==================== led_tone_arbiter
**led_tone_arbiter: supply network**

Pins as bars on the die edge. Tap cells in grey.
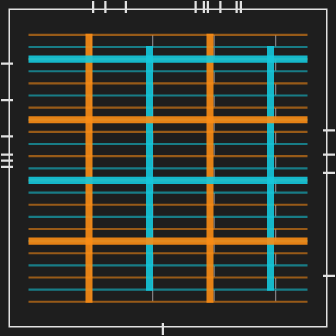
[src/rtl/led_tone_arbiter.sv]
`default_nettype none
// ============================================================================
// Module   : led_tone_arbiter
// Brief    : Fixed-priority owner of the colour LEDs and tone select, shared
//            between playback, player echo and win/lose animations.
// Revision : 1.0 - initial release
// ============================================================================
module led_tone_arbiter #(
    parameter int PLAY_TICKS  = 8,
    parameter int ECHO_TICKS  = 4,
    parameter int WIN_LOOPS   = 2,
    parameter int LOSE_BLINKS = 3
) (
    input  logic       CLK,
    input  logic       RST_N,
    input  logic       TICK,
    input  logic       PB_REQ,
    input  logic [1:0] PB_COLOR,
    input  logic       IN_VALID,
    input  logic [1:0] IN,
    input  logic       WIN,
    input  logic       LOSE,
    output logic [3:0] LED,
    output logic [1:0] TONE,
    output logic       TONE_EN,
    output logic       BUSY,
    output logic       DROP
);

    typedef enum logic [2:0] {
        S_IDLE  = 3'd0,
        S_PLAY  = 3'd1,
        S_ECHO  = 3'd2,
        S_WINA  = 3'd3,
        S_LOSEA = 3'd4
    } state_t;

    localparam logic [7:0] c_PLAY_TICKS = 8'(PLAY_TICKS);
    localparam logic [7:0] c_ECHO_TICKS = 8'(ECHO_TICKS);
    // Step index is 8 bits so the full WIN_LOOPS range (4*63-1) fits.
    localparam logic [7:0] c_WIN_LAST   = 8'(4 * WIN_LOOPS - 1);
    localparam logic [7:0] c_LOSE_LAST  = 8'(2 * LOSE_BLINKS - 1);

    state_t     r_state, w_state;
    logic [7:0] r_rem, w_rem;
    logic [7:0] r_step, w_step;
    logic [1:0] r_color, w_color;

    logic [3:0] w_led;
    logic [1:0] w_tone;
    logic       w_tone_en;
    logic       w_busy;
    logic       w_drop;

    always_ff @(posedge CLK or negedge RST_N) begin
        if (!RST_N) begin
            r_state <= S_IDLE;
            r_rem   <= 8'd0;
            r_step  <= 8'd0;
            r_color <= 2'd0;
            LED     <= 4'd0;
            TONE    <= 2'd0;
            TONE_EN <= 1'b0;
            BUSY    <= 1'b0;
            DROP    <= 1'b0;
        end else begin
            r_state <= w_state;
            r_rem   <= w_rem;
            r_step  <= w_step;
            r_color <= w_color;
            LED     <= w_led;
            TONE    <= w_tone;
            TONE_EN <= w_tone_en;
            BUSY    <= w_busy;
            DROP    <= w_drop;
        end
    end

    // Next-state: arbitration, tick counting and the single DROP pulse.
    always_comb begin
        w_state = r_state;
        w_rem   = r_rem;
        w_step  = r_step;
        w_color = r_color;
        w_drop  = 1'b0;

        case (r_state)
            S_WINA, S_LOSEA: begin
                w_drop = PB_REQ | IN_VALID | WIN | LOSE;
                if (TICK) begin
                    if (r_step == ((r_state == S_WINA) ? c_WIN_LAST : c_LOSE_LAST)) begin
                        w_state = S_IDLE;
                        w_step  = 8'd0;
                        w_rem   = 8'd0;
                    end else begin
                        w_step = r_step + 8'd1;
                    end
                end
            end
            default: begin
                if (LOSE) begin
                    w_state = S_LOSEA;
                    w_step  = 8'd0;
                    w_rem   = 8'd1;
                    w_drop  = WIN | IN_VALID | PB_REQ;
                end else if (WIN) begin
                    w_state = S_WINA;
                    w_step  = 8'd0;
                    w_rem   = 8'd1;
                    w_drop  = IN_VALID | PB_REQ;
                end else if (IN_VALID) begin
                    w_state = S_ECHO;
                    w_color = IN;
                    w_rem   = c_ECHO_TICKS;
                    w_drop  = PB_REQ;
                end else if (PB_REQ && r_state != S_ECHO) begin
                    w_state = S_PLAY;
                    w_color = PB_COLOR;
                    w_rem   = c_PLAY_TICKS;
                end else begin
                    // A playback request during echo is refused but time keeps running.
                    w_drop = PB_REQ;
                    if (TICK && r_state != S_IDLE) begin
                        if (r_rem == 8'd1) begin
                            w_state = S_IDLE;
                            w_rem   = 8'd0;
                        end else begin
                            w_rem = r_rem - 8'd1;
                        end
                    end
                end
            end
        endcase
    end

    // Outputs are decoded from the next state so they register with it.
    always_comb begin
        w_led     = 4'd0;
        w_tone    = 2'd0;
        w_tone_en = 1'b0;
        w_busy    = 1'b0;
        case (w_state)
            S_PLAY, S_ECHO: begin
                w_led     = 4'b0001 << w_color;
                w_tone    = w_color;
                w_tone_en = 1'b1;
            end
            S_WINA: begin
                w_led     = 4'b0001 << w_step[1:0];
                w_tone    = w_step[1:0];
                w_tone_en = 1'b1;
                w_busy    = 1'b1;
            end
            S_LOSEA: begin
                w_busy = 1'b1;
                if (!w_step[0]) begin
                    w_led     = 4'b1111;
                    w_tone_en = 1'b1;
                end
            end
            default: ;
        endcase
    end

endmodule
`default_nettype wire

[config.mk]
export PLATFORM = sky130hd
export DESIGN_NAME = led_tone_arbiter
export DESIGN_NICKNAME = d
export VERILOG_FILES = /design/src/rtl/led_tone_arbiter.sv
export SDC_FILE = /design/constraint.sdc
export NUM_CORES = 1
export LEC_CHECK = 0
export CORE_MARGIN = 4
export CORE_UTILIZATION = 50
export CTS_BUF_LIST = sky130_fd_sc_hd__clkbuf_4
export DETAILED_ROUTE_END_ITERATION = 7
export HOLD_SLACK_MARGIN = 0.12
export PLACE_DENSITY = 0.7
export SETUP_SLACK_MARGIN = 0.4
export SLEW_MARGIN = 20
export SYNTH_ARGS = -nofsm -noshare
export SYNTH_HDL_FRONTEND = slang
export SYNTH_SLANG_ARGS = --single-unit
[constraint.sdc]
create_clock -name CLK -period 2.3 [get_ports CLK]
set_input_delay 0.23 -clock CLK [delete_from_list [all_inputs] [get_ports CLK]]
set_output_delay 0.23 -clock CLK [all_outputs]
set_load 0.1 [all_outputs]
==> results.sh <==
# source this file to load flow results
export IMPL_ys_cells=205
export IMPL_outcome="complete, no violations"
export IMPL_slowest_delay_ns=0.48
export IMPL_fp_dieH_um=70.9
export IMPL_synth_cells=205
export IMPL_route_met3_wl_um=303
export IMPL_async_flop_share_pct=100
export IMPL_ys_top_cells_by_area="dfrtp_1, o21ai_0, nand2_1"
export IMPL_leakagePower_nw=1.21
export IMPL_top_cell="dfrtp_1"
export IMPL_powerClk_uw=315
export IMPL_clock_buffers=5
export IMPL_postPlaceCellArea_sq_um=2320
export IMPL_fp_nets=219
export IMPL_finalWirelength_um=5570
export IMPL_warnings=29
export IMPL_finalPower_mw=3.84
Notes on 'supply network' of led_tone_arbiter above:
- VSS: orange
- VDD: cyan
- signal pins: 20
- tap cells: 48
- met5 straps: 4

-- repair_timing --
action,in CTS,in global routing
pin swaps,4,18
setup endpoints to repair,23,23
setup buffers,14,10
hold buffers,0,0
gates resized,25,38
-- sequential cells by signal (all words and copies together) (netlist names) --
name	cells
r_state	3
DROP	1
BUSY	1
r_step	8
LED	4
TONE_EN	1
TONE	2
r_color	2
r_rem	8
-- worst reg2reg max path, cell delays in order, from the launching register on --
cell      delay [ns]
dfrtp_2         0.48
buf_6           0.15
nor3b_4         0.16
buf_4           0.16
nor2_2          0.19
o211ai_2        0.13
a221oi_4        0.36
mux2i_2         0.16
o31ai_2         0.26

==================== hs_inband_wr
<file path="src/rtl/hs_inband_wr.sv">
// hs_inband_wr: inband ring producer stage.
//
// Takes complete 4-word command entries from the SATA host command interface and writes them
// into the inband ring BRAM, one 32-bit word per cycle. It then publishes the new producer
// index to the MicroBlaze. One entry is committed or aborted per ent_req/ent_ack handshake.
// One ring slot is always kept empty, so full means (prod+1) mod N == cons.
//
// Parameters:
//   C_RING_LOG2  log2 of ring entries (N = 2**C_RING_LOG2, max 11)
//   C_IDX_W      width of the producer/consumer index ports
//
// Ports:
//   sys_clk            clock
//   sys_rst            synchronous active-high reset (dominates PhyReset)
//   PhyReset           synchronous abort/flush from the link layer
//   ent_req            entry valid, held until ent_ack
//   ent_ack            one-cycle pulse: entry consumed
//   ent_err            with ent_ack: 1 = entry aborted, not committed
//   ent_id             command slot tag, placed in word 0 bits [31:27]
//   ent_data           entry payload, word k = ent_data[32k+31:32k]
//   ring_we            BRAM write enable
//   ring_addr          BRAM word address {prod_index, word_cnt}
//   ring_wdata         BRAM write data
//   inband_prod_index  producer index, zero-extended
//   inband_cons_index  consumer index, only the low C_RING_LOG2 bits are used
//   ring_full          combinational full flag
//   inband_irq         doorbell pulse (see HS_INBAND_IRQ_EN)
//
// Build option:
//   HS_INBAND_IRQ_EN  when defined, inband_irq pulses one cycle after a commit made into an
//                     empty ring (doorbell coalescing). When undefined, inband_irq is tied low.

module hs_inband_wr #(
  parameter int unsigned C_RING_LOG2 = 8,
  parameter int unsigned C_IDX_W     = 12
) (
  input  logic                   sys_clk,
  input  logic                   sys_rst,
  input  logic                   PhyReset,
  input  logic                   ent_req,
  output logic                   ent_ack,
  output logic                   ent_err,
  input  logic [4:0]             ent_id,
  input  logic [127:0]           ent_data,
  output logic                   ring_we,
  output logic [C_RING_LOG2+1:0] ring_addr,
  output logic [31:0]            ring_wdata,
  output logic [C_IDX_W-1:0]     inband_prod_index,
  input  logic [C_IDX_W-1:0]     inband_cons_index,
  output logic                   ring_full,
  output logic                   inband_irq
);

  typedef enum logic [1:0] {
    StIdle,
    StLatch,
    StWrite,
    StCommit
  } state_e;

  state_e                 state_q, state_d;
  logic [C_RING_LOG2-1:0] prod_q, prod_d;
  logic [C_RING_LOG2-1:0] prod_inc;
  logic [C_RING_LOG2-1:0] cons_lo;
  logic [1:0]             word_cnt_q, word_cnt_d;
  logic                   abort_q, abort_d;
  logic [3:0][31:0]       words_q;
  logic                   latch_en;
  logic                   commit_ok;

  // Upper consumer-index bits and the overwritten tag field of word 0 are not needed.
  logic unused_inputs;
  assign unused_inputs = ^{inband_cons_index[C_IDX_W-1:C_RING_LOG2], ent_data[31:27]};

  assign cons_lo           = inband_cons_index[C_RING_LOG2-1:0];
  assign prod_inc          = prod_q + {{(C_RING_LOG2-1){1'b0}}, 1'b1};
  assign ring_full         = (prod_inc == cons_lo);
  assign inband_prod_index = C_IDX_W'(prod_q);
  assign ring_addr         = {prod_q, word_cnt_q};
  assign ring_wdata        = ring_we ? words_q[word_cnt_q] : 32'h0;

  always_comb begin
    state_d    = state_q;
    prod_d     = prod_q;
    word_cnt_d = word_cnt_q;
    abort_d    = abort_q;
    latch_en   = 1'b0;
    commit_ok  = 1'b0;
    ent_ack    = 1'b0;
    ent_err    = 1'b0;
    ring_we    = 1'b0;

    unique case (state_q)
      StIdle: begin
        // Full is only evaluated here; cons moving later cannot affect an entry in flight.
        if (ent_req && !ring_full && !PhyReset) begin
          latch_en = 1'b1;
          state_d  = StLatch;
        end
      end

      StLatch: begin
        word_cnt_d = 2'd0;
        abort_d    = PhyReset;
        state_d    = PhyReset ? StCommit : StWrite;
      end

      StWrite: begin
        if (PhyReset) begin
          // Words already written sit beyond prod and are invisible to the consumer.
          abort_d = 1'b1;
          state_d = StCommit;
        end else begin
          ring_we    = 1'b1;
          word_cnt_d = word_cnt_q + 2'd1;
          if (word_cnt_q == 2'd3) begin
            // Index advances on the edge after the last write, so it is visible in the same
            // cycle as ent_ack and never ahead of the BRAM contents.
            prod_d    = prod_inc;
            commit_ok = 1'b1;
            state_d   = StCommit;
          end
        end
      end

      StCommit: begin
        ent_ack = 1'b1;
        ent_err = abort_q;
        state_d = StIdle;
      end

      default: state_d = StIdle;
    endcase
  end

  always_ff @(posedge sys_clk) begin
    if (sys_rst) begin
      state_q    <= StIdle;
      prod_q     <= '0;
      word_cnt_q <= 2'd0;
      abort_q    <= 1'b0;
      words_q    <= '0;
    end else begin
      state_q    <= state_d;
      prod_q     <= prod_d;
      word_cnt_q <= word_cnt_d;
      abort_q    <= abort_d;
      if (latch_en) begin
        words_q <= {ent_data[127:32], ent_id, ent_data[26:0]};
      end
    end
  end

`ifdef HS_INBAND_IRQ_EN
  logic was_empty_q;
  logic irq_q;

  always_ff @(posedge sys_clk) begin
    if (sys_rst) begin
      was_empty_q <= 1'b0;
      irq_q       <= 1'b0;
    end else begin
      // Emptiness is judged just before the index advances.
      if (commit_ok) begin
        was_empty_q <= (prod_q == cons_lo);
      end
      irq_q <= ent_ack && !ent_err && was_empty_q;
    end
  end

  assign inband_irq = irq_q;
`else
  logic unused_commit;
  assign unused_commit = commit_ok;
  assign inband_irq    = 1'b0;
`endif

endmodule
</file>
<file path="config.mk">
export PLATFORM = sky130hd
export DESIGN_NAME = hs_inband_wr
export DESIGN_NICKNAME = d
export VERILOG_FILES = /design/src/rtl/hs_inband_wr.sv
export SDC_FILE = /design/constraint.sdc
export NUM_CORES = 1
export LEC_CHECK = 0
export ABC_AREA = 1
export CORE_MARGIN = 3
export CORE_UTILIZATION = 30
export CTS_CLUSTER_SIZE = 16
export DETAILED_ROUTE_END_ITERATION = 10
export PLACE_DENSITY = 0.58
export SKIP_LAST_GASP = 1
export SLEW_MARGIN = 10
export SYNTH_ARGS = -nofsm -noshare
export SYNTH_HDL_FRONTEND = slang
export SYNTH_SLANG_ARGS = --single-unit
</file>
<file path="constraint.sdc">
create_clock -name sys_clk -period 2.9 [get_ports sys_clk]
set_input_delay 0.58 -clock sys_clk [delete_from_list [all_inputs] [get_ports sys_clk]]
set_output_delay 0.58 -clock sys_clk [all_outputs]
set_load 0.005 [all_outputs]
</file>
**hs_inband_wr: cell classes on the final placement**

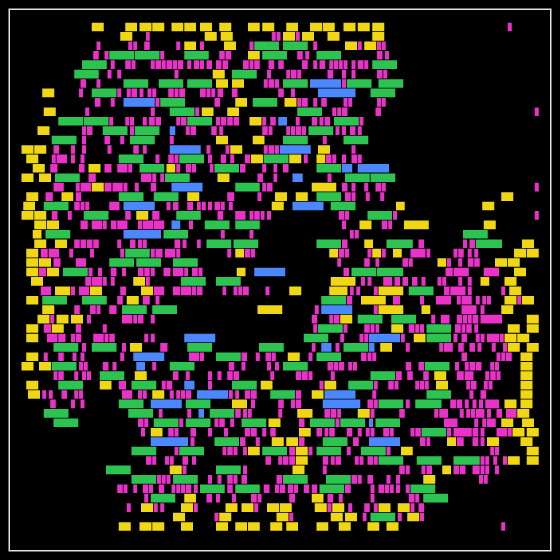
- flops: green (cells 141; share of their area 31%)
- other buffers and delay cells: yellow (cells 215; share of their area 24%)
- all other logic: magenta (cells 754; share of their area 38%)
- clock drivers and dummy loads: blue (cells 32; share of their area 6.8%)

**hs_inband_wr: supply network**

Pins as bars on the die edge. Tap cells in grey.
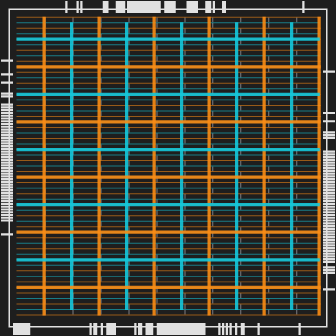
- VSS: orange
- VDD: cyan
- signal pins: 208
- met5 straps: 10
- rows: 54

==> results.sh <==
# source this file to load flow results
export IMPL_outcome="complete, no violations"
export IMPL_comb_share_pct=35.2
export IMPL_ys_cells=972
export IMPL_switching_power_mw=1.94
export IMPL_largest_class="multi-input combinational cells"
export IMPL_cts_tree="built"
export IMPL_p_clk_share_pct=37.3
export IMPL_start_kind="register"
export IMPL_holdPathStages=2
export IMPL_worst_clock_skew_ns=0.00656
export IMPL_inv_count=33
export IMPL_synthXorXnorAreaFrac_pct=0.260
export IMPL_hold_path_class="register to register"
export IMPL_clk_pin_slew_worst_paths_ns=0.06
export IMPL_fin_cells=1422
export IMPL_required_ns=2.32
export IMPL_r2r_setup_slack_ns=0.58
export IMPL_seq_share_pct=29.9
export IMPL_grt_max_degree=74
export IMPL_clkCellAreaFrac_pct=6.58
export IMPL_overflow=0
export IMPL_ant_nets=0
export IMPL_coreArea_sq_um=22000
export IMPL_hold_violations=0
export IMPL_synth_warning_count=0
export IMPL_final_common_cell="nand2_1"
export IMPL_postPlaceCellArea_sq_um=8770
==> synth_stat cells (13+ instances only) <==
cell type  count
nand2_1      270
buf_4         27
a21oi_2       20
nor2_1       145
clkbuf_1      34
nand2_2       22
a21oi_1      150
dfxtp_1      141
nand3_1       18
inv_1         31
o21ai_0       71
buf_6         13
==> metal layers <==
layer  wire length, um  global-route usage (%)  vias up
li1                  -                       -     3424
met1             10600                    25.1     3046
met2              9430                    25.3      181
met3              1280                    4.97       16
met4               213                    4.25        0
met5                 0                       0        -
==> tightest hold or removal path, stage by stage (launching register included) <==
cell     delay, ns
dfxtp_1       0.30
nand2_1       0.06
a21oi_1       0.05

==================== ascon_permutation_ctrl
File: config.mk
export PLATFORM = sky130hd
export DESIGN_NAME = ascon_permutation_ctrl
export DESIGN_NICKNAME = d
export VERILOG_FILES = /design/src/rtl/ascon_permutation_ctrl.sv
export SDC_FILE = /design/constraint.sdc
export NUM_CORES = 1
export LEC_CHECK = 0
export CORE_MARGIN = 2
export CORE_UTILIZATION = 40
export CTS_CLUSTER_SIZE = 10
export DETAILED_ROUTE_END_ITERATION = 16
export PLACE_DENSITY = 0.63
export SLEW_MARGIN = 20
export SYNTH_ARGS = -nofsm -noshare
export SYNTH_HDL_FRONTEND = slang
export SYNTH_SLANG_ARGS = --single-unit
File: constraint.sdc
create_clock -name clk -period 6.2 [get_ports clk]
set_input_delay 1.24 -clock clk [delete_from_list [all_inputs] [get_ports clk]]
set_output_delay 1.24 -clock clk [all_outputs]
set_load 0.005 [all_outputs]
File: src/rtl/ascon_permutation_ctrl.sv
// Iterative Ascon-p[rnd] engine: one full round (constant, S-box, linear layer)
// per clock on a 320-bit state, with a start/ready/done handshake.
package ascon_pkg;
  typedef logic [4:0][63:0] ascon_state_t;
  typedef logic [3:0]       rnd_t;
endpackage

module constant_addition_layer
  import ascon_pkg::*;
(
  input  ascon_state_t state_array_i,
  input  logic         round_config_i,
  input  rnd_t         rnd_i,
  output ascon_state_t state_array_o
);

  rnd_t       idx;
  logic [7:0] rc;

  // p8 uses the last eight of the twelve p12 constants
  always_comb begin
    idx = round_config_i ? rnd_i : rnd_i + 4'd4;
    case (idx)
      4'd0:    rc = 8'hf0;
      4'd1:    rc = 8'he1;
      4'd2:    rc = 8'hd2;
      4'd3:    rc = 8'hc3;
      4'd4:    rc = 8'hb4;
      4'd5:    rc = 8'ha5;
      4'd6:    rc = 8'h96;
      4'd7:    rc = 8'h87;
      4'd8:    rc = 8'h78;
      4'd9:    rc = 8'h69;
      4'd10:   rc = 8'h5a;
      4'd11:   rc = 8'h4b;
      default: rc = 8'h00;
    endcase
    state_array_o    = state_array_i;
    state_array_o[2] = state_array_i[2] ^ {56'd0, rc};
  end

endmodule

module ascon_permutation_ctrl
  import ascon_pkg::*;
(
  input  logic         clk,
  input  logic         rst_n,
  input  logic         start_i,
  input  logic         round_config_i,
  input  ascon_state_t state_array_i,
  output logic         ready_o,
  output logic         done_o,
  output rnd_t         rnd_o,
  output ascon_state_t state_array_o
);

  typedef enum logic {IDLE, RUN} fsm_t;

  fsm_t         fsm_q, fsm_d;
  ascon_state_t state_q, state_d;
  logic         cfg_q, cfg_d;
  rnd_t         rnd_q, rnd_d;
  logic         done_q, done_d;

  ascon_state_t c_state;
  ascon_state_t s_state;
  ascon_state_t l_state;
  logic [63:0]  x [5];
  logic [63:0]  t [5];
  logic         last_round;

  function automatic logic [63:0] ror(input logic [63:0] v, input int n);
    return (v >> n) | (v << (64 - n));
  endfunction

  constant_addition_layer u_cadd (
    .state_array_i  (state_q),
    .round_config_i (cfg_q),
    .rnd_i          (rnd_q),
    .state_array_o  (c_state)
  );

  // Bitsliced S-box: each of the 64 columns is one 5-bit substitution
  always_comb begin
    for (int i = 0; i < 5; i++) x[i] = c_state[i];
    x[0] = x[0] ^ x[4];
    x[4] = x[4] ^ x[3];
    x[2] = x[2] ^ x[1];
    for (int i = 0; i < 5; i++) t[i] = ~x[i] & x[(i + 1) % 5];
    for (int i = 0; i < 5; i++) x[i] = x[i] ^ t[(i + 1) % 5];
    x[1] = x[1] ^ x[0];
    x[0] = x[0] ^ x[4];
    x[3] = x[3] ^ x[2];
    x[2] = ~x[2];
    for (int i = 0; i < 5; i++) s_state[i] = x[i];
  end

  always_comb begin
    l_state[0] = s_state[0] ^ ror(s_state[0], 19) ^ ror(s_state[0], 28);
    l_state[1] = s_state[1] ^ ror(s_state[1], 61) ^ ror(s_state[1], 39);
    l_state[2] = s_state[2] ^ ror(s_state[2], 1)  ^ ror(s_state[2], 6);
    l_state[3] = s_state[3] ^ ror(s_state[3], 10) ^ ror(s_state[3], 17);
    l_state[4] = s_state[4] ^ ror(s_state[4], 7)  ^ ror(s_state[4], 41);
  end

  assign last_round = cfg_q ? (rnd_q == 4'd11) : (rnd_q == 4'd7);

  always_comb begin
    fsm_d   = fsm_q;
    state_d = state_q;
    cfg_d   = cfg_q;
    rnd_d   = rnd_q;
    done_d  = 1'b0;
    case (fsm_q)
      IDLE: begin
        if (start_i) begin
          state_d = state_array_i;
          cfg_d   = round_config_i;
          rnd_d   = 4'd0;
          fsm_d   = RUN;
        end
      end
      RUN: begin
        state_d = l_state;
        rnd_d   = rnd_q + 4'd1;
        if (last_round) begin
          fsm_d  = IDLE;
          rnd_d  = 4'd0;
          done_d = 1'b1;
        end
      end
      default: fsm_d = IDLE;
    endcase
  end

  always_ff @(posedge clk or negedge rst_n) begin
    if (!rst_n) begin
      fsm_q   <= IDLE;
      state_q <= '0;
      cfg_q   <= 1'b0;
      rnd_q   <= 4'd0;
      done_q  <= 1'b0;
    end else begin
      fsm_q   <= fsm_d;
      state_q <= state_d;
      cfg_q   <= cfg_d;
      rnd_q   <= rnd_d;
      done_q  <= done_d;
    end
  end

  assign ready_o       = (fsm_q == IDLE);
  assign done_o        = done_q;
  assign rnd_o         = rnd_q;
  assign state_array_o = state_q;

endmodule

**ascon_permutation_ctrl: supply network**

Pins as bars on the die edge. Tap cells in grey.
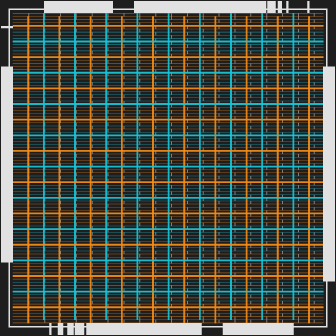
- VDD: cyan
- VSS: orange
- rows: 99
- signal pins: 650

==> results.sh <==
# source this file to load flow results
export IMPL_grt_use_met3_pct=7.89
export IMPL_outcome="complete, no violations"
export IMPL_synth_cells=3283
export IMPL_cts_sinks=327
export IMPL_finalWirelength_um=149000
export IMPL_synthXorXnorAreaFrac_pct=35.0
export IMPL_vias=27400
export IMPL_grtUsageMet2_pct=60.1
export IMPL_nWellTaps=959
export IMPL_crit_end="ready_o"
export IMPL_nets=4332
export IMPL_hold_violations=0
export IMPL_drt_iter0_markers=3088
export IMPL_grt_antenna_before_repair=3
export IMPL_num_antenna_cells=0
export IMPL_comb_share_pct=51.9
-- cells in the final DEF, fill, tap and decap left out, types with 6 or more instances in the layout --
cell,instances
nand2_1,419
nor2_1,36
inv_1,196
o211a_1,189
maj3_1,59
buf_4,36
clkbuf_1,8
nor2b_1,64
clkbuf_16,45
xor2_1,146
o21ai_0,107
buf_12,6
a211oi_1,67
ha_1,129
xnor2_2,10
dfrtp_1,326
a21oi_1,289
clkdlybuf4s50_1,647
xnor2_1,995
mux2i_1,68
clkbuf_8,14

==================== seg_display_scheduler
[config.mk]
export PLATFORM = sky130hd
export DESIGN_NAME = seg_display_scheduler
export DESIGN_NICKNAME = d
export VERILOG_FILES = /design/src/rtl/seg_display_scheduler.sv
export SDC_FILE = /design/constraint.sdc
export NUM_CORES = 1
export LEC_CHECK = 0
export CAP_MARGIN = 10
export CORE_ASPECT_RATIO = 1.2
export CORE_MARGIN = 2
export CORE_UTILIZATION = 40
export CTS_CLUSTER_SIZE = 16
export DETAILED_ROUTE_END_ITERATION = 10
export GPL_ROUTABILITY_DRIVEN = 0
export GPL_TIMING_DRIVEN = 1
export PLACE_DENSITY = 0.76
export SETUP_SLACK_MARGIN = 0.02
export SLEW_MARGIN = 20
export SYNTH_ARGS = -nofsm -noshare
export SYNTH_HDL_FRONTEND = slang
export SYNTH_SLANG_ARGS = --single-unit
[constraint.sdc]
create_clock -name clk -period 7.2 [get_ports clk]
set_input_delay 1.8 -clock clk [delete_from_list [all_inputs] [get_ports clk]]
set_output_delay 1.8 -clock clk [all_outputs]
set_load 0.02 [all_outputs]
[src/rtl/seg_display_scheduler.sv]
// Display-ownership arbiter and digit scanner for the 4-digit 7-segment display.
// Optional macro LEADING_ZERO_BLANK_EN blanks a leading zero for the time and stopwatch owners.
module seg_display_scheduler #(
  parameter int BLANK_SCANS = 4,
  parameter int BLINK_DIV   = 2
) (
  input  logic        clk,
  input  logic        reset,
  input  logic        tick_scan,
  input  logic        tick_blink,
  input  logic [3:0]  req,
  input  logic        count_valid,
  input  logic        alarm_flash,
  input  logic [15:0] num_time,
  input  logic [15:0] num1,
  input  logic [15:0] num2,
  input  logic [15:0] num3,
  input  logic [15:0] num4,
  input  logic [3:0]  edit_sel1,
  input  logic [3:0]  edit_sel2,
  output logic [3:0]  anode,
  output logic [6:0]  seg,
  output logic [2:0]  owner,
  output logic        switching
);

  localparam logic [0:0] SHOW = 1'b0;
  localparam logic [0:0] GAP  = 1'b1;

  logic [0:0] state_q, state_d;
  logic [2:0] owner_q, owner_d;
  logic [3:0] gap_cnt_q, gap_cnt_d;
  logic [1:0] scan_idx_q, scan_idx_d;
  logic       blink_phase_q, blink_phase_d;
  logic [7:0] blink_div_q, blink_div_d;
  logic [3:0] anode_q, anode_d;
  logic [6:0] seg_q, seg_d;

  logic [2:0]  candidate;
  logic [15:0] src_bus;
  logic [3:0]  nibble;
  logic        blink_off;
  logic        lead_blank;
  logic [6:0]  seg_dec;

  always_comb begin
    candidate = 3'd0;
    if (req[3])                        candidate = 3'd1;
    else if (req[2])                   candidate = 3'd2;
    else if (req[1])                   candidate = 3'd3;
    else if (req[0] && count_valid)    candidate = 3'd4;
  end

  always_comb begin
    case (owner_q)
      3'd1:    src_bus = num1;
      3'd2:    src_bus = num2;
      3'd3:    src_bus = num3;
      3'd4:    src_bus = num4;
      default: src_bus = num_time;
    endcase
    case (scan_idx_q)
      2'd0:    nibble = src_bus[3:0];
      2'd1:    nibble = src_bus[7:4];
      2'd2:    nibble = src_bus[11:8];
      default: nibble = src_bus[15:12];
    endcase
  end

  always_comb begin
    case (nibble)
      4'd0:    seg_dec = 7'b1000000;
      4'd1:    seg_dec = 7'b1111001;
      4'd2:    seg_dec = 7'b0100100;
      4'd3:    seg_dec = 7'b0110000;
      4'd4:    seg_dec = 7'b0011001;
      4'd5:    seg_dec = 7'b0010010;
      4'd6:    seg_dec = 7'b0000010;
      4'd7:    seg_dec = 7'b1111000;
      4'd8:    seg_dec = 7'b0000000;
      4'd9:    seg_dec = 7'b0010000;
      default: seg_dec = 7'b1111111;
    endcase
  end

  always_comb begin
    blink_off = 1'b0;
    if (!blink_phase_q) begin
      if (owner_q == 3'd1 && edit_sel1[scan_idx_q]) blink_off = 1'b1;
      if (owner_q == 3'd2 && edit_sel2[scan_idx_q]) blink_off = 1'b1;
    end
  end

`ifdef LEADING_ZERO_BLANK_EN
  assign lead_blank = (owner_q == 3'd0 || owner_q == 3'd3) &&
                      (scan_idx_q == 2'd3) && (nibble == 4'd0);
`else
  assign lead_blank = 1'b0;
`endif

  always_comb begin
    state_d       = state_q;
    owner_d       = owner_q;
    gap_cnt_d     = gap_cnt_q;
    scan_idx_d    = scan_idx_q;
    blink_phase_d = blink_phase_q;
    blink_div_d   = blink_div_q;
    anode_d       = anode_q;
    seg_d         = seg_q;

    if (tick_blink) begin
      if (blink_div_q == 8'(BLINK_DIV - 1)) begin
        blink_div_d   = 8'd0;
        blink_phase_d = ~blink_phase_q;
      end else begin
        blink_div_d = blink_div_q + 8'd1;
      end
    end

    case (state_q)
      SHOW: begin
        if (candidate != owner_q) begin
          state_d   = GAP;
          owner_d   = candidate;
          gap_cnt_d = 4'(BLANK_SCANS);
          anode_d   = 4'b1111;
        end else if (tick_scan) begin
          // Outputs show the current index; the index then points at the next digit.
          scan_idx_d = scan_idx_q + 2'd1;
          anode_d    = blink_off ? 4'b1111 : ~(4'b0001 << scan_idx_q);
          if (alarm_flash)     seg_d = 7'b0000000;
          else if (lead_blank) seg_d = 7'b1111111;
          else                 seg_d = seg_dec;
        end
      end
      default: begin
        anode_d = 4'b1111;
        if (candidate != owner_q) begin
          owner_d   = candidate;
          gap_cnt_d = 4'(BLANK_SCANS);
        end else if (tick_scan) begin
          if (gap_cnt_q <= 4'd1) begin
            state_d    = SHOW;
            gap_cnt_d  = 4'd0;
            scan_idx_d = 2'd0;
          end else begin
            gap_cnt_d = gap_cnt_q - 4'd1;
          end
        end
      end
    endcase
  end

  always_ff @(posedge clk) begin
    if (reset) begin
      state_q       <= SHOW;
      owner_q       <= 3'd0;
      gap_cnt_q     <= 4'd0;
      scan_idx_q    <= 2'd0;
      blink_phase_q <= 1'b1;
      blink_div_q   <= 8'd0;
      anode_q       <= 4'b1111;
      seg_q         <= 7'b1111111;
    end else begin
      state_q       <= state_d;
      owner_q       <= owner_d;
      gap_cnt_q     <= gap_cnt_d;
      scan_idx_q    <= scan_idx_d;
      blink_phase_q <= blink_phase_d;
      blink_div_q   <= blink_div_d;
      anode_q       <= anode_d;
      seg_q         <= seg_d;
    end
  end

  assign anode     = anode_q;
  assign seg       = seg_q;
  assign owner     = owner_q;
  assign switching = (state_q == GAP);

endmodule
**seg_display_scheduler: supply network**

Pins as bars on the die edge. Tap cells in grey.
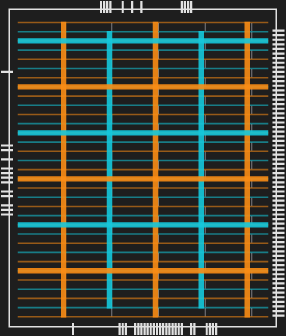
- VDD: cyan
- VSS: orange
- met4 straps: 5
- met5 straps: 6
- met1 rails: 33

==> results.sh <==
# source this file to load flow results
export IMPL_mux_area_share_pct=10.0
export IMPL_clk_pin_slew_worst_paths_ns=0.06
export IMPL_drv_cap=0
export IMPL_overflow=0
export IMPL_outcome="complete, no violations"
export IMPL_slew_viol_final=0
export IMPL_worst_clock_skew_ns=0.00852
export IMPL_final_area_sq_um=3910
export IMPL_top_register="blink_div_q"
export IMPL_die_w_um=78.6
export IMPL_syn_avg_cell_area_sq_um=7.78
export IMPL_syn_to_final_growth_pct=46.7
export IMPL_max_slew_margin_rel_pct=29.1
export IMPL_p_clk_share_pct=32.1
export IMPL_finalClockPeriodUsage_pct=60.2
export IMPL_tightest_slew_ns=1.05
export IMPL_post_route_util_pct=60.7
export IMPL_fp_nets=456
export IMPL_synthesis_area_sq_um=2670
export IMPL_drt_iter0_markers=137
export IMPL_p_int_uw=370
export IMPL_finalPower_uw=519
export IMPL_logic_area_sq_um=1890
export IMPL_rsz0062_at_grt="no"
export IMPL_placed_cells=519
[per-layer routing]
layer	global-route usage, %	routed length, um	vias to the layer above
li1	-	-	1477
met1	28.3	3610	1390
met2	41.0	4020	105
met3	5.89	756	12
met4	6.29	135	0
met5	0	0	-
[final cells by class]
class,instances,share of cell area (%)
Inverter,17,1.63
Clock buffer,5,1.76
Clock inverter,3,1.02
Multi-Input combinational cell,272,48.3
Sequential cell,30,15.4
Timing Repair Buffer,115,29.2
Tap cell,85,2.72
[worst min-delay path, stage by stage (launching register included)]
cell,delay (ns)
dfxtp_1,0.34
a32oi_1,0.06
nand2_1,0.06

==================== gen2_cmd_framer
File: config.mk
export PLATFORM = sky130hd
export DESIGN_NAME = gen2_cmd_framer
export DESIGN_NICKNAME = d
export VERILOG_FILES = /design/src/rtl/gen2_cmd_framer.sv
export SDC_FILE = /design/constraint.sdc
export NUM_CORES = 1
export LEC_CHECK = 0
export CORE_UTILIZATION = 45
export CTS_CLUSTER_SIZE = 14
export DETAILED_ROUTE_END_ITERATION = 10
export PLACE_DENSITY = 0.79
export SLEW_MARGIN = 20
export SYNTH_ARGS = -nofsm -noshare
export SYNTH_HDL_FRONTEND = slang
export SYNTH_SLANG_ARGS = --single-unit
export TNS_END_PERCENT = 10
File: constraint.sdc
create_clock -name clk -period 2.41 [get_ports clk]
set_input_delay 0.482 -clock clk [delete_from_list [all_inputs] [get_ports clk]]
set_output_delay 0.482 -clock clk [all_outputs]
set_load 0.005 [all_outputs]
File: src/rtl/gen2_cmd_framer.sv
// EPC Gen2 reader command framer: serialises Query / QueryRep / ACK MSB-first onto the
// pie_encoder pull interface, appending CRC-5 to Query on the fly.
module gen2_cmd_framer #(
    parameter logic [4:0] CRC5_PRESET = 5'b01001,
    parameter logic [4:0] CRC5_POLY   = 5'b01001
) (
    input  logic        clk,
    input  logic        rst,
    input  logic        start,
    input  logic [1:0]  cmd_type,
    input  logic        q_dr,
    input  logic [1:0]  q_m,
    input  logic        q_trext,
    input  logic [1:0]  q_sel,
    input  logic [1:0]  session,
    input  logic        q_target,
    input  logic [3:0]  q_q,
    input  logic [15:0] rn16,
    input  logic        enc_rdy,
    output logic        out_bit,
    output logic        out_active,
    output logic        out_preamble,
    output logic        busy,
    output logic        done,
    output logic        err
);

    typedef enum logic [1:0] {
        ST_IDLE = 2'd0,
        ST_SEND = 2'd1,
        ST_DONE = 2'd2
    } state_t;

    function automatic logic [4:0] crc5_step(input logic [4:0] crc, input logic din,
                                             input logic [4:0] poly);
        logic fb;
        fb        = crc[4] ^ din;
        crc5_step = {crc[3:0], 1'b0} ^ (fb ? poly : 5'b00000);
    endfunction

    state_t      state_q, state_d;
    logic [21:0] shift_q, shift_d;
    logic [4:0]  cnt_q, cnt_d;
    logic [4:0]  crc_q, crc_d;
    logic        query_q, query_d;
    logic        bit_q, bit_d;
    logic        active_q, active_d;
    logic        pre_q, pre_d;
    logic        busy_q, busy_d;
    logic        done_q, done_d;
    logic        err_q, err_d;

    logic [21:0] frame_s;
    logic [4:0]  len_s;
    logic        valid_s;
    logic        is_query_s;
    logic [21:0] shift_nx_s;
    logic [4:0]  crc_upd_s;

    // Frame image for the requested command, left-justified in the shift register
    always_comb begin
        frame_s    = 22'd0;
        len_s      = 5'd0;
        valid_s    = 1'b1;
        is_query_s = 1'b0;
        case (cmd_type)
            2'b00: begin
                frame_s    = {4'b1000, q_dr, q_m, q_trext, q_sel, session, q_target, q_q, 5'b00000};
                len_s      = 5'd22;
                is_query_s = 1'b1;
            end
            2'b01: begin
                frame_s = {2'b00, session, 18'd0};
                len_s   = 5'd4;
            end
            2'b10: begin
                frame_s = {2'b01, rn16, 4'd0};
                len_s   = 5'd18;
            end
            default: begin
                valid_s = 1'b0;
            end
        endcase
    end

    // Next-state and registered-output logic
    always_comb begin
        state_d    = state_q;
        shift_d    = shift_q;
        cnt_d      = cnt_q;
        crc_d      = crc_q;
        query_d    = query_q;
        bit_d      = bit_q;
        active_d   = active_q;
        pre_d      = pre_q;
        busy_d     = busy_q;
        done_d     = 1'b0;
        err_d      = 1'b0;
        shift_nx_s = {shift_q[20:0], 1'b0};
        crc_upd_s  = crc_q;
        case (state_q)
            ST_IDLE: begin
                if (start && valid_s) begin
                    shift_d  = frame_s;
                    bit_d    = frame_s[21];
                    cnt_d    = len_s;
                    crc_d    = CRC5_PRESET;
                    query_d  = is_query_s;
                    active_d = 1'b1;
                    pre_d    = is_query_s;
                    busy_d   = 1'b1;
                    state_d  = ST_SEND;
                end else if (start) begin
                    err_d = 1'b1;
                end else begin
                    state_d = ST_IDLE;
                end
            end
            ST_SEND: begin
                if (enc_rdy && (cnt_q == 5'd1)) begin
                    bit_d    = 1'b0;
                    active_d = 1'b0;
                    pre_d    = 1'b0;
                    busy_d   = 1'b0;
                    done_d   = 1'b1;
                    state_d  = ST_DONE;
                end else if (enc_rdy) begin
                    // Payload bits feed the CRC; once the last one goes, the CRC
                    // replaces the empty tail of the shift register.
                    if (query_q && (cnt_q > 5'd5)) begin
                        crc_upd_s = crc5_step(crc_q, bit_q, CRC5_POLY);
                        crc_d     = crc_upd_s;
                    end else begin
                        crc_d = crc_q;
                    end
                    if (query_q && (cnt_q == 5'd6)) begin
                        shift_nx_s[21:17] = crc_upd_s;
                    end else begin
                        shift_nx_s[21:17] = shift_nx_s[21:17];
                    end
                    shift_d = shift_nx_s;
                    bit_d   = shift_nx_s[21];
                    cnt_d   = cnt_q - 5'd1;
                end else begin
                    state_d = ST_SEND;
                end
            end
            ST_DONE: begin
                state_d = ST_IDLE;
            end
            default: begin
                state_d  = ST_IDLE;
                bit_d    = 1'b0;
                active_d = 1'b0;
                pre_d    = 1'b0;
                busy_d   = 1'b0;
            end
        endcase
    end

    // State and output registers
    always_ff @(posedge clk or negedge rst) begin
        if (!rst) begin
            state_q  <= ST_IDLE;
            shift_q  <= 22'd0;
            cnt_q    <= 5'd0;
            crc_q    <= 5'd0;
            query_q  <= 1'b0;
            bit_q    <= 1'b0;
            active_q <= 1'b0;
            pre_q    <= 1'b0;
            busy_q   <= 1'b0;
            done_q   <= 1'b0;
            err_q    <= 1'b0;
        end else begin
            state_q  <= state_d;
            shift_q  <= shift_d;
            cnt_q    <= cnt_d;
            crc_q    <= crc_d;
            query_q  <= query_d;
            bit_q    <= bit_d;
            active_q <= active_d;
            pre_q    <= pre_d;
            busy_q   <= busy_d;
            done_q   <= done_d;
            err_q    <= err_d;
        end
    end

    assign out_bit      = bit_q;
    assign out_active   = active_q;
    assign out_preamble = pre_q;
    assign busy         = busy_q;
    assign done         = done_q;
    assign err          = err_q;

endmodule

**gen2_cmd_framer: supply network**

Pins as bars on the die edge. Tap cells in grey.
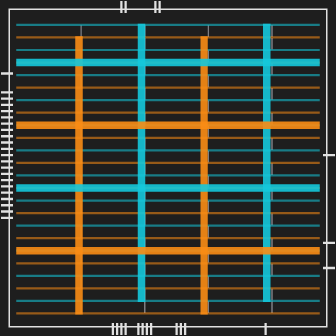
- VDD: cyan
- VSS: orange
- met4 straps: 4
- tap cells: 50
- rows: 23
- signal pins: 41
- met1 rails: 24
peak supply drop: 0.460 mV
Die W: 68.5 um
Core Region: 4120 sq um

**gen2_cmd_framer: cell classes on the final placement**

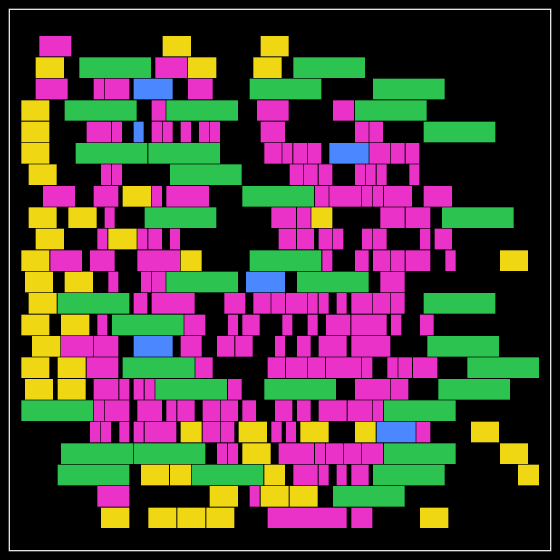
- flops: green (cells 35; share of their area 36%)
- other buffers and delay cells: yellow (cells 47; share of their area 19%)
- clock drivers and dummy loads: blue (cells 6; share of their area 3.0%)
- all other logic: magenta (cells 161; share of their area 43%)

==> results.sh <==
# source this file to load flow results
export IMPL_cts_buffers=5
export IMPL_critical_path_slowest_cell="or4b_4"
export IMPL_p_per_area_nw_per_um2=1050
export IMPL_outcome="complete, no violations"
export IMPL_setup_ws_ns=0.216
export IMPL_cp_cell_sequence="inv_1 -> ha_1 -> or4b_4 -> a32oi_4 -> buf_4 -> a21oi_2 -> o32a_1"
export IMPL_slew_viol_final=0
export IMPL_drt_pass1_iter_count=4
export IMPL_warnings=28
export IMPL_ys_types=48
export IMPL_cts_tree="built"
export IMPL_grt_pass1_vias=1642
export IMPL_post_cts_resized=0
export IMPL_wl_met2_um=2200
export IMPL_track_usage_pct=22.8
## worst max path at each step
stage	from	endpoint
6_report	cnt_q[1]	crc_q[3]
3_5_place_dp	start	cnt_q[1]
3_3_place_gp	start	cnt_q[1]
5_1_grt	cnt_q[1]	crc_q[3]
4_1_cts	cnt_q[1]	crc_q[3]
2_1_floorplan	cnt_q[1]	cnt_q[4]
## where the power goes
group,switching [mW],internal [mW]
clock network,0.192,0.192
registers,0.225,0.839
logic,0.640,0.549

==================== pc_ctrl_flat
**pc_ctrl_flat: routing congestion**

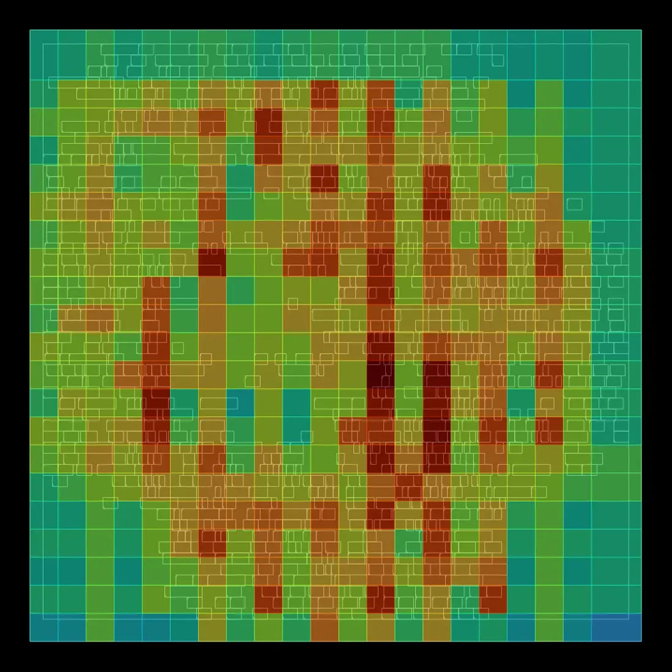
**pc_ctrl_flat: signal wires by layer**

Bar = 50 um.
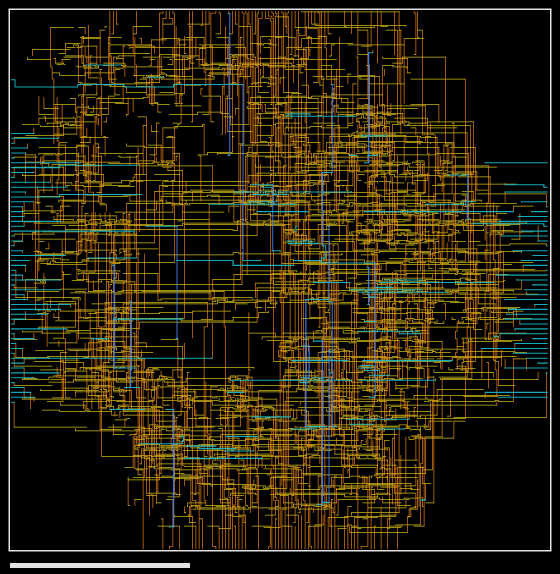
`src/rtl/pc_pkg.sv`:
```
// rtl/pc_pkg.sv - shared constants and types for the PC controller
package pc_pkg;

    localparam logic [4:0]  CAUSE_NONE           = 5'd0;
    localparam logic [4:0]  CAUSE_ADEL           = 5'd4;

    localparam logic [31:0] DEF_RESET_VECTOR     = 32'h0040_0000;
    localparam logic [31:0] DEF_EXC_VECTOR       = 32'h8000_0180;

    // Next-PC source, listed from lowest to highest priority
    typedef enum logic [2:0] {
        SEL_PC4,
        SEL_BRANCH,
        SEL_JUMP,
        SEL_JR,
        SEL_ERET,
        SEL_EXC
    } sel_e;

    // Taken when the beq/bne polarity matches the comparator result
    function automatic logic branch_taken(input logic branch, input logic bne_or_beq,
                                          input logic equal);
        return branch & ~(bne_or_beq ^ equal);
    endfunction

endpackage

```
`src/rtl/pc_ctrl_if.sv`:
```
// rtl/pc_ctrl_if.sv - control inputs and architectural state outputs of the PC controller
interface pc_ctrl_if #(
    parameter int XLEN  = 32,
    parameter int CNT_W = 32
);
    logic             stall;
    logic             has_exp;
    logic [4:0]       exc_code_in;
    logic             is_eret;
    logic             is_jr;
    logic             jump;
    logic             branch;
    logic             bne_or_beq;
    logic             equal;
    logic [25:0]      instr_index;
    logic [XLEN-1:0]  ext_imm;
    logic [XLEN-1:0]  rs_val;
    logic [XLEN-1:0]  pc;
    logic [XLEN-1:0]  epc;
    logic             exl;
    logic [4:0]       exc_cause;
    logic [CNT_W-1:0] instret;

    modport master (
        output stall, has_exp, exc_code_in, is_eret, is_jr, jump, branch,
               bne_or_beq, equal, instr_index, ext_imm, rs_val,
        input  pc, epc, exl, exc_cause, instret
    );

    modport slave (
        input  stall, has_exp, exc_code_in, is_eret, is_jr, jump, branch,
               bne_or_beq, equal, instr_index, ext_imm, rs_val,
        output pc, epc, exl, exc_cause, instret
    );
endinterface

```
`src/rtl/pc_next_sel.sv`:
```
// rtl/pc_next_sel.sv - next-PC target computation and priority selection
module pc_next_sel
    import pc_pkg::*;
#(
    parameter int               XLEN       = 32,
    parameter logic [XLEN-1:0]  EXC_VECTOR = XLEN'(DEF_EXC_VECTOR)
) (
    input  logic [XLEN-1:0] pc,
    input  logic [XLEN-1:0] epc,
    input  logic            exl,
    input  logic            stall,
    input  logic            has_exp,
    input  logic [4:0]      exc_code_in,
    input  logic            is_eret,
    input  logic            is_jr,
    input  logic            jump,
    input  logic            branch,
    input  logic            bne_or_beq,
    input  logic            equal,
    input  logic [25:0]     instr_index,
    input  logic [XLEN-1:0] ext_imm,
    input  logic [XLEN-1:0] rs_val,
    output logic [XLEN-1:0] next_pc,
    output logic            take_exc,
    output logic [4:0]      cause,
    output logic            update,
    output logic            eret_ret
);

    logic [XLEN-1:0] pc4;
    logic [XLEN-1:0] br_target;
    logic [XLEN-1:0] j_target;
    logic            jr_bad;
    sel_e            sel;

    assign pc4       = pc + XLEN'(4);
    assign br_target = pc4 + (ext_imm << 2);
    assign j_target  = {pc4[XLEN-1:28], instr_index, 2'b00};

    // A jr only counts when eret does not outrank it; a misaligned target then faults
    assign jr_bad    = is_jr & ~is_eret & (rs_val[1:0] != 2'b00);
    assign take_exc  = has_exp | jr_bad;
    assign cause     = has_exp ? exc_code_in : CAUSE_ADEL;

    // Ordinary updates happen only when not stalled and not faulting
    assign update    = ~take_exc & ~stall;
    assign eret_ret  = update & is_eret & exl;

    // Pick the highest-priority source of the next PC
    always_comb begin
        sel = SEL_PC4;
        if (take_exc) begin
            sel = SEL_EXC;
        end else if (is_eret) begin
            sel = SEL_ERET;
        end else if (is_jr) begin
            sel = SEL_JR;
        end else if (jump) begin
            sel = SEL_JUMP;
        end else if (branch_taken(branch, bne_or_beq, equal)) begin
            sel = SEL_BRANCH;
        end
    end

    // Map the selected source to a target address; eret outside a handler just advances
    always_comb begin
        next_pc = pc4;
        case (sel)
            SEL_EXC:    next_pc = EXC_VECTOR;
            SEL_ERET:   next_pc = exl ? epc : pc4;
            SEL_JR:     next_pc = rs_val;
            SEL_JUMP:   next_pc = j_target;
            SEL_BRANCH: next_pc = br_target;
            default:    next_pc = pc4;
        endcase
    end

endmodule

```
`src/rtl/pc_ctrl.sv`:
```
// rtl/pc_ctrl.sv - program counter with exception entry/return and retired-update counter
module pc_ctrl
    import pc_pkg::*;
#(
    parameter int               XLEN         = 32,
    parameter logic [XLEN-1:0]  RESET_VECTOR = XLEN'(DEF_RESET_VECTOR),
    parameter logic [XLEN-1:0]  EXC_VECTOR   = XLEN'(DEF_EXC_VECTOR),
    parameter int               CNT_W        = 32
) (
    input  logic        clk,
    input  logic        rst_n,
    pc_ctrl_if.slave    bus
);

    logic [XLEN-1:0]  pc_q;
    logic [XLEN-1:0]  epc_q;
    logic             exl_q;
    logic [4:0]       cause_q;
    logic [CNT_W-1:0] instret_q;

    logic [XLEN-1:0]  next_pc;
    logic             take_exc;
    logic [4:0]       cause;
    logic             update;
    logic             eret_ret;

    pc_next_sel #(
        .XLEN       (XLEN),
        .EXC_VECTOR (EXC_VECTOR)
    ) u_next_sel (
        .pc          (pc_q),
        .epc         (epc_q),
        .exl         (exl_q),
        .stall       (bus.stall),
        .has_exp     (bus.has_exp),
        .exc_code_in (bus.exc_code_in),
        .is_eret     (bus.is_eret),
        .is_jr       (bus.is_jr),
        .jump        (bus.jump),
        .branch      (bus.branch),
        .bne_or_beq  (bus.bne_or_beq),
        .equal       (bus.equal),
        .instr_index (bus.instr_index),
        .ext_imm     (bus.ext_imm),
        .rs_val      (bus.rs_val),
        .next_pc     (next_pc),
        .take_exc    (take_exc),
        .cause       (cause),
        .update      (update),
        .eret_ret    (eret_ret)
    );

    // Architectural state: exceptions win over stall; a nested fault keeps the original epc
    always_ff @(posedge clk or negedge rst_n) begin
        if (!rst_n) begin
            pc_q      <= RESET_VECTOR;
            epc_q     <= '0;
            exl_q     <= 1'b0;
            cause_q   <= CAUSE_NONE;
            instret_q <= '0;
        end else if (take_exc) begin
            pc_q    <= next_pc;
            cause_q <= cause;
            exl_q   <= 1'b1;
            if (!exl_q) begin
                epc_q <= pc_q;
            end
        end else if (update) begin
            pc_q      <= next_pc;
            instret_q <= instret_q + CNT_W'(1);
            if (eret_ret) begin
                exl_q <= 1'b0;
            end
        end
    end

    assign bus.pc        = pc_q;
    assign bus.epc       = epc_q;
    assign bus.exl       = exl_q;
    assign bus.exc_cause = cause_q;
    assign bus.instret   = instret_q;

endmodule

```
`src/flat_wrapper.sv`:
```
// flat-port wrapper written by rule: the top's interface ports become plain ports
module pc_ctrl_flat import pc_pkg::*;
#(
    parameter int               XLEN         = 32,
    parameter logic [XLEN-1:0]  RESET_VECTOR = XLEN'(DEF_RESET_VECTOR),
    parameter logic [XLEN-1:0]  EXC_VECTOR   = XLEN'(DEF_EXC_VECTOR),
    parameter int               CNT_W        = 32
)
  (clk, rst_n, bus_stall, bus_has_exp, bus_exc_code_in, bus_is_eret, bus_is_jr, bus_jump, bus_branch, bus_bne_or_beq, bus_equal, bus_instr_index, bus_ext_imm, bus_rs_val, bus_pc, bus_epc, bus_exl, bus_exc_cause, bus_instret);
  pc_ctrl_if #(.XLEN(XLEN), .CNT_W(CNT_W)) bus_i ();
  input  logic clk;
  input  logic rst_n;
  input wire logic [$bits(bus_i.stall)-1:0] bus_stall;
  input wire logic [$bits(bus_i.has_exp)-1:0] bus_has_exp;
  input wire logic [$bits(bus_i.exc_code_in)-1:0] bus_exc_code_in;
  input wire logic [$bits(bus_i.is_eret)-1:0] bus_is_eret;
  input wire logic [$bits(bus_i.is_jr)-1:0] bus_is_jr;
  input wire logic [$bits(bus_i.jump)-1:0] bus_jump;
  input wire logic [$bits(bus_i.branch)-1:0] bus_branch;
  input wire logic [$bits(bus_i.bne_or_beq)-1:0] bus_bne_or_beq;
  input wire logic [$bits(bus_i.equal)-1:0] bus_equal;
  input wire logic [$bits(bus_i.instr_index)-1:0] bus_instr_index;
  input wire logic [$bits(bus_i.ext_imm)-1:0] bus_ext_imm;
  input wire logic [$bits(bus_i.rs_val)-1:0] bus_rs_val;
  output wire logic [$bits(bus_i.pc)-1:0] bus_pc;
  output wire logic [$bits(bus_i.epc)-1:0] bus_epc;
  output wire logic [$bits(bus_i.exl)-1:0] bus_exl;
  output wire logic [$bits(bus_i.exc_cause)-1:0] bus_exc_cause;
  output wire logic [$bits(bus_i.instret)-1:0] bus_instret;
  assign bus_i.stall = bus_stall;
  assign bus_i.has_exp = bus_has_exp;
  assign bus_i.exc_code_in = bus_exc_code_in;
  assign bus_i.is_eret = bus_is_eret;
  assign bus_i.is_jr = bus_is_jr;
  assign bus_i.jump = bus_jump;
  assign bus_i.branch = bus_branch;
  assign bus_i.bne_or_beq = bus_bne_or_beq;
  assign bus_i.equal = bus_equal;
  assign bus_i.instr_index = bus_instr_index;
  assign bus_i.ext_imm = bus_ext_imm;
  assign bus_i.rs_val = bus_rs_val;
  assign bus_pc = bus_i.pc;
  assign bus_epc = bus_i.epc;
  assign bus_exl = bus_i.exl;
  assign bus_exc_cause = bus_i.exc_cause;
  assign bus_instret = bus_i.instret;
  pc_ctrl #(.XLEN(XLEN), .RESET_VECTOR(RESET_VECTOR), .EXC_VECTOR(EXC_VECTOR), .CNT_W(CNT_W)) u_core (.clk(clk), .rst_n(rst_n), .bus(bus_i));
endmodule
```
`config.mk`:
```
export PLATFORM = sky130hd
export DESIGN_NAME = pc_ctrl_flat
export DESIGN_NICKNAME = d
export VERILOG_FILES = /design/src/rtl/pc_pkg.sv /design/src/rtl/pc_ctrl_if.sv /design/src/rtl/pc_next_sel.sv /design/src/rtl/pc_ctrl.sv /design/src/flat_wrapper.sv
export SDC_FILE = /design/constraint.sdc
export NUM_CORES = 1
export LEC_CHECK = 0
export ABC_CLOCK_PERIOD_IN_PS = 7300
export CAP_MARGIN = 0
export CORE_MARGIN = 3
export CORE_UTILIZATION = 35
export DETAILED_ROUTE_END_ITERATION = 8
export PLACE_DENSITY = 0.73
export SYNTH_ARGS = -nofsm -noshare
export SYNTH_HDL_FRONTEND = slang
export SYNTH_SLANG_ARGS = --single-unit
```
`constraint.sdc`:
```
create_clock -name clk -period 7.3 [get_ports clk]
set_input_delay 1.095 -clock clk [delete_from_list [all_inputs] [get_ports clk]]
set_output_delay 1.095 -clock clk [all_outputs]
set_load 0.005 [all_outputs]
```
==> results.sh <==
# source this file to load flow results
export IMPL_final_area_sq_um=9910
export IMPL_worstSetupPathDepth=14
export IMPL_synthesis_area_sq_um=7290
export IMPL_drt_pass1_iter_count=4
export IMPL_crit_end="u_core.bus.pc[31]"
export IMPL_grt_max_degree=56
export IMPL_ios=207
export IMPL_warnings=31
export IMPL_critical_path_slowest_cell="a2111oi_0"
export IMPL_synth_logic_top_family="AND-OR/OR-AND gates"
export IMPL_clkLatencyLatePin_ns=0.37
export IMPL_fp_nets=943
export IMPL_dp_slack_ns=2.96
export IMPL_cp_max_fo=7
export IMPL_outcome="complete, no violations"
export IMPL_seq_power_share_pct=37.6
export IMPL_multi_input_comb_cells=639
export IMPL_clk_pin_slew_worst_paths_ns=0.08
export IMPL_grt_pass1_vias=7003
export IMPL_fillers=1916
export IMPL_holdPathStages=1
export IMPL_synth_warning_count=0
export IMPL_worst_clock_skew_ns=0.0117
export IMPL_regToRegEndpoint="u_core.bus.pc[31]"
About 'routing congestion' of pc_ctrl_flat:
GR met2 Demand/Resource: 34.9%
most used routing layer: met2
met3 Use GR: 4.03%

About 'signal wires by layer' of pc_ctrl_flat:
- met1: yellow (wire length 11300 um)
- met2: orange (wire length 11700 um)
- met4: blue (wire length 545 um)
- met3: cyan (wire length 1670 um)
total number of vias: 7074
DR WL/cell: 20.0 um
Total Routed Length: 25300 um
GRT Overall Usage: 22.2%

metal layers:
metal  share of wire [%]  up-vias  GRT usage [%]
met5                   0        -              0
met4                 2.2        0           7.50
met3                 6.6       41           4.03
met2                  46      262           34.9
met1                  45     3418           30.7
li1                    -     3353              -
sequential cells by signal, summed over array words and instances, names as in the netlist:
| register | flops |
|---|---|
| u_core.bus.exl | 1 |
| u_core.bus.exc_cause | 5 |
| u_core.bus.epc | 32 |
| u_core.bus.pc | 32 |
| u_core.bus.instret | 32 |

==================== single_ch_dcfifo_s
**single_ch_dcfifo_s: supply network**

Pins as bars on the die edge. Tap cells in grey.
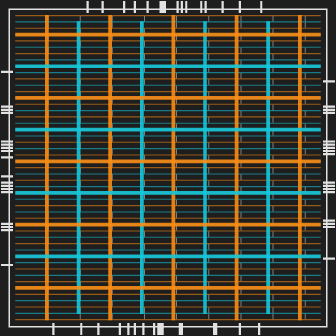
**single_ch_dcfifo_s: cell classes on the final placement**

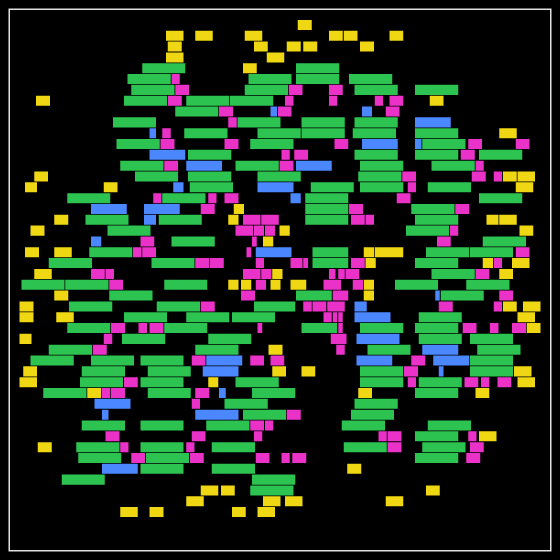
**config.mk**
```make
export PLATFORM = sky130hd
export DESIGN_NAME = single_ch_dcfifo_s
export DESIGN_NICKNAME = d
export VERILOG_FILES = /design/src/rtl/single_ch_dcfifo_s.sv
export SDC_FILE = /design/constraint.sdc
export NUM_CORES = 1
export LEC_CHECK = 0
export CORE_MARGIN = 2
export CORE_UTILIZATION = 30
export DETAILED_ROUTE_END_ITERATION = 16
export HOLD_SLACK_MARGIN = 0.06
export PLACE_DENSITY = 0.5
export SYNTH_ARGS = -nofsm -noshare
export SYNTH_HDL_FRONTEND = slang
export SYNTH_SLANG_ARGS = --single-unit
```
**constraint.sdc**
```tcl
create_clock -name CLK -period 3 [get_ports CLK]
set_input_delay 0.6 -clock CLK [delete_from_list [all_inputs] [get_ports CLK]]
set_output_delay 0.6 -clock CLK [all_outputs]
set_load 0.02 [all_outputs]
```
**src/rtl/single_ch_dcfifo_s.sv**
```systemverilog
// -----------------------------------------------------------------------------
// single_ch_dcfifo_s
//   Single-channel fixed-depth streaming FIFO (delay line), one clock domain.
//   Each enqueue writes one DW-bit word and presents the word written exactly
//   D = 2**LEN_LOG enqueues earlier. There is no dequeue handshake: the stream
//   drains itself as new data arrives. Until the FIFO has been filled once
//   after reset/clear, the output reads 0 rather than uninitialised storage.
//
// Parameters
//   DW       data width in bits
//   LEN_LOG  log2 of the depth, legal range 1..12
//
// Ports
//   CLK    in   1   clock, all state changes on the rising edge
//   RST_X  in   1   asynchronous reset, active low
//   CLR    in   1   synchronous clear, active high (priority over enq)
//   enq    in   1   enqueue strobe
//   din    in   DW  write data
//   dot    out  DW  read data
//
// Build option
//   SINGLE_CH_DCFIFO_S_OUTREG_EN
//     defined   : dot is a register loaded with the word displaced by the
//                 latest enqueue
//     undefined : dot is combinational and shows the word the next enqueue
//                 will displace (one enqueue earlier than the registered view)
// -----------------------------------------------------------------------------
module single_ch_dcfifo_s #(
   parameter int DW      = 32,
   parameter int LEN_LOG = 2
) (
   input  logic          CLK,
   input  logic          RST_X,
   input  logic          CLR,
   input  logic          enq,
   input  logic [DW-1:0] din,
   output logic [DW-1:0] dot
);

   localparam int unsigned D = 1 << LEN_LOG;

   logic [DW-1:0]      mem [D];
   logic [LEN_LOG-1:0] wp_q, wp_d;
   logic [LEN_LOG:0]   fc_q, fc_d;
   logic               full;
   logic               wr_en;
   logic [DW-1:0]      rd_word;

   assign full    = (fc_q == (LEN_LOG+1)'(D));
   assign wr_en   = enq && !CLR;
   // Gate the read with the fill state so stale/unwritten storage never leaks.
   assign rd_word = full ? mem[wp_q] : '0;

   always_comb begin
      wp_d = wp_q;
      fc_d = fc_q;
      if (CLR) begin
         wp_d = '0;
         fc_d = '0;
      end else if (enq) begin
         wp_d = wp_q + 1'b1;
         fc_d = full ? fc_q : fc_q + 1'b1;
      end
   end

   always_ff @(posedge CLK or negedge RST_X) begin
      if (!RST_X) begin
         wp_q <= '0;
         fc_q <= '0;
      end else begin
         wp_q <= wp_d;
         fc_q <= fc_d;
      end
   end

   // Storage carries no reset; the fill gate on rd_word covers its contents.
   always_ff @(posedge CLK) begin
      if (wr_en) begin
         mem[wp_q] <= din;
      end
   end

`ifdef SINGLE_CH_DCFIFO_S_OUTREG_EN
   logic [DW-1:0] dot_q, dot_d;

   always_comb begin
      dot_d = dot_q;
      if (CLR) begin
         dot_d = '0;
      end else if (enq) begin
         dot_d = rd_word;
      end
   end

   always_ff @(posedge CLK or negedge RST_X) begin
      if (!RST_X) begin
         dot_q <= '0;
      end else begin
         dot_q <= dot_d;
      end
   end

   assign dot = dot_q;
`else
   assign dot = rd_word;
`endif

endmodule

```
==> results.sh <==
# source this file to load flow results
export IMPL_outcome="complete, no violations"
export IMPL_comb_share_pct=15.8
export IMPL_p_comb_uw=257
export IMPL_ys_top_cells_by_area="edfxtp_1, mux2i_1, o22ai_1"
export IMPL_max_slew_margin_rel_pct=77.0
export IMPL_rows=48
export IMPL_yosysTopAreaCell="edfxtp_1"
export IMPL_route_detailed_drc=0
export IMPL_logic_area_sq_um=1070
export IMPL_ff2ff_path_depth=5
export IMPL_fillers=1583
export IMPL_dp_slack_ns=0.364
export IMPL_slew_viol_final=0
export IMPL_cp_top_family="buffers and inverters"
export IMPL_vias=2648
export IMPL_start_kind="register"
export IMPL_drt_iter0_markers=117
export IMPL_place_congestion=0.664
export IMPL_ys_types=22
export IMPL_drive_above_1_share_pct=14.1
export IMPL_route_met3_wl_um=396
export IMPL_r2r_setup_slack_ns=1.12
export IMPL_clkLatencyLatePin_ns=0.40
export IMPL_worstSetupPathDepth=6
export IMPL_combPwrFrac_pct=6.0
export IMPL_r2r_start="wp_q[1]"
export IMPL_syn_to_final_growth_pct=30.2
About 'supply network' of single_ch_dcfifo_s:
- VSS: orange
- VDD: cyan
- met1 rails: 49
- tap cells: 225

About 'cell classes on the final placement' of single_ch_dcfifo_s:
- other buffers and delay cells: yellow (cells 83; share of their area 13%)
- clock drivers and dummy loads: blue (cells 32; share of their area 8.7%)
- flops: green (cells 133; share of their area 61%)
- all other logic: magenta (cells 127; share of their area 17%)

state kept, by name, indices dropped and copies added, names as in the netlist:
register / cells
fc_q: 3
wp_q: 2
mem: 128
synthesized netlist by cell type, types with 2 or more instances:
| library cell | count |
|---|---|
| edfxtp_1 | 128 |
| mux2i_1 | 66 |
| o22ai_1 | 32 |
| buf_2 | 6 |
| ha_1 | 6 |
| buf_12 | 5 |
| dfrtp_1 | 5 |
| and2_1 | 4 |
| inv_1 | 4 |
| nor2_1 | 3 |
| clkbuf_4 | 2 |
| nand2b_1 | 2 |
| nor2b_1 | 2 |

==================== packet_mem_tx_reader_flat
## src/rtl/packet_mem_tx_reader_if.sv

```systemverilog
// Signal bundle between the packet-memory tx reader, its length FIFO, the SRAM and the MAC.
// The master side is the reader itself; the slave side is the surrounding environment.
interface packet_mem_tx_reader_if #(
  parameter int pDATA_WIDTH = 8,
  parameter int pFIFO_WIDTH = 11,
  parameter int pADDR_WIDTH = 12
);
  logic                   ien;
  logic                   ilen_empty;
  logic [pFIFO_WIDTH-1:0] ilen_pac;
  logic                   olen_rd;
  logic [pADDR_WIDTH-1:0] omem_addr;
  logic [pDATA_WIDTH-1:0] imem_data;
  logic [pDATA_WIDTH-1:0] otx_d;
  logic                   otx_en;
  logic                   obusy;
  logic                   oframe_done;
  logic                   oerr_len;
  logic [pADDR_WIDTH-1:0] optr_rd;

  modport master (
    input  ien, ilen_empty, ilen_pac, imem_data,
    output olen_rd, omem_addr, otx_d, otx_en, obusy, oframe_done, oerr_len, optr_rd
  );

  modport slave (
    output ien, ilen_empty, ilen_pac, imem_data,
    input  olen_rd, omem_addr, otx_d, otx_en, obusy, oframe_done, oerr_len, optr_rd
  );
endinterface

```

## src/rtl/packet_mem_tx_reader.sv

```systemverilog
// Read side of the packet memory: pops frame lengths, streams the stored bytes onto a
// byte-wide transmit bus framed by preamble/SFD, and returns the freed read pointer.
module packet_mem_tx_reader #(
  parameter int pDATA_WIDTH        = 8,
  parameter int pMAX_PACKET_LENGHT = 1536,
  parameter int pFIFO_WIDTH        = $clog2(pMAX_PACKET_LENGHT),
  parameter int pDEPTH_RAM         = 2 * pMAX_PACKET_LENGHT,
  parameter int pPREAMBLE          = 7,
  parameter int pIFG               = 12
) (
  input  logic                   iclk,
  input  logic                   i_rst,
  packet_mem_tx_reader_if.master bus
);
  localparam int AW = $clog2(pDEPTH_RAM);
  localparam int CW = pFIFO_WIDTH;
  localparam logic [pDATA_WIDTH-1:0] PRE_BYTE = 'h55;
  localparam logic [pDATA_WIDTH-1:0] SFD_BYTE = 'hD5;

  // IDLE wait for length | PREAMBLE 0x55 bytes | SFD 0xD5 | DATA frame bytes | IFG idle gap
  typedef enum logic [2:0] {IDLE, PREAMBLE, SFD, DATA, IFG} state_t;
  state_t state, state_next;

  logic [CW-1:0] cnt, len_q;
  logic [AW-1:0] rptr, mem_addr, addr_inc;
  logic          len_rd, err_len, frame_done;
  logic          pop, start, discard, last, len_ok;
  logic [pDATA_WIDTH-1:0] tx_d;

  function automatic logic [AW-1:0] wrap_add(input logic [AW-1:0] base, input logic [CW-1:0] n);
    logic [AW:0] sum;
    sum = {1'b0, base} + (AW+1)'(n);
    if (sum >= (AW+1)'(pDEPTH_RAM)) sum = sum - (AW+1)'(pDEPTH_RAM);
    return sum[AW-1:0];
  endfunction

  assign len_ok   = (bus.ilen_pac != '0) && ({1'b0, bus.ilen_pac} <= (CW+1)'(pMAX_PACKET_LENGHT));
  assign addr_inc = (mem_addr == AW'(pDEPTH_RAM - 1)) ? '0 : mem_addr + AW'(1);

  always_comb begin
    state_next = state;
    pop        = 1'b0;
    start      = 1'b0;
    discard    = 1'b0;
    last       = 1'b0;
    case (state)
      IDLE: begin
        // While a pop is in flight the FIFO head still shows the entry being removed.
        if (bus.ien && !bus.ilen_empty && !len_rd) begin
          pop = 1'b1;
          if (len_ok) begin
            start      = 1'b1;
            state_next = PREAMBLE;
          end else begin
            discard = 1'b1;
          end
        end
      end
      PREAMBLE: if (cnt == '0) state_next = SFD;
      SFD:      state_next = DATA;
      DATA: begin
        if (cnt == '0) begin
          last       = 1'b1;
          state_next = IFG;
        end
      end
      IFG:      if (cnt == '0) state_next = IDLE;
      default:  state_next = IDLE;
    endcase
  end

  always_ff @(posedge iclk or posedge i_rst) begin
    if (i_rst) begin
      state      <= IDLE;
      cnt        <= '0;
      len_q      <= '0;
      rptr       <= '0;
      mem_addr   <= '0;
      len_rd     <= 1'b0;
      err_len    <= 1'b0;
      frame_done <= 1'b0;
    end else begin
      state      <= state_next;
      len_rd     <= pop;
      err_len    <= discard;
      frame_done <= last;
      case (state)
        IDLE: begin
          if (start) begin
            len_q    <= bus.ilen_pac;
            mem_addr <= rptr;
            cnt      <= CW'(pPREAMBLE - 1);
          end
          if (discard) rptr <= wrap_add(rptr, bus.ilen_pac);
        end
        PREAMBLE: cnt <= cnt - CW'(1);
        SFD: begin
          // First byte address was issued during preamble; step now so DATA is gap-free.
          cnt      <= len_q - CW'(1);
          mem_addr <= addr_inc;
        end
        DATA: begin
          mem_addr <= addr_inc;
          if (last) begin
            cnt  <= CW'(pIFG - 1);
            rptr <= wrap_add(rptr, len_q);
          end else begin
            cnt <= cnt - CW'(1);
          end
        end
        IFG:     cnt <= cnt - CW'(1);
        default: cnt <= '0;
      endcase
    end
  end

  always_comb begin
    tx_d = '0;
    case (state)
      PREAMBLE: tx_d = PRE_BYTE;
      SFD:      tx_d = SFD_BYTE;
      DATA:     tx_d = bus.imem_data;
      default:  tx_d = '0;
    endcase
  end

  assign bus.otx_d       = tx_d;
  assign bus.otx_en      = (state == PREAMBLE) || (state == SFD) || (state == DATA);
  assign bus.obusy       = (state != IDLE);
  assign bus.olen_rd     = len_rd;
  assign bus.oerr_len    = err_len;
  assign bus.oframe_done = frame_done;
  assign bus.omem_addr   = mem_addr;
  assign bus.optr_rd     = rptr;
endmodule

```

## src/flat_wrapper.sv

```systemverilog
// flat-port wrapper written by rule: the top's interface ports become plain ports
module packet_mem_tx_reader_flat 
#(
  parameter int pDATA_WIDTH        = 8,
  parameter int pMAX_PACKET_LENGHT = 1536,
  parameter int pFIFO_WIDTH        = $clog2(pMAX_PACKET_LENGHT),
  parameter int pDEPTH_RAM         = 2 * pMAX_PACKET_LENGHT,
  parameter int pPREAMBLE          = 7,
  parameter int pIFG               = 12
)
  (iclk, i_rst, bus_ien, bus_ilen_empty, bus_ilen_pac, bus_imem_data, bus_olen_rd, bus_omem_addr, bus_otx_d, bus_otx_en, bus_obusy, bus_oframe_done, bus_oerr_len, bus_optr_rd);
  packet_mem_tx_reader_if #(.pDATA_WIDTH(pDATA_WIDTH), .pFIFO_WIDTH(pFIFO_WIDTH), .pADDR_WIDTH(12)) bus_i ();
  input  logic iclk;
  input  logic i_rst;
  input wire logic [$bits(bus_i.ien)-1:0] bus_ien;
  input wire logic [$bits(bus_i.ilen_empty)-1:0] bus_ilen_empty;
  input wire logic [$bits(bus_i.ilen_pac)-1:0] bus_ilen_pac;
  input wire logic [$bits(bus_i.imem_data)-1:0] bus_imem_data;
  output wire logic [$bits(bus_i.olen_rd)-1:0] bus_olen_rd;
  output wire logic [$bits(bus_i.omem_addr)-1:0] bus_omem_addr;
  output wire logic [$bits(bus_i.otx_d)-1:0] bus_otx_d;
  output wire logic [$bits(bus_i.otx_en)-1:0] bus_otx_en;
  output wire logic [$bits(bus_i.obusy)-1:0] bus_obusy;
  output wire logic [$bits(bus_i.oframe_done)-1:0] bus_oframe_done;
  output wire logic [$bits(bus_i.oerr_len)-1:0] bus_oerr_len;
  output wire logic [$bits(bus_i.optr_rd)-1:0] bus_optr_rd;
  assign bus_i.ien = bus_ien;
  assign bus_i.ilen_empty = bus_ilen_empty;
  assign bus_i.ilen_pac = bus_ilen_pac;
  assign bus_i.imem_data = bus_imem_data;
  assign bus_olen_rd = bus_i.olen_rd;
  assign bus_omem_addr = bus_i.omem_addr;
  assign bus_otx_d = bus_i.otx_d;
  assign bus_otx_en = bus_i.otx_en;
  assign bus_obusy = bus_i.obusy;
  assign bus_oframe_done = bus_i.oframe_done;
  assign bus_oerr_len = bus_i.oerr_len;
  assign bus_optr_rd = bus_i.optr_rd;
  packet_mem_tx_reader #(.pDATA_WIDTH(pDATA_WIDTH), .pMAX_PACKET_LENGHT(pMAX_PACKET_LENGHT), .pFIFO_WIDTH(pFIFO_WIDTH), .pDEPTH_RAM(pDEPTH_RAM), .pPREAMBLE(pPREAMBLE), .pIFG(pIFG)) u_core (.iclk(iclk), .i_rst(i_rst), .bus(bus_i));
endmodule
```

## config.mk

```make
export PLATFORM = sky130hd
export DESIGN_NAME = packet_mem_tx_reader_flat
export DESIGN_NICKNAME = d
export VERILOG_FILES = /design/src/rtl/packet_mem_tx_reader_if.sv /design/src/rtl/packet_mem_tx_reader.sv /design/src/flat_wrapper.sv
export SDC_FILE = /design/constraint.sdc
export NUM_CORES = 1
export LEC_CHECK = 0
export ABC_AREA = 1
export CAP_MARGIN = 10
export CORE_ASPECT_RATIO = 0.6
export CORE_UTILIZATION = 25
export DETAILED_ROUTE_END_ITERATION = 7
export RECOVER_POWER = 50
export SLEW_MARGIN = 20
export SYNTH_ARGS = -nofsm -noshare
export SYNTH_HDL_FRONTEND = slang
export SYNTH_SLANG_ARGS = --single-unit
```

## constraint.sdc

```tcl
create_clock -name iclk -period 3.6 [get_ports iclk]
set_clock_uncertainty 0.15 [all_clocks]
set_input_delay 0.72 -clock iclk [delete_from_list [all_inputs] [get_ports iclk]]
set_output_delay 0.72 -clock iclk [all_outputs]
set_load 0.02 [all_outputs]
```

**packet_mem_tx_reader_flat: supply network**

Pins as bars on the die edge. Tap cells in grey.
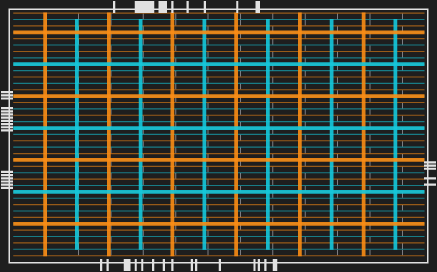
- VDD: cyan
- VSS: orange
- rows: 38
- tap cells: 240
- met4 straps: 12
- met1 rails: 39
Core Region: 18100 sq um
Die W: 178 um
peak supply drop: 0.176 mV
Die Ht: 107 um

==> results.sh <==
# source this file to load flow results
export IMPL_outcome="complete, no violations"
export IMPL_synthesis_area_sq_um=4630
export IMPL_drive_above_1_share_pct=7.83
export IMPL_edf_count=0
export IMPL_period_minus_slack_ns=3.27
export IMPL_grt_util_met1_pct=26.8
export IMPL_wl_per_cell_um=14.4
export IMPL_rsz0062_at_grt="no"
export IMPL_fin_cells=1032
export IMPL_synth_adder_area_share_pct=8.16
export IMPL_overflow=0
export IMPL_top_cell="nand2_1"
export IMPL_fp_util_pct=25.6
export IMPL_drv_cap=0
export IMPL_dp_slack_ns=-0.0648
export IMPL_place_congestion=0.916
export IMPL_io_buffers=59
export IMPL_cts_tree="built"
export IMPL_final_common_cell="nand2_1"
export IMPL_cts_buffers=5
export IMPL_finalSetupTns_ns=0
export IMPL_post_cts_resized=0
export IMPL_ff2ff_path_depth=22
export IMPL_syn_avg_cell_area_sq_um=6.49
export IMPL_hold_path_endpoint="u_core.cnt[0]"
**packet_mem_tx_reader_flat: cell classes on the final placement**

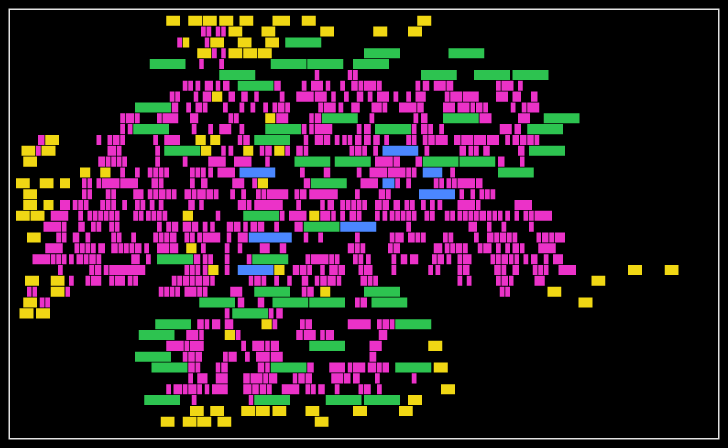
- clock drivers and dummy loads: blue (cells 8; share of their area 3.2%)
- all other logic: magenta (cells 652; share of their area 60%)
- flops: green (cells 52; share of their area 24%)
- other buffers and delay cells: yellow (cells 80; share of their area 14%)

-- final cells by class --
type	count	area, sq um
well taps	240	300
clock buffers	6	139
clock inverters	2	38.8
repair buffers	80	748
fillers	1979	12300
multi-input cells	522	2790
flip-flops and latches	52	1300
inverters	130	488
-- worst max-delay path, delay by kind of cell --
family	cells	cell delay (ns)
adder cells (fa/ha/maj)	2	0.54
buffers and inverters	1	0.44
AND/OR/NAND/NOR	19	1.60
-- report_power, final --
part	total, mW	internal (mW)	switching [mW]
clock	0.586	0.349	0.237
combinational	0.341	0.132	0.209
sequential	0.608	0.593	0.0148
total	1.53	1.07	0.461

==================== line_burst_adaptor
**line_burst_adaptor: supply network**

Pins as bars on the die edge. Tap cells in grey.
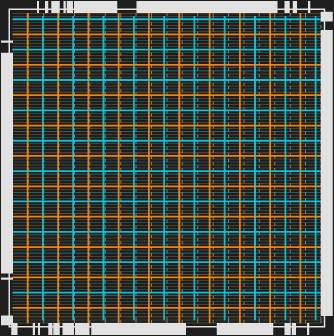
**line_burst_adaptor: cell classes on the final placement**

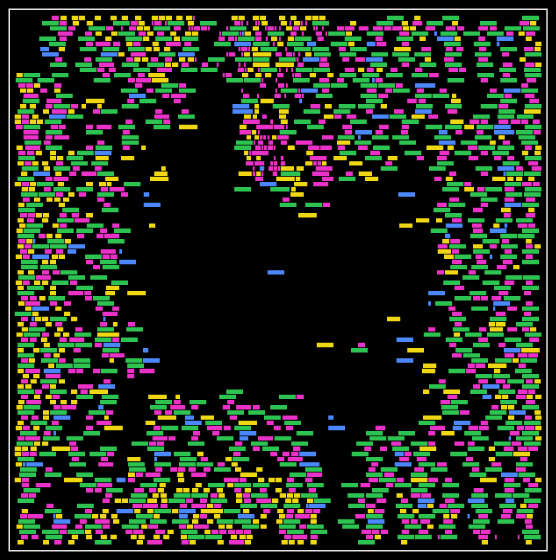
<file path="src/rtl/line_burst_pkg.sv">
// Shared types and constants for the line-to-burst memory adaptor.
// Latency: n/a (declarations only).
// Backpressure: n/a.
package line_burst_pkg;

  typedef enum logic [1:0] {
    IDLE     = 2'd0,
    RD_BURST = 2'd1,
    WR_BURST = 2'd2,
    DONE     = 2'd3
  } state_t;

  localparam int LINE_BYTES       = 32;
  localparam int LINE_OFFSET_BITS = 5;
  localparam int DEF_LINE_WIDTH   = 256;
  localparam int DEF_BURST_LEN    = 4;
  localparam int DEF_BEAT_W       = DEF_LINE_WIDTH / DEF_BURST_LEN;

  localparam logic [31:0] LINE_OFFSET_MASK = (32'd1 << LINE_OFFSET_BITS) - 32'd1;

  // Clear the byte-offset bits so the burst always starts on a line boundary.
  function automatic logic [31:0] line_align(input logic [31:0] addr);
    return addr & ~LINE_OFFSET_MASK;
  endfunction

endpackage

</file>
<file path="src/rtl/line_burst_adaptor_reg.sv">
// Generic load-enable register with asynchronous active-low clear.
// Latency: 1 cycle from en to q.
// Backpressure: none; loads whenever en is high.
module line_burst_adaptor_reg #(
  parameter int W = 32
) (
  input  logic         clk,
  input  logic         rst,
  input  logic         en,
  input  logic [W-1:0] d,
  output logic [W-1:0] q
);

  logic [W-1:0] q_q;

  // Hold value until a load is requested.
  always_ff @(posedge clk or negedge rst) begin
    if (!rst) q_q <= '0;
    else if (en) q_q <= d;
  end

  assign q = q_q;

endmodule

</file>
<file path="src/rtl/line_burst_adaptor.sv">
// Converts one line read/write into a BURST_LEN-beat burst on the memory port (optional LINE_BURST_TIMEOUT_EN).
// Latency: request -> burst 1 cycle; last beat -> line_resp_o 1 cycle; BURST_LEN+2 cycles minimum.
// Backpressure: requester holds its request until line_resp_o; memory paces beats with burst_resp_i.
module line_burst_adaptor
  import line_burst_pkg::*;
#(
  parameter int LINE_WIDTH     = DEF_LINE_WIDTH,
  parameter int BURST_LEN      = DEF_BURST_LEN,
  parameter int TIMEOUT_CYCLES = 255
) (
  input  logic                           clk,
  input  logic                           rst,
  input  logic                           line_read_i,
  input  logic                           line_write_i,
  input  logic [31:0]                    line_address_i,
  input  logic [LINE_WIDTH-1:0]          line_wdata_i,
  output logic [LINE_WIDTH-1:0]          line_rdata_o,
  output logic                           line_resp_o,
  output logic                           burst_read_o,
  output logic                           burst_write_o,
  output logic [31:0]                    burst_address_o,
  output logic [LINE_WIDTH/BURST_LEN-1:0] burst_wdata_o,
  input  logic [LINE_WIDTH/BURST_LEN-1:0] burst_rdata_i,
  input  logic                           burst_resp_i,
  output logic                           err_o
);

  localparam int BEAT_W = LINE_WIDTH / BURST_LEN;
  localparam int CNT_W  = (BURST_LEN > 1) ? $clog2(BURST_LEN) : 1;
  localparam logic [CNT_W-1:0] LAST_BEAT = CNT_W'(BURST_LEN - 1);

  state_t                            state_q, state_d;
  logic [CNT_W-1:0]                  cnt_q, cnt_d;
  logic [BURST_LEN-1:0][BEAT_W-1:0]  wdata_q, wdata_d;
  logic [BURST_LEN-1:0][BEAT_W-1:0]  rdata_q, rdata_d;
  logic                              resp_q, resp_d;
  logic                              burst_read_q, burst_read_d;
  logic                              burst_write_q, burst_write_d;
  logic                              addr_en;
  logic [31:0]                       addr_d;
  logic [31:0]                       addr_q;
  logic                              abort;

  // Address is loaded on acceptance and cleared when the burst ends, so it reads 0 outside a burst.
  line_burst_adaptor_reg #(.W(32)) u_addr_reg (
    .clk (clk),
    .rst (rst),
    .en  (addr_en),
    .d   (addr_d),
    .q   (addr_q)
  );

`ifdef LINE_BURST_TIMEOUT_EN
  localparam int IDLE_W = $clog2(TIMEOUT_CYCLES + 1);
  logic [IDLE_W-1:0] idle_q, idle_d;
  logic              err_q, err_d;

  // Count consecutive burst cycles without a beat; restarts on each beat and outside bursts.
  always_comb begin
    idle_d = '0;
    err_d  = 1'b0;
    abort  = 1'b0;
    if ((state_q == RD_BURST || state_q == WR_BURST) && !burst_resp_i) begin
      idle_d = idle_q + IDLE_W'(1);
      if (idle_d == IDLE_W'(TIMEOUT_CYCLES)) begin
        abort = 1'b1;
        err_d = 1'b1;
      end
    end
  end

  // Idle-beat counter and error pulse flops.
  always_ff @(posedge clk or negedge rst) begin
    if (!rst) begin
      idle_q <= '0;
      err_q  <= 1'b0;
    end else begin
      idle_q <= idle_d;
      err_q  <= err_d;
    end
  end

  assign err_o = err_q;
`else
  assign abort = 1'b0;
  assign err_o = 1'b0;
`endif

  // Next-state and next-output decode; read wins over write when both are pending.
  always_comb begin
    state_d       = state_q;
    cnt_d         = cnt_q;
    wdata_d       = wdata_q;
    rdata_d       = rdata_q;
    resp_d        = 1'b0;
    burst_read_d  = 1'b0;
    burst_write_d = 1'b0;
    addr_en       = 1'b0;
    addr_d        = '0;
    case (state_q)
      IDLE: begin
        if (line_read_i) begin
          state_d      = RD_BURST;
          cnt_d        = '0;
          burst_read_d = 1'b1;
          addr_en      = 1'b1;
          addr_d       = line_align(line_address_i);
        end else if (line_write_i) begin
          state_d       = WR_BURST;
          cnt_d         = '0;
          wdata_d       = line_wdata_i;
          burst_write_d = 1'b1;
          addr_en       = 1'b1;
          addr_d        = line_align(line_address_i);
        end
      end
      RD_BURST: begin
        burst_read_d = 1'b1;
        if (burst_resp_i) begin
          rdata_d[cnt_q] = burst_rdata_i;
          cnt_d          = cnt_q + CNT_W'(1);
          if (cnt_q == LAST_BEAT) begin
            state_d      = DONE;
            burst_read_d = 1'b0;
            resp_d       = 1'b1;
            addr_en      = 1'b1;
          end
        end
      end
      WR_BURST: begin
        burst_write_d = 1'b1;
        if (burst_resp_i) begin
          cnt_d = cnt_q + CNT_W'(1);
          if (cnt_q == LAST_BEAT) begin
            state_d       = DONE;
            burst_write_d = 1'b0;
            resp_d        = 1'b1;
            addr_en       = 1'b1;
          end
        end
      end
      DONE: begin
        state_d = IDLE;
      end
      default: begin
        state_d = IDLE;
      end
    endcase
    if (abort) begin
      state_d       = DONE;
      burst_read_d  = 1'b0;
      burst_write_d = 1'b0;
      resp_d        = 1'b1;
      addr_en       = 1'b1;
      addr_d        = '0;
    end
  end

  // FSM state, beat counter, line buffers and registered control outputs.
  always_ff @(posedge clk or negedge rst) begin
    if (!rst) begin
      state_q       <= IDLE;
      cnt_q         <= '0;
      wdata_q       <= '0;
      rdata_q       <= '0;
      resp_q        <= 1'b0;
      burst_read_q  <= 1'b0;
      burst_write_q <= 1'b0;
    end else begin
      state_q       <= state_d;
      cnt_q         <= cnt_d;
      wdata_q       <= wdata_d;
      rdata_q       <= rdata_d;
      resp_q        <= resp_d;
      burst_read_q  <= burst_read_d;
      burst_write_q <= burst_write_d;
    end
  end

  assign line_rdata_o    = rdata_q;
  assign line_resp_o     = resp_q;
  assign burst_read_o    = burst_read_q;
  assign burst_write_o   = burst_write_q;
  assign burst_address_o = addr_q;
  assign burst_wdata_o   = wdata_q[cnt_q];

endmodule
</file>
<file path="config.mk">
export PLATFORM = sky130hd
export DESIGN_NAME = line_burst_adaptor
export DESIGN_NICKNAME = d
export VERILOG_FILES = /design/src/rtl/line_burst_pkg.sv /design/src/rtl/line_burst_adaptor_reg.sv /design/src/rtl/line_burst_adaptor.sv
export SDC_FILE = /design/constraint.sdc
export NUM_CORES = 1
export LEC_CHECK = 0
export ABC_AREA = 0
export CAP_MARGIN = 20
export CORE_AREA = 2 2 279 281
export DETAILED_ROUTE_END_ITERATION = 10
export DIE_AREA = 0 0 281 283
export DONT_BUFFER_PORTS = 1
export PLACE_DENSITY = 0.43
export SETUP_SLACK_MARGIN = 0.05
export SYNTH_ARGS = -nofsm -noshare
export SYNTH_HDL_FRONTEND = slang
export SYNTH_SLANG_ARGS = --single-unit
</file>
<file path="constraint.sdc">
create_clock -name clk -period 1.85 [get_ports clk]
set_input_delay 0.185 -clock clk [delete_from_list [all_inputs] [get_ports clk]]
set_output_delay 0.185 -clock clk [all_outputs]
set_load 0.02 [all_outputs]
</file>
==> results.sh <==
# source this file to load flow results
export IMPL_syn_to_final_growth_pct=39.8
export IMPL_final_common_cell="dfrtp_1"
export IMPL_vias=13100
export IMPL_violations="negative hold slack, max-slew violations, negative setup slack"
export IMPL_ys_flop_type="dfrtp_1"
export IMPL_p_clk_share_pct=23.1
export IMPL_hold_ws_ns=-0.729
export IMPL_final_area_sq_um=31300
export IMPL_finalPower_mw=52.3
export IMPL_slew_viol_final=214
export IMPL_ctsHoldBuffers=350
export IMPL_cts_tree="built"
export IMPL_fp_util_pct=29.1
export IMPL_setup_violations=110
export IMPL_cp_top_family="multiplexers"
export IMPL_coreArea_sq_um=76700
export IMPL_cp_cell_sequence="buf_12 -> buf_16 -> buf_16 -> mux4_2"
export IMPL_cts_path_max_buffers=3
export IMPL_hold_violations=546
export IMPL_powerSeq_mw=24.0
export IMPL_worstSetupPathDepth=4
export IMPL_setup_ws_ns=-0.430
export IMPL_outcome="finished, violations left"
export IMPL_clkLatencyLatePin_ns=0.62
export IMPL_fin_cells=2877
Notes on 'supply network' of line_burst_adaptor above:
- VDD: cyan
- VSS: orange
- signal pins: 713
- tap cells: 1040
- met4 straps: 20

Notes on 'cell classes on the final placement' of line_burst_adaptor above:
- clock drivers and dummy loads: blue (cells 107; share of their area 6.6%)
- other buffers and delay cells: yellow (cells 465; share of their area 19%)
- all other logic: magenta (cells 711; share of their area 29%)
- flops: green (cells 546; share of their area 46%)

worst reg2reg max path, stage by stage (launching register included):
cell	delay [ns]
dfrtp_4	0.52
buf_6	0.14
buf_6	0.12
inv_4	0.06
ha_4	0.13
nand3_4	0.17
buf_8	0.21
buf_16	0.15
mux2_4	0.29
layout make-up:
| type | instances | area (sq um) |
|---|---|---|
| diodes | 8 | 20.0 |
| clock buffers | 84 | 1750 |
| clock inverters | 23 | 236 |
| fillers | 7140 | 45400 |
| inverters | 34 | 133 |
| multi-input cells | 677 | 8610 |
| flip-flops and latches | 546 | 13700 |
| well taps | 1040 | 1300 |
| repair buffers | 465 | 5540 |

==================== sipo_4bit_shift_reg_rx_flat
<file path="src/rtl/sipo_4bit_shift_reg_rx_if.sv">
// Serial receive link bundle: serial bit/control toward the receiver, assembled word and status back.
interface sipo_4bit_shift_reg_rx_if #(
  parameter int unsigned WIDTH = 4
);
  localparam int unsigned CW = $clog2(WIDTH);

  logic             s_in;
  logic             shift_en;
  logic             sync;
  logic [WIDTH-1:0] q;
  logic [WIDTH-1:0] dout;
  logic             dout_valid;
  logic [CW-1:0]    bit_cnt;
  logic             busy;

  modport master (
    output s_in, shift_en, sync,
    input  q, dout, dout_valid, bit_cnt, busy
  );

  modport slave (
    input  s_in, shift_en, sync,
    output q, dout, dout_valid, bit_cnt, busy
  );
endinterface

</file>
<file path="src/rtl/sipo_4bit_shift_reg_rx.sv">
// Serial-in parallel-out receiver: shifts in one bit per enabled clock and
// publishes each completed WIDTH-bit word on dout with a one-cycle valid pulse.
module sipo_4bit_shift_reg_rx #(
  parameter int unsigned WIDTH     = 4,
  parameter bit          LSB_FIRST = 1'b1
) (
  input  logic                   clk,
  input  logic                   rst_n,
  sipo_4bit_shift_reg_rx_if.slave bus
);
  localparam int unsigned CW = $clog2(WIDTH);

  localparam logic [0:0] IDLE = 1'b0;
  localparam logic [0:0] RECV = 1'b1;

  logic [0:0]       state, state_nxt;
  logic [WIDTH-1:0] q_r, q_nxt;
  logic [WIDTH-1:0] dout_r, dout_nxt;
  logic [WIDTH-1:0] shifted;
  logic             valid_r, valid_nxt;
  logic [CW-1:0]    cnt_r, cnt_nxt;
  logic             last_bit;

  // Shift direction decides where the first received bit finally lands.
  generate
    if (LSB_FIRST) begin : g_lsb_first
      assign shifted = {bus.s_in, q_r[WIDTH-1:1]};
    end else begin : g_msb_first
      assign shifted = {q_r[WIDTH-2:0], bus.s_in};
    end
  endgenerate

  assign last_bit = (cnt_r == CW'(WIDTH - 1));

  always_ff @(posedge clk or negedge rst_n) begin
    if (!rst_n) begin
      state   <= IDLE;
      q_r     <= '0;
      dout_r  <= '0;
      valid_r <= 1'b0;
      cnt_r   <= '0;
    end else begin
      state   <= state_nxt;
      q_r     <= q_nxt;
      dout_r  <= dout_nxt;
      valid_r <= valid_nxt;
      cnt_r   <= cnt_nxt;
    end
  end

  // Next-state and datapath; sync outranks shift_en and drops that cycle's bit.
  always_comb begin
    state_nxt = state;
    q_nxt     = q_r;
    dout_nxt  = dout_r;
    valid_nxt = 1'b0;
    cnt_nxt   = cnt_r;

    if (bus.sync) begin
      q_nxt   = '0;
      cnt_nxt = '0;
    end else if (bus.shift_en) begin
      q_nxt = shifted;
      if (last_bit) begin
        cnt_nxt   = '0;
        dout_nxt  = shifted;
        valid_nxt = 1'b1;
      end else begin
        cnt_nxt = cnt_r + CW'(1);
      end
    end

    case (state)
      IDLE: if (!bus.sync && bus.shift_en) state_nxt = RECV;
      RECV: if (bus.sync || (bus.shift_en && last_bit)) state_nxt = IDLE;
      default: state_nxt = IDLE;
    endcase
  end

  assign bus.q          = q_r;
  assign bus.dout       = dout_r;
  assign bus.dout_valid = valid_r;
  assign bus.bit_cnt    = cnt_r;
  assign bus.busy       = (state == RECV);
endmodule
</file>
<file path="src/flat_wrapper.sv">
// flat-port wrapper written by rule: the top's interface ports become plain ports
module sipo_4bit_shift_reg_rx_flat 
#(
  parameter int unsigned WIDTH     = 4,
  parameter bit          LSB_FIRST = 1'b1
)
  (clk, rst_n, bus_s_in, bus_shift_en, bus_sync, bus_q, bus_dout, bus_dout_valid, bus_bit_cnt, bus_busy);
  sipo_4bit_shift_reg_rx_if #(.WIDTH(WIDTH)) bus_i ();
  input  logic clk;
  input  logic rst_n;
  input wire logic [$bits(bus_i.s_in)-1:0] bus_s_in;
  input wire logic [$bits(bus_i.shift_en)-1:0] bus_shift_en;
  input wire logic [$bits(bus_i.sync)-1:0] bus_sync;
  output wire logic [$bits(bus_i.q)-1:0] bus_q;
  output wire logic [$bits(bus_i.dout)-1:0] bus_dout;
  output wire logic [$bits(bus_i.dout_valid)-1:0] bus_dout_valid;
  output wire logic [$bits(bus_i.bit_cnt)-1:0] bus_bit_cnt;
  output wire logic [$bits(bus_i.busy)-1:0] bus_busy;
  assign bus_i.s_in = bus_s_in;
  assign bus_i.shift_en = bus_shift_en;
  assign bus_i.sync = bus_sync;
  assign bus_q = bus_i.q;
  assign bus_dout = bus_i.dout;
  assign bus_dout_valid = bus_i.dout_valid;
  assign bus_bit_cnt = bus_i.bit_cnt;
  assign bus_busy = bus_i.busy;
  sipo_4bit_shift_reg_rx #(.WIDTH(WIDTH), .LSB_FIRST(LSB_FIRST)) u_core (.clk(clk), .rst_n(rst_n), .bus(bus_i));
endmodule
</file>
<file path="config.mk">
export PLATFORM = sky130hd
export DESIGN_NAME = sipo_4bit_shift_reg_rx_flat
export DESIGN_NICKNAME = d
export VERILOG_FILES = /design/src/rtl/sipo_4bit_shift_reg_rx_if.sv /design/src/rtl/sipo_4bit_shift_reg_rx.sv /design/src/flat_wrapper.sv
export SDC_FILE = /design/constraint.sdc
export NUM_CORES = 1
export LEC_CHECK = 0
export ABC_CLOCK_PERIOD_IN_PS = 1100
export CAP_MARGIN = 0
export CORE_MARGIN = 3
export CORE_UTILIZATION = 37
export DETAILED_ROUTE_END_ITERATION = 12
export PLACE_DENSITY = 0.69
export RECOVER_POWER = 100
export SKIP_CTS_REPAIR_TIMING = 1
export SYNTH_ARGS = -nofsm -noshare
export SYNTH_HDL_FRONTEND = slang
export SYNTH_SLANG_ARGS = --single-unit
</file>
<file path="constraint.sdc">
create_clock -name clk -period 1.1 [get_ports clk]
set_input_delay 0.165 -clock clk [delete_from_list [all_inputs] [get_ports clk]]
set_output_delay 0.165 -clock clk [all_outputs]
set_load 0.05 [all_outputs]
</file>
**sipo_4bit_shift_reg_rx_flat: supply network**

Pins as bars on the die edge. Tap cells in grey.
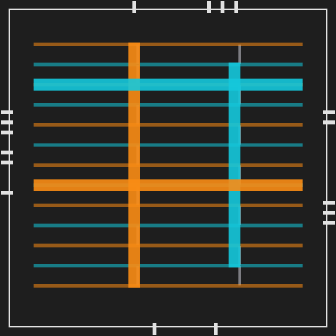
- VDD: cyan
- VSS: orange
- met5 straps: 2
- met1 rails: 13
- rows: 12

==> results.sh <==
# source this file to load flow results
export IMPL_synth_adder_area_share_pct=2.51
export IMPL_fillers=89
export IMPL_combPwrFrac_pct=22.2
export IMPL_synth_logic_top_family="multiplexers"
export IMPL_die_w_um=42.7
export IMPL_clkLatencyLatePin_ns=0.27
export IMPL_worst_clock_skew_ns=0.00502
export IMPL_violations="negative setup slack"
export IMPL_synth_cells=35
export IMPL_end_kind="register"
export IMPL_fmax_mhz=827
export IMPL_setup_violations=7
export IMPL_setup_ws_ns=-0.109
export IMPL_top_cell_area_share_pct=60.2
export IMPL_grtUsageMet2_pct=23.1
export IMPL_yosys_top_cells_count="dfrtp_1, mux2i_1, nor2_1"
export IMPL_grt_pass1_vias=391
export IMPL_wl_met2_um=539
export IMPL_fp_dieH_um=42.7
export IMPL_cp_top_family="flip-flops"
export IMPL_outcome="finished, violations left"
-- cells in the final DEF (no fill, tap or decap), drive strengths merged --
cell / Yosys / layout
buf: 1 / 13
dfrtp: 12 / 12
clkbuf: 0 / 9
mux2i: 5 / 5
nor2: 5 / 5
mux2: 4 / 4
clkdlybuf4s50: 0 / 2
dlygate4sd3: 0 / 2
o21bai: 1 / 1
a31oi: 1 / 1
nand3b: 1 / 1
inv: 1 / 1
or3b: 1 / 1
nand2b: 1 / 1
a21oi: 1 / 1
ha: 1 / 1

==================== dmem_access_ctrl
### config.mk
export PLATFORM = sky130hd
export DESIGN_NAME = dmem_access_ctrl
export DESIGN_NICKNAME = d
export VERILOG_FILES = /design/src/rtl/dmem_access_ctrl.sv
export SDC_FILE = /design/constraint.sdc
export NUM_CORES = 1
export LEC_CHECK = 0
export CORE_MARGIN = 1.5
export CORE_UTILIZATION = 30
export CTS_BUF_LIST = sky130_fd_sc_hd__clkbuf_8
export CTS_CLUSTER_DIAMETER = 80
export DETAILED_ROUTE_END_ITERATION = 10
export PLACE_DENSITY = 0.73
export SLEW_MARGIN = 0
export SYNTH_ARGS = -nofsm -noshare
export SYNTH_HDL_FRONTEND = slang
export SYNTH_SLANG_ARGS = --single-unit
export TNS_END_PERCENT = 10
### constraint.sdc
create_clock -name clk -period 7.5 [get_ports clk]
set_input_delay 1.5 -clock clk [delete_from_list [all_inputs] [get_ports clk]]
set_output_delay 1.5 -clock clk [all_outputs]
set_load 0.05 [all_outputs]
### src/rtl/dmem_access_ctrl.sv
// ---------------------------------------------------------------------------
// dmem_access_ctrl
//
// Purpose:
//   Two-port round-robin arbiter and sequencer for the byte-addressed data
//   memory. Requester r0 is the core LSU, r1 is the debug/DMA port. Each
//   accepted request is checked for a legal op code, natural alignment and
//   address range. The memory op code is then driven for exactly one cycle,
//   and the load result is registered and returned with an error flag.
//
//   Sequence per access: IDLE -> ISSUE -> RESP -> IDLE. A request sampled at
//   edge k produces gnt in cycle k+1 and rvalid in cycle k+2.
//
// Ports:
//   clk        in   1          single clock, rising edge
//   rst        in   1          asynchronous, active-low reset
//   rN_req     in   1          request valid, held until rN_gnt
//   rN_op      in   4          1=SW 2=SH 3=SB 4=LW 5=LH 6=LB 7=LHU 8=LBU
//   rN_addr    in   ADDR_BITS  byte address
//   rN_wdata   in   32         store data, right-aligned for SH/SB
//   rN_gnt     out  1          one-cycle pulse, request accepted
//   rN_rvalid  out  1          one-cycle pulse, response valid
//   rN_rdata   out  32         load result, 0 for stores and errors
//   rN_err     out  1          request rejected (qualified by rN_rvalid)
//   mem_addr   out  ADDR_BITS  memory address
//   mem_wdata  out  32         memory write data
//   mem_we     out  4          memory op code, 4'b0000 = no access
//   mem_rdata  in   32         memory read data (combinational)
// ---------------------------------------------------------------------------
module dmem_access_ctrl #(
    parameter int ADDR_BITS = 8,
    parameter int MEM_BYTES = 12
) (
    input  logic                 clk,
    input  logic                 rst,

    input  logic                 r0_req,
    input  logic [3:0]           r0_op,
    input  logic [ADDR_BITS-1:0] r0_addr,
    input  logic [31:0]          r0_wdata,
    output logic                 r0_gnt,
    output logic                 r0_rvalid,
    output logic [31:0]          r0_rdata,
    output logic                 r0_err,

    input  logic                 r1_req,
    input  logic [3:0]           r1_op,
    input  logic [ADDR_BITS-1:0] r1_addr,
    input  logic [31:0]          r1_wdata,
    output logic                 r1_gnt,
    output logic                 r1_rvalid,
    output logic [31:0]          r1_rdata,
    output logic                 r1_err,

    output logic [ADDR_BITS-1:0] mem_addr,
    output logic [31:0]          mem_wdata,
    output logic [3:0]           mem_we,
    input  logic [31:0]          mem_rdata
);

    // Highest implemented byte address, one bit wider than the address so
    // the end-of-access comparison below can never wrap.
    localparam logic [ADDR_BITS:0] LAST_ADDR = (ADDR_BITS+1)'(MEM_BYTES - 1);

    typedef enum logic [1:0] {
        IDLE  = 2'd0,
        ISSUE = 2'd1,
        RESP  = 2'd2
    } state_t;

    state_t state;
    state_t state_next;

    // Latched request and response registers
    logic                 owner_q;
    logic [3:0]           op_q;
    logic [ADDR_BITS-1:0] addr_q;
    logic [31:0]          wdata_q;
    logic                 bad_q;
    logic [31:0]          rdata_q;
    logic                 rr_ptr;

    // Owner selection and request decode for the current IDLE cycle
    logic                 any_req;
    logic                 sel_owner;
    logic [3:0]           sel_op;
    logic [ADDR_BITS-1:0] sel_addr;
    logic [31:0]          sel_wdata;
    logic                 sel_bad;

    logic [ADDR_BITS:0]   size_m1;
    logic [ADDR_BITS:0]   last_byte;
    logic                 op_bad;
    logic                 misaligned;
    logic                 out_of_range;
    logic                 op_is_load;

    assign any_req = r0_req | r1_req;

    // With both requesting the round-robin pointer decides; otherwise the
    // single requester wins (r1_req alone selects 1, r0_req alone selects 0).
    assign sel_owner = (r0_req && r1_req) ? rr_ptr : r1_req;
    assign sel_op    = sel_owner ? r1_op    : r0_op;
    assign sel_addr  = sel_owner ? r1_addr  : r0_addr;
    assign sel_wdata = sel_owner ? r1_wdata : r0_wdata;

    // Legality check: op code, natural alignment and range. The last byte
    // touched is computed one bit wider than the address so that e.g. a word
    // access at 8'hFE is seen as out of range instead of wrapping to 1.
    always_comb begin
        size_m1    = '0;
        op_bad     = 1'b0;
        misaligned = 1'b0;
        unique case (sel_op)
            4'd1, 4'd4: begin
                size_m1    = (ADDR_BITS+1)'(3);
                misaligned = (sel_addr[1:0] != 2'b00);
            end
            4'd2, 4'd5, 4'd7: begin
                size_m1    = (ADDR_BITS+1)'(1);
                misaligned = sel_addr[0];
            end
            4'd3, 4'd6, 4'd8: begin
                size_m1    = '0;
            end
            default: begin
                op_bad     = 1'b1;
            end
        endcase
        last_byte    = {1'b0, sel_addr} + size_m1;
        out_of_range = (last_byte > LAST_ADDR);
        sel_bad      = op_bad | misaligned | out_of_range;
    end

    // Only legal loads capture memory data; stores and rejected requests
    // return zero.
    assign op_is_load = (op_q >= 4'd4) && (op_q <= 4'd8);

    // State register. An asynchronous reset returns to IDLE immediately,
    // which also drops mem_we mid-ISSUE and abandons the access.
    always_ff @(posedge clk or negedge rst) begin
        if (!rst) begin
            state <= IDLE;
        end else begin
            state <= state_next;
        end
    end

    // Next-state and output decode. Grant, response and memory strobe are
    // all pure functions of the state and the latched owner, so every pulse
    // is exactly one cycle wide.
    always_comb begin
        state_next = state;
        r0_gnt     = 1'b0;
        r1_gnt     = 1'b0;
        r0_rvalid  = 1'b0;
        r1_rvalid  = 1'b0;
        r0_err     = 1'b0;
        r1_err     = 1'b0;
        r0_rdata   = '0;
        r1_rdata   = '0;
        mem_we     = 4'b0000;

        unique case (state)
            IDLE: begin
                if (any_req) begin
                    state_next = ISSUE;
                end
            end
            ISSUE: begin
                r0_gnt     = ~owner_q;
                r1_gnt     = owner_q;
                mem_we     = bad_q ? 4'b0000 : op_q;
                state_next = RESP;
            end
            RESP: begin
                r0_rvalid  = ~owner_q;
                r1_rvalid  = owner_q;
                r0_err     = ~owner_q & bad_q;
                r1_err     = owner_q & bad_q;
                r0_rdata   = owner_q ? 32'd0 : rdata_q;
                r1_rdata   = owner_q ? rdata_q : 32'd0;
                state_next = IDLE;
            end
            default: begin
                state_next = IDLE;
            end
        endcase
    end

    // Request capture. The address and write data registers feed the memory
    // directly and are only reloaded on acceptance, so the memory bus holds
    // its last values between accesses.
    always_ff @(posedge clk or negedge rst) begin
        if (!rst) begin
            owner_q <= 1'b0;
            op_q    <= 4'd0;
            addr_q  <= '0;
            wdata_q <= '0;
            bad_q   <= 1'b0;
        end else if (state == IDLE && any_req) begin
            owner_q <= sel_owner;
            op_q    <= sel_op;
            addr_q  <= sel_addr;
            wdata_q <= sel_wdata;
            bad_q   <= sel_bad;
        end
    end

    // Load result capture at the end of ISSUE, while the memory is still
    // presenting data for the latched address and op code.
    always_ff @(posedge clk or negedge rst) begin
        if (!rst) begin
            rdata_q <= '0;
        end else if (state == ISSUE) begin
            rdata_q <= (op_is_load && !bad_q) ? mem_rdata : 32'd0;
        end
    end

    // Round-robin pointer favours the port that was not just served. It only
    // moves on a completed response, so an access cut short by reset leaves
    // the priority untouched. Rejected requests count as served.
    always_ff @(posedge clk or negedge rst) begin
        if (!rst) begin
            rr_ptr <= 1'b0;
        end else if (state == RESP) begin
            rr_ptr <= ~owner_q;
        end
    end

    assign mem_addr  = addr_q;
    assign mem_wdata = wdata_q;

endmodule

**dmem_access_ctrl: supply network**

Pins as bars on the die edge. Tap cells in grey.
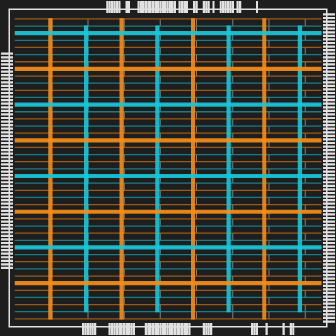
- VSS: orange
- VDD: cyan
- signal pins: 238
- met1 rails: 43
- met5 straps: 8
- tap cells: 176
- rows: 42

**dmem_access_ctrl: cell classes on the final placement**

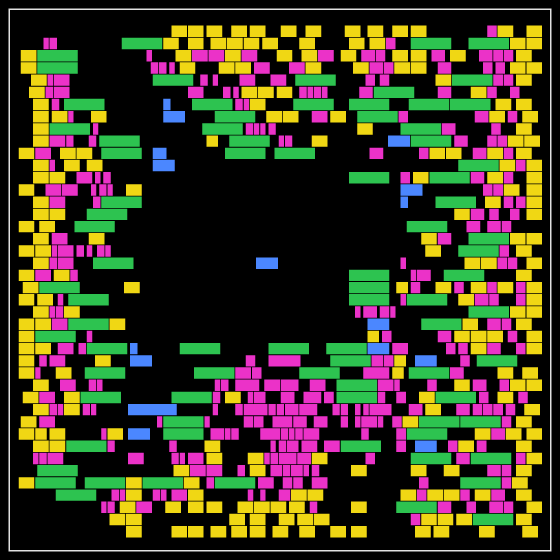
- flops: green (cells 81; share of their area 31%)
- other buffers and delay cells: yellow (cells 242; share of their area 36%)
- clock drivers and dummy loads: blue (cells 16; share of their area 3.1%)
- all other logic: magenta (cells 294; share of their area 30%)
Final Cell Area: 6850 sq um
Core Region: 13300 sq um
fin util: 51.3%
sequential share of cell area: 29.6%

==> placed cells by master, fill, tap and decap left out, drive strengths merged, types with 2 or more instances in the layout <==
master / Yosys / layout
clkdlybuf4s50: 0 / 236
dfrtp: 81 / 81
and2: 71 / 71
nor2: 49 / 49
a21oi: 45 / 45
mux2i: 43 / 43
a22o: 32 / 32
clkbuf: 13 / 11
buf: 15 / 6
nor3: 6 / 6
inv: 5 / 5
mux2: 5 / 5
xnor2: 4 / 4
nand2b: 4 / 4
nand2: 4 / 4
clkinv: 0 / 4
o21ai: 3 / 3
nand3: 3 / 3
and3: 2 / 2
ha: 2 / 2
==> results.sh <==
# source this file to load flow results
export IMPL_outcome="complete, no violations"
export IMPL_grt_antenna_before_repair=0
export IMPL_criticalPathCategory="primary input to register"
export IMPL_top_cell="dfrtp_1"
export IMPL_warnings=28
export IMPL_hold_path_class="register to register"
export IMPL_grt_max_degree=91
export IMPL_cts_root_buf="clkbuf_8"
export IMPL_drt_pass1_iter_count=4
export IMPL_powerSeq_uw=658
export IMPL_edf_count=0
export IMPL_route_met3_wl_um=1080
export IMPL_synth_warning_count=0
export IMPL_aoi_share_pct=15.0
export IMPL_wl_per_cell_um=15.3
export IMPL_grt_busiest_layer="met2"
export IMPL_clkLatencyLatePin_ns=0.36
export IMPL_hold_path_endpoint="rdata_q[8]"

==================== fm_sb_playback
$ cat config.mk
export PLATFORM = sky130hd
export DESIGN_NAME = fm_sb_playback
export DESIGN_NICKNAME = d
export VERILOG_FILES = /design/src/rtl/fm_sb_playback.sv
export SDC_FILE = /design/constraint.sdc
export NUM_CORES = 1
export LEC_CHECK = 0
export CAP_MARGIN = 20
export CORE_UTILIZATION = 46
export CTS_BUF_LIST = sky130_fd_sc_hd__clkbuf_8 sky130_fd_sc_hd__clkbuf_16
export CTS_CLUSTER_DIAMETER = 150
export DETAILED_ROUTE_END_ITERATION = 8
export GPL_TIMING_DRIVEN = 0
export PLACE_DENSITY = 0.95
export SLEW_MARGIN = 20
export SYNTH_ARGS = -nofsm -noshare
export SYNTH_HDL_FRONTEND = slang
export SYNTH_SLANG_ARGS = --single-unit
export TNS_END_PERCENT = 20
$ cat constraint.sdc
create_clock -name clk -period 4.45 [get_ports clk]
set_input_delay 0.6675 -clock clk [delete_from_list [all_inputs] [get_ports clk]]
set_output_delay 0.6675 -clock clk [all_outputs]
set_load 0.03 [all_outputs]
$ cat src/rtl/fm_sb_playback.sv
// fm_sb_playback: replays spy-buffer words as an fm_rt data/valid stream.
// Reads 0..last_addr once or in a loop; the stored valid bit gates fm_vld so capture gaps are preserved.
module fm_sb_playback #(
  parameter int SB_DW  = 64,
  parameter int TP_DW  = 51,
  parameter int ADDR_W = 10,
  parameter int RD_LAT = 2
) (
  input  logic              clk,
  input  logic              rst_n,
  input  logic [1:0]        pb_mode,
  input  logic              pb_start,
  input  logic              pb_stop,
  input  logic [ADDR_W-1:0] pb_last_addr,
  output logic              mem_rd_en,
  output logic [ADDR_W-1:0] mem_rd_addr,
  input  logic [SB_DW-1:0]  mem_rd_data,
  output logic [TP_DW-1:0]  fm_data,
  output logic              fm_vld,
  output logic              pb_busy,
  output logic              pb_done,
  output logic [15:0]       pb_loop_cnt
);
  localparam logic [1:0] IDLE  = 2'd0;
  localparam logic [1:0] FETCH = 2'd1;
  localparam logic [1:0] DRAIN = 2'd2;

  logic [1:0]        r_state, r_mode;
  logic [ADDR_W-1:0] r_addr, r_last;
  logic [RD_LAT-1:0] r_pipe;
  logic [TP_DW-1:0]  r_data;
  logic [15:0]       r_cnt;
  logic              r_vld, r_done;

  wire w_fetch   = r_state == FETCH;
  wire w_at_last = r_addr == r_last;
  wire w_start   = pb_start & ~pb_stop & (pb_mode == 2'd1 | pb_mode == 2'd2);
  wire w_out_vld = r_pipe[RD_LAT-1] & mem_rd_data[TP_DW];
  wire w_unused  = ^mem_rd_data[SB_DW-1:TP_DW+1];

  always_ff @(posedge clk or negedge rst_n) begin
    if (!rst_n) begin
      r_state <= IDLE;
      r_mode  <= '0;
      r_addr  <= '0;
      r_last  <= '0;
      r_pipe  <= '0;
      r_data  <= '0;
      r_cnt   <= '0;
      r_vld   <= 1'b0;
      r_done  <= 1'b0;
    end else begin
      r_pipe <= RD_LAT'({r_pipe, w_fetch});
      r_vld  <= w_out_vld;
      r_data <= w_out_vld ? mem_rd_data[TP_DW-1:0] : '0;
      r_done <= 1'b0;
      case (r_state)
        IDLE: if (w_start) begin
          r_state <= FETCH;
          r_mode  <= pb_mode;
          r_last  <= pb_last_addr;
          r_addr  <= '0;
          r_cnt   <= '0;
        end
        FETCH: begin
          r_addr <= w_at_last ? '0 : r_addr + 1'b1;
          // a pass whose last read is issued counts even if stop arrives with it
          if (w_at_last && r_cnt != 16'hFFFF) r_cnt <= r_cnt + 1'b1;
          if (pb_stop || (w_at_last && r_mode == 2'd1)) r_state <= DRAIN;
        end
        default: if (r_pipe == '0) begin
          r_state <= IDLE;
          r_done  <= 1'b1;
        end
      endcase
    end
  end

  assign mem_rd_en   = w_fetch;
  assign mem_rd_addr = r_addr;
  assign fm_data     = r_data;
  assign fm_vld      = r_vld;
  assign pb_busy     = r_state != IDLE;
  assign pb_done     = r_done;
  assign pb_loop_cnt = r_cnt;
endmodule

==> results.sh <==
# source this file to load flow results
export IMPL_crit_start="r_state[1]"
export IMPL_yosysTopAreaCell="dfrtp_1"
export IMPL_powerSeq_mw=1.06
export IMPL_p_int_mw=1.51
export IMPL_required_ns=3.78
export IMPL_cts_root_buf="clkbuf_8"
export IMPL_fp_nets=438
export IMPL_final_area_sq_um=5720
export IMPL_outcome="complete, no violations"
export IMPL_ys_types=38
export IMPL_post_cts_resized=0
export IMPL_io_buffers=148
export IMPL_finalWirelength_um=10500
export IMPL_setup_ws_ns=1.76
export IMPL_async_flop_share_pct=100
export IMPL_ys_flops=95
layer usage:
layer / track usage [%] / vias to the layer above / wire, um
li1: - / 1581 / -
met1: 30.9 / 1644 / 4080
met2: 45.0 / 126 / 5650
met3: 3.40 / 26 / 431
met4: 13.2 / 0 / 354
met5: 0 / - / 0
cells by family (layout without fill, tap and decap cells):
kind of cell / Yosys count / after routing / share of synthesized area [%]
mux: 4 / 4 / 1.03
simple gates: 173 / 173 / 23.9
buf+inv: 28 / 193 / 3.06
flops: 95 / 95 / 61.3
fa+ha+maj: 2 / 2 / 0.645
xor+xnor: 11 / 11 / 2.68
compound gates: 43 / 43 / 7.45
**fm_sb_playback: supply network**

Pins as bars on the die edge. Tap cells in grey.
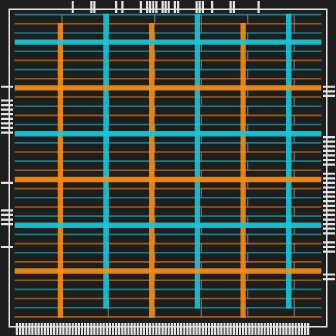
- VSS: orange
- VDD: cyan
- rows: 33
- met1 rails: 34
- tap cells: 105
- signal pins: 161
Die W: 93.9 um
peak supply drop: 0.218 mV
Core Region: 8180 sq um

**fm_sb_playback: cell classes on the final placement**

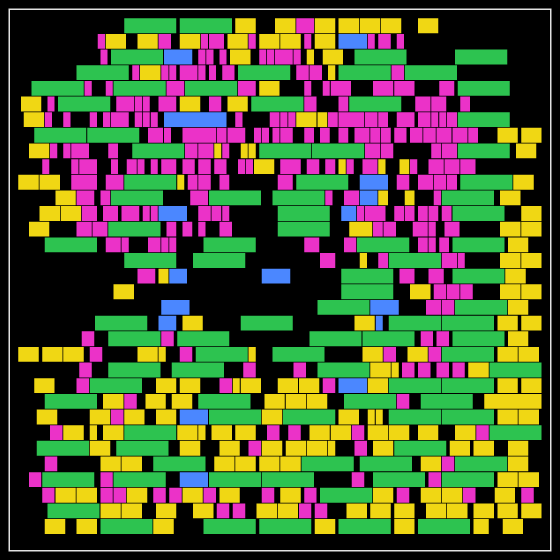
- clock drivers and dummy loads: blue (cells 16; share of their area 3.7%)
- other buffers and delay cells: yellow (cells 173; share of their area 29%)
- flops: green (cells 95; share of their area 43%)
- all other logic: magenta (cells 237; share of their area 25%)

**fm_sb_playback: clock network drawn from the DEF**

Bar = 20 um.
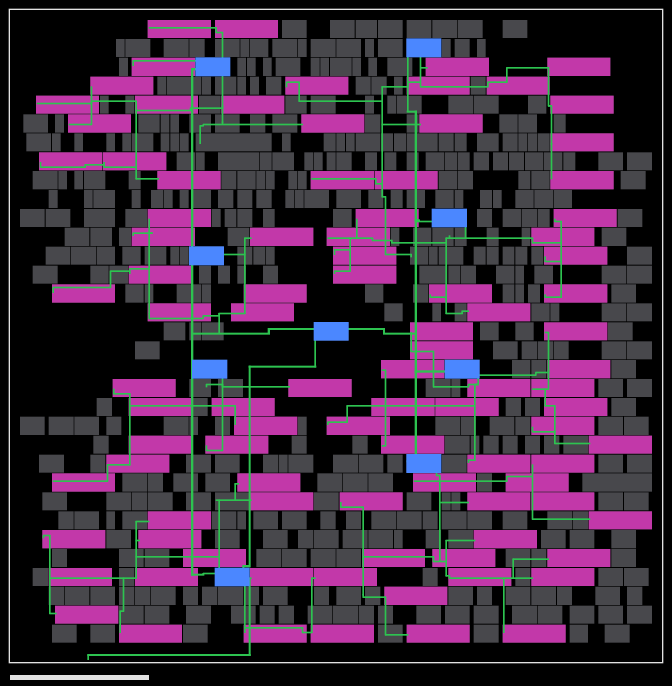
- cells driving clock nets: blue (count 9)
- clock wires: green (length 1070 um)
- flip-flops: magenta (count 95)
- flops lie: all over the die
- routed clock nets: 10
Clock power frac: 25.9%
Worst Skew: 0.0118 ns
clock network power: 586 uW
Worst-Skew Late Latency: 0.36 ns


==================== wb_stage
File: src/rtl/wb_stage_pkg.sv
// Shared definitions for the MEM/WB writeback stage: load type encodings and
// default widths used by wb_stage and load_align.
package wb_stage_pkg;

  localparam int WIDTH_DEF      = 32;
  localparam int ADDR_WIDTH_DEF = 5;

  typedef logic [2:0] ld_type_t;

  localparam ld_type_t LD_LW  = 3'd0;
  localparam ld_type_t LD_LB  = 3'd1;
  localparam ld_type_t LD_LBU = 3'd2;
  localparam ld_type_t LD_LH  = 3'd3;
  localparam ld_type_t LD_LHU = 3'd4;

endpackage

File: src/rtl/wb_stage_load_align.sv
// Combinational sub-word load alignment and extension, little-endian.
// Misaligned halfword/word loads report misalign and return zero data.
module load_align
  import wb_stage_pkg::*;
#(
  parameter int WIDTH = WIDTH_DEF
) (
  input  logic [WIDTH-1:0] rdata,
  input  logic [1:0]       off,
  input  logic [2:0]       ld_type,
  output logic [WIDTH-1:0] data,
  output logic             misalign
);

  logic [7:0]  byte_sel;
  logic [15:0] half_sel;

  assign byte_sel = rdata[{off, 3'b000} +: 8];
  assign half_sel = rdata[{off[1], 4'b0000} +: 16];

  // NOTE: both outputs get a default first so no path leaves them unassigned,
  // which would otherwise infer a latch.
  always_comb begin
    data     = '0;
    misalign = 1'b0;
    case (ld_type)
      LD_LB:  data = {{(WIDTH-8){byte_sel[7]}}, byte_sel};
      LD_LBU: data = {{(WIDTH-8){1'b0}}, byte_sel};
      LD_LH: begin
        misalign = off[0];
        if (!off[0]) data = {{(WIDTH-16){half_sel[15]}}, half_sel};
      end
      LD_LHU: begin
        misalign = off[0];
        if (!off[0]) data = {{(WIDTH-16){1'b0}}, half_sel};
      end
      // LW and the unused encodings 5-7 all behave as a full-word load.
      default: begin
        misalign = (off != 2'd0);
        if (off == 2'd0) data = rdata;
      end
    endcase
  end

endmodule

File: src/rtl/wb_stage.sv
// MEM/WB pipeline register and writeback stage driving the register file write
// port. Optional retire counter enabled by defining WB_RETIRE_CNT_EN.
module wb_stage
  import wb_stage_pkg::*;
#(
  parameter int WIDTH      = WIDTH_DEF,
  parameter int ADDR_WIDTH = ADDR_WIDTH_DEF
) (
  input  logic                  clk,
  input  logic                  reset,
  input  logic                  stall_in,
  input  logic                  flush_in,
  input  logic                  mem_valid,
  input  logic                  mem_regwrite,
  input  logic                  mem_memtoreg,
  input  logic [2:0]            mem_ld_type,
  input  logic [ADDR_WIDTH-1:0] mem_dst,
  input  logic [WIDTH-1:0]      mem_alu_result,
  input  logic [WIDTH-1:0]      mem_rdata,
  output logic                  RegWrite,
  output logic [ADDR_WIDTH-1:0] Write_register,
  output logic [WIDTH-1:0]      Write_data,
  output logic                  fwd_valid,
  output logic                  wb_misalign
`ifdef WB_RETIRE_CNT_EN
  ,
  output logic [31:0]           retire_count
`endif
);

  logic [WIDTH-1:0]      ld_data;
  logic                  ld_mis;
  logic [WIDTH-1:0]      next_data;
  logic                  next_mis;

  logic                  valid_q;
  logic                  regwrite_q;
  logic                  misalign_q;
  logic                  written_q;
  logic [ADDR_WIDTH-1:0] dst_q;
  logic [WIDTH-1:0]      data_q;

  load_align #(.WIDTH(WIDTH)) u_load_align (
    .rdata    (mem_rdata),
    .off      (mem_alu_result[1:0]),
    .ld_type  (mem_ld_type),
    .data     (ld_data),
    .misalign (ld_mis)
  );

  // Selection happens before the register so outputs are straight flop outputs.
  assign next_mis  = mem_memtoreg & ld_mis;
  assign next_data = mem_memtoreg ? ld_data : mem_alu_result;

  // NOTE: sequential state uses non-blocking assignments so every flop samples
  // pre-edge values regardless of statement order.
  always_ff @(posedge clk or posedge reset) begin
    if (reset) begin
      valid_q    <= 1'b0;
      regwrite_q <= 1'b0;
      misalign_q <= 1'b0;
      written_q  <= 1'b0;
      dst_q      <= '0;
      data_q     <= '0;
    end else if (flush_in) begin
      valid_q <= 1'b0;
    end else if (stall_in) begin
      // A stalled entry writes once; later stall cycles only forward.
      written_q <= written_q | RegWrite;
    end else begin
      valid_q    <= mem_valid;
      regwrite_q <= mem_regwrite;
      misalign_q <= next_mis;
      written_q  <= 1'b0;
      dst_q      <= mem_dst;
      data_q     <= next_data;
    end
  end

  assign fwd_valid      = valid_q & regwrite_q & (dst_q != '0) & ~misalign_q;
  assign RegWrite       = fwd_valid & ~written_q;
  assign Write_register = dst_q;
  assign Write_data     = data_q;
  assign wb_misalign    = valid_q & misalign_q;

`ifdef WB_RETIRE_CNT_EN
  logic retired_q;
  logic retire_now;

  // retired_q marks an entry already counted during its first stall cycle.
  assign retire_now = valid_q & ~misalign_q & ~flush_in & ~retired_q;

  always_ff @(posedge clk or posedge reset) begin
    if (reset) begin
      retire_count <= '0;
      retired_q    <= 1'b0;
    end else begin
      if (retire_now) retire_count <= retire_count + 32'd1;
      if (!flush_in) begin
        if (stall_in) retired_q <= retired_q | retire_now;
        else          retired_q <= 1'b0;
      end
    end
  end
`endif

endmodule

File: config.mk
export PLATFORM = sky130hd
export DESIGN_NAME = wb_stage
export DESIGN_NICKNAME = d
export VERILOG_FILES = /design/src/rtl/wb_stage_pkg.sv /design/src/rtl/wb_stage_load_align.sv /design/src/rtl/wb_stage.sv
export SDC_FILE = /design/constraint.sdc
export NUM_CORES = 1
export LEC_CHECK = 0
export ABC_AREA = 1
export CAP_MARGIN = 20
export CORE_ASPECT_RATIO = 1.5
export CORE_MARGIN = 4
export CORE_UTILIZATION = 40
export DETAILED_ROUTE_END_ITERATION = 16
export GPL_TIMING_DRIVEN = 0
export PLACE_DENSITY = 0.76
export SYNTH_ARGS = -nofsm -noshare
export SYNTH_HDL_FRONTEND = slang
export SYNTH_SLANG_ARGS = --single-unit
File: constraint.sdc
create_clock -name clk -period 3.3 [get_ports clk]
set_input_delay 0.66 -clock clk [delete_from_list [all_inputs] [get_ports clk]]
set_output_delay 0.66 -clock clk [all_outputs]
set_load 0.02 [all_outputs]
==> results.sh <==
# source this file to load flow results
export IMPL_synthesis_area_sq_um=2880
export IMPL_top_cell_area_share_pct=35.6
export IMPL_ctsHoldBuffers=0
export IMPL_overflow=0
export IMPL_place_congestion=0.901
export IMPL_buffers=140
export IMPL_ys_flops=41
export IMPL_grtUsageMet2_pct=40.4
export IMPL_outcome="complete, no violations"
export IMPL_worstHoldStart="Write_data[18]"
export IMPL_dieArea_sq_um=8650
export IMPL_grt_use_met3_pct=2.83
export IMPL_tightest_slew_ns=0.878
export IMPL_p_sw_share_pct=34.8
export IMPL_clock_buffers=5
export IMPL_ys_flop_type="dfrtp_1"
export IMPL_nWellTaps=78
export IMPL_slew_viol_final=0
export IMPL_holdPathStages=2
power groups by stage:
stage          clock (mW)  sequential, mW  combinational, mW
2_1_floorplan           0           0.698              0.217
3_3_place_gp            0           0.618              0.586
3_5_place_dp            0           0.620              0.592
4_1_cts             0.338           0.610              0.595
5_1_grt             0.353           0.619              0.642
6_report            0.329           0.610              0.589
critical path: stages, from the launching register on:
cell and delay (ns):
dfrtp_1 0.40, nor3_1 0.24, nand3_1 0.10, nand2_1 0.11, nor2_1 0.05, clkdlybuf4s50_1 0.53
**wb_stage: supply network**

Pins as bars on the die edge. Tap cells in grey.
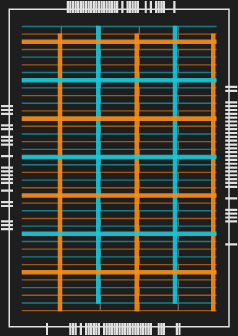
- VSS: orange
- VDD: cyan
- met1 rails: 38
- met5 straps: 7
- met4 straps: 5

**wb_stage: cell classes on the final placement**

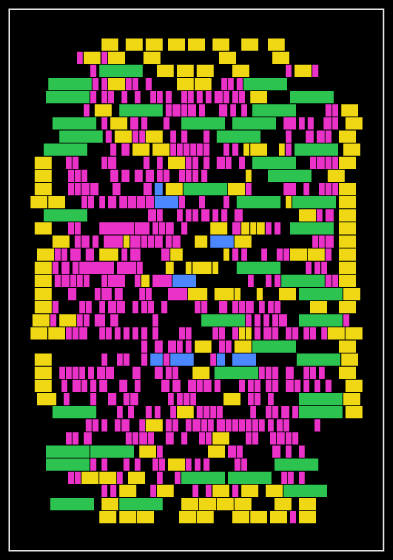
- other buffers and delay cells: yellow (cells 140; share of their area 32%)
- flops: green (cells 41; share of their area 25%)
- all other logic: magenta (cells 406; share of their area 42%)
- clock drivers and dummy loads: blue (cells 8; share of their area 2.1%)
sequential share of cell area: 24.3%
Core Region: 6940 sq um
Rows: 37



==> layout pictures side by side <==
Clock network drawn from the DEF.
picture 1
Bar = 20 um.
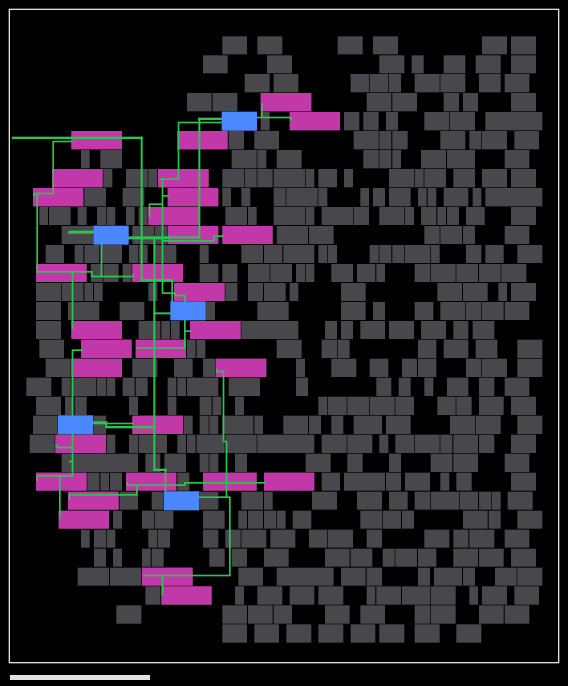
picture 2
Bar = 50 um.
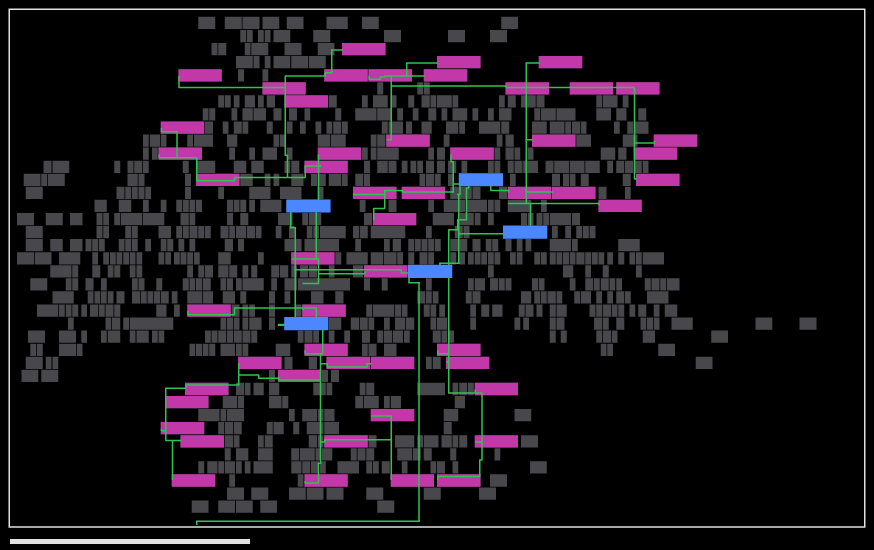
picture 3
Bar = 100 um.
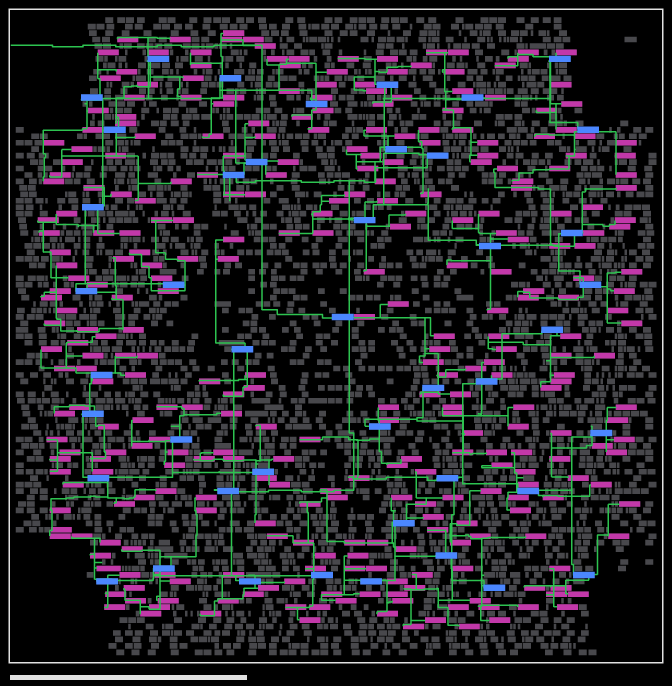
picture 4
Bar = 100 um.
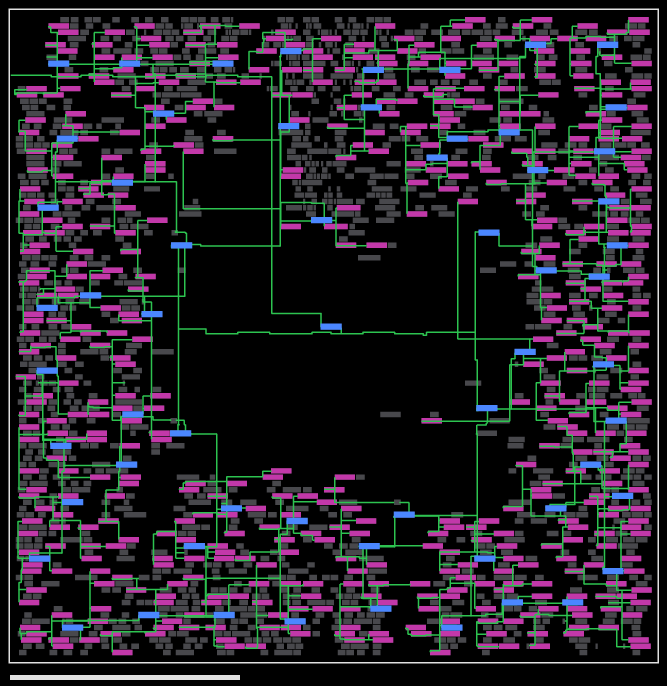
picture 5
Bar = 50 um.
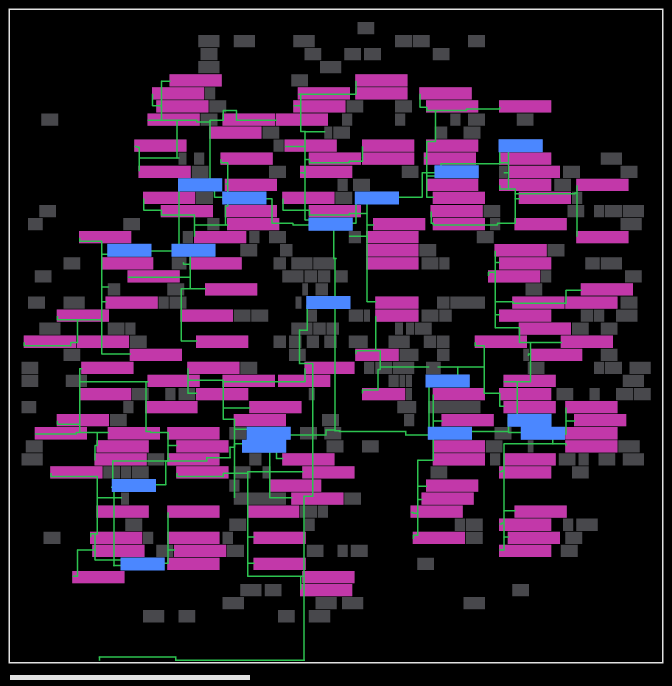
picture 6
Bar = 20 um.
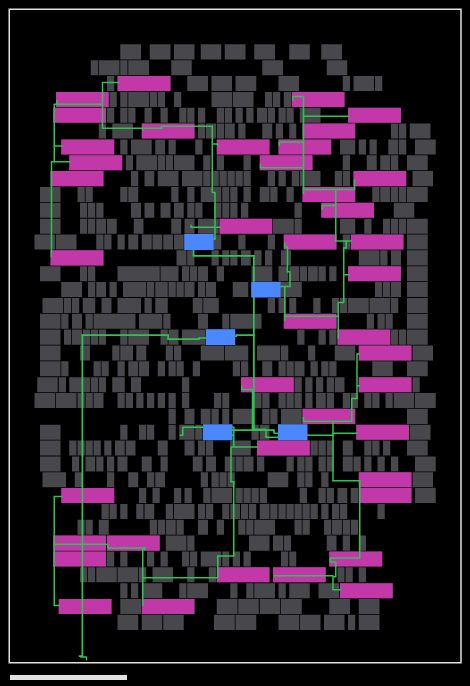
Of these, fewest sequential cells: picture 1
Of these, most sequential cells: picture 4
Picture 5 comes from single_ch_dcfifo_s.
Picture 6 comes from wb_stage.
Picture 2 comes from packet_mem_tx_reader_flat.
Picture 3 comes from ascon_permutation_ctrl.
Picture 4 comes from line_burst_adaptor.
Picture 1 comes from seg_display_scheduler.


==> screenshots <==
Signal wires by layer.
image #1
Bar = 50 um.
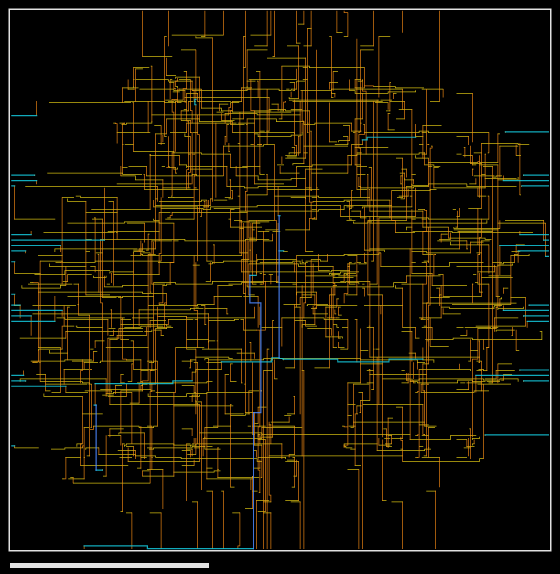
image #2
Bar = 20 um.
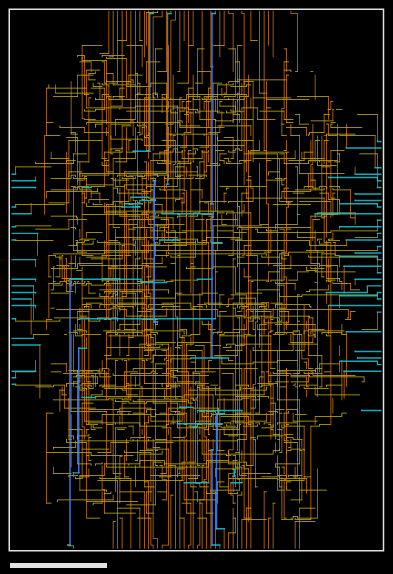
Image #1 is single_ch_dcfifo_s.
Image #2 is wb_stage.
- largest die: image #1

No activity file was given, so power comes from the tool's default toggle rates.
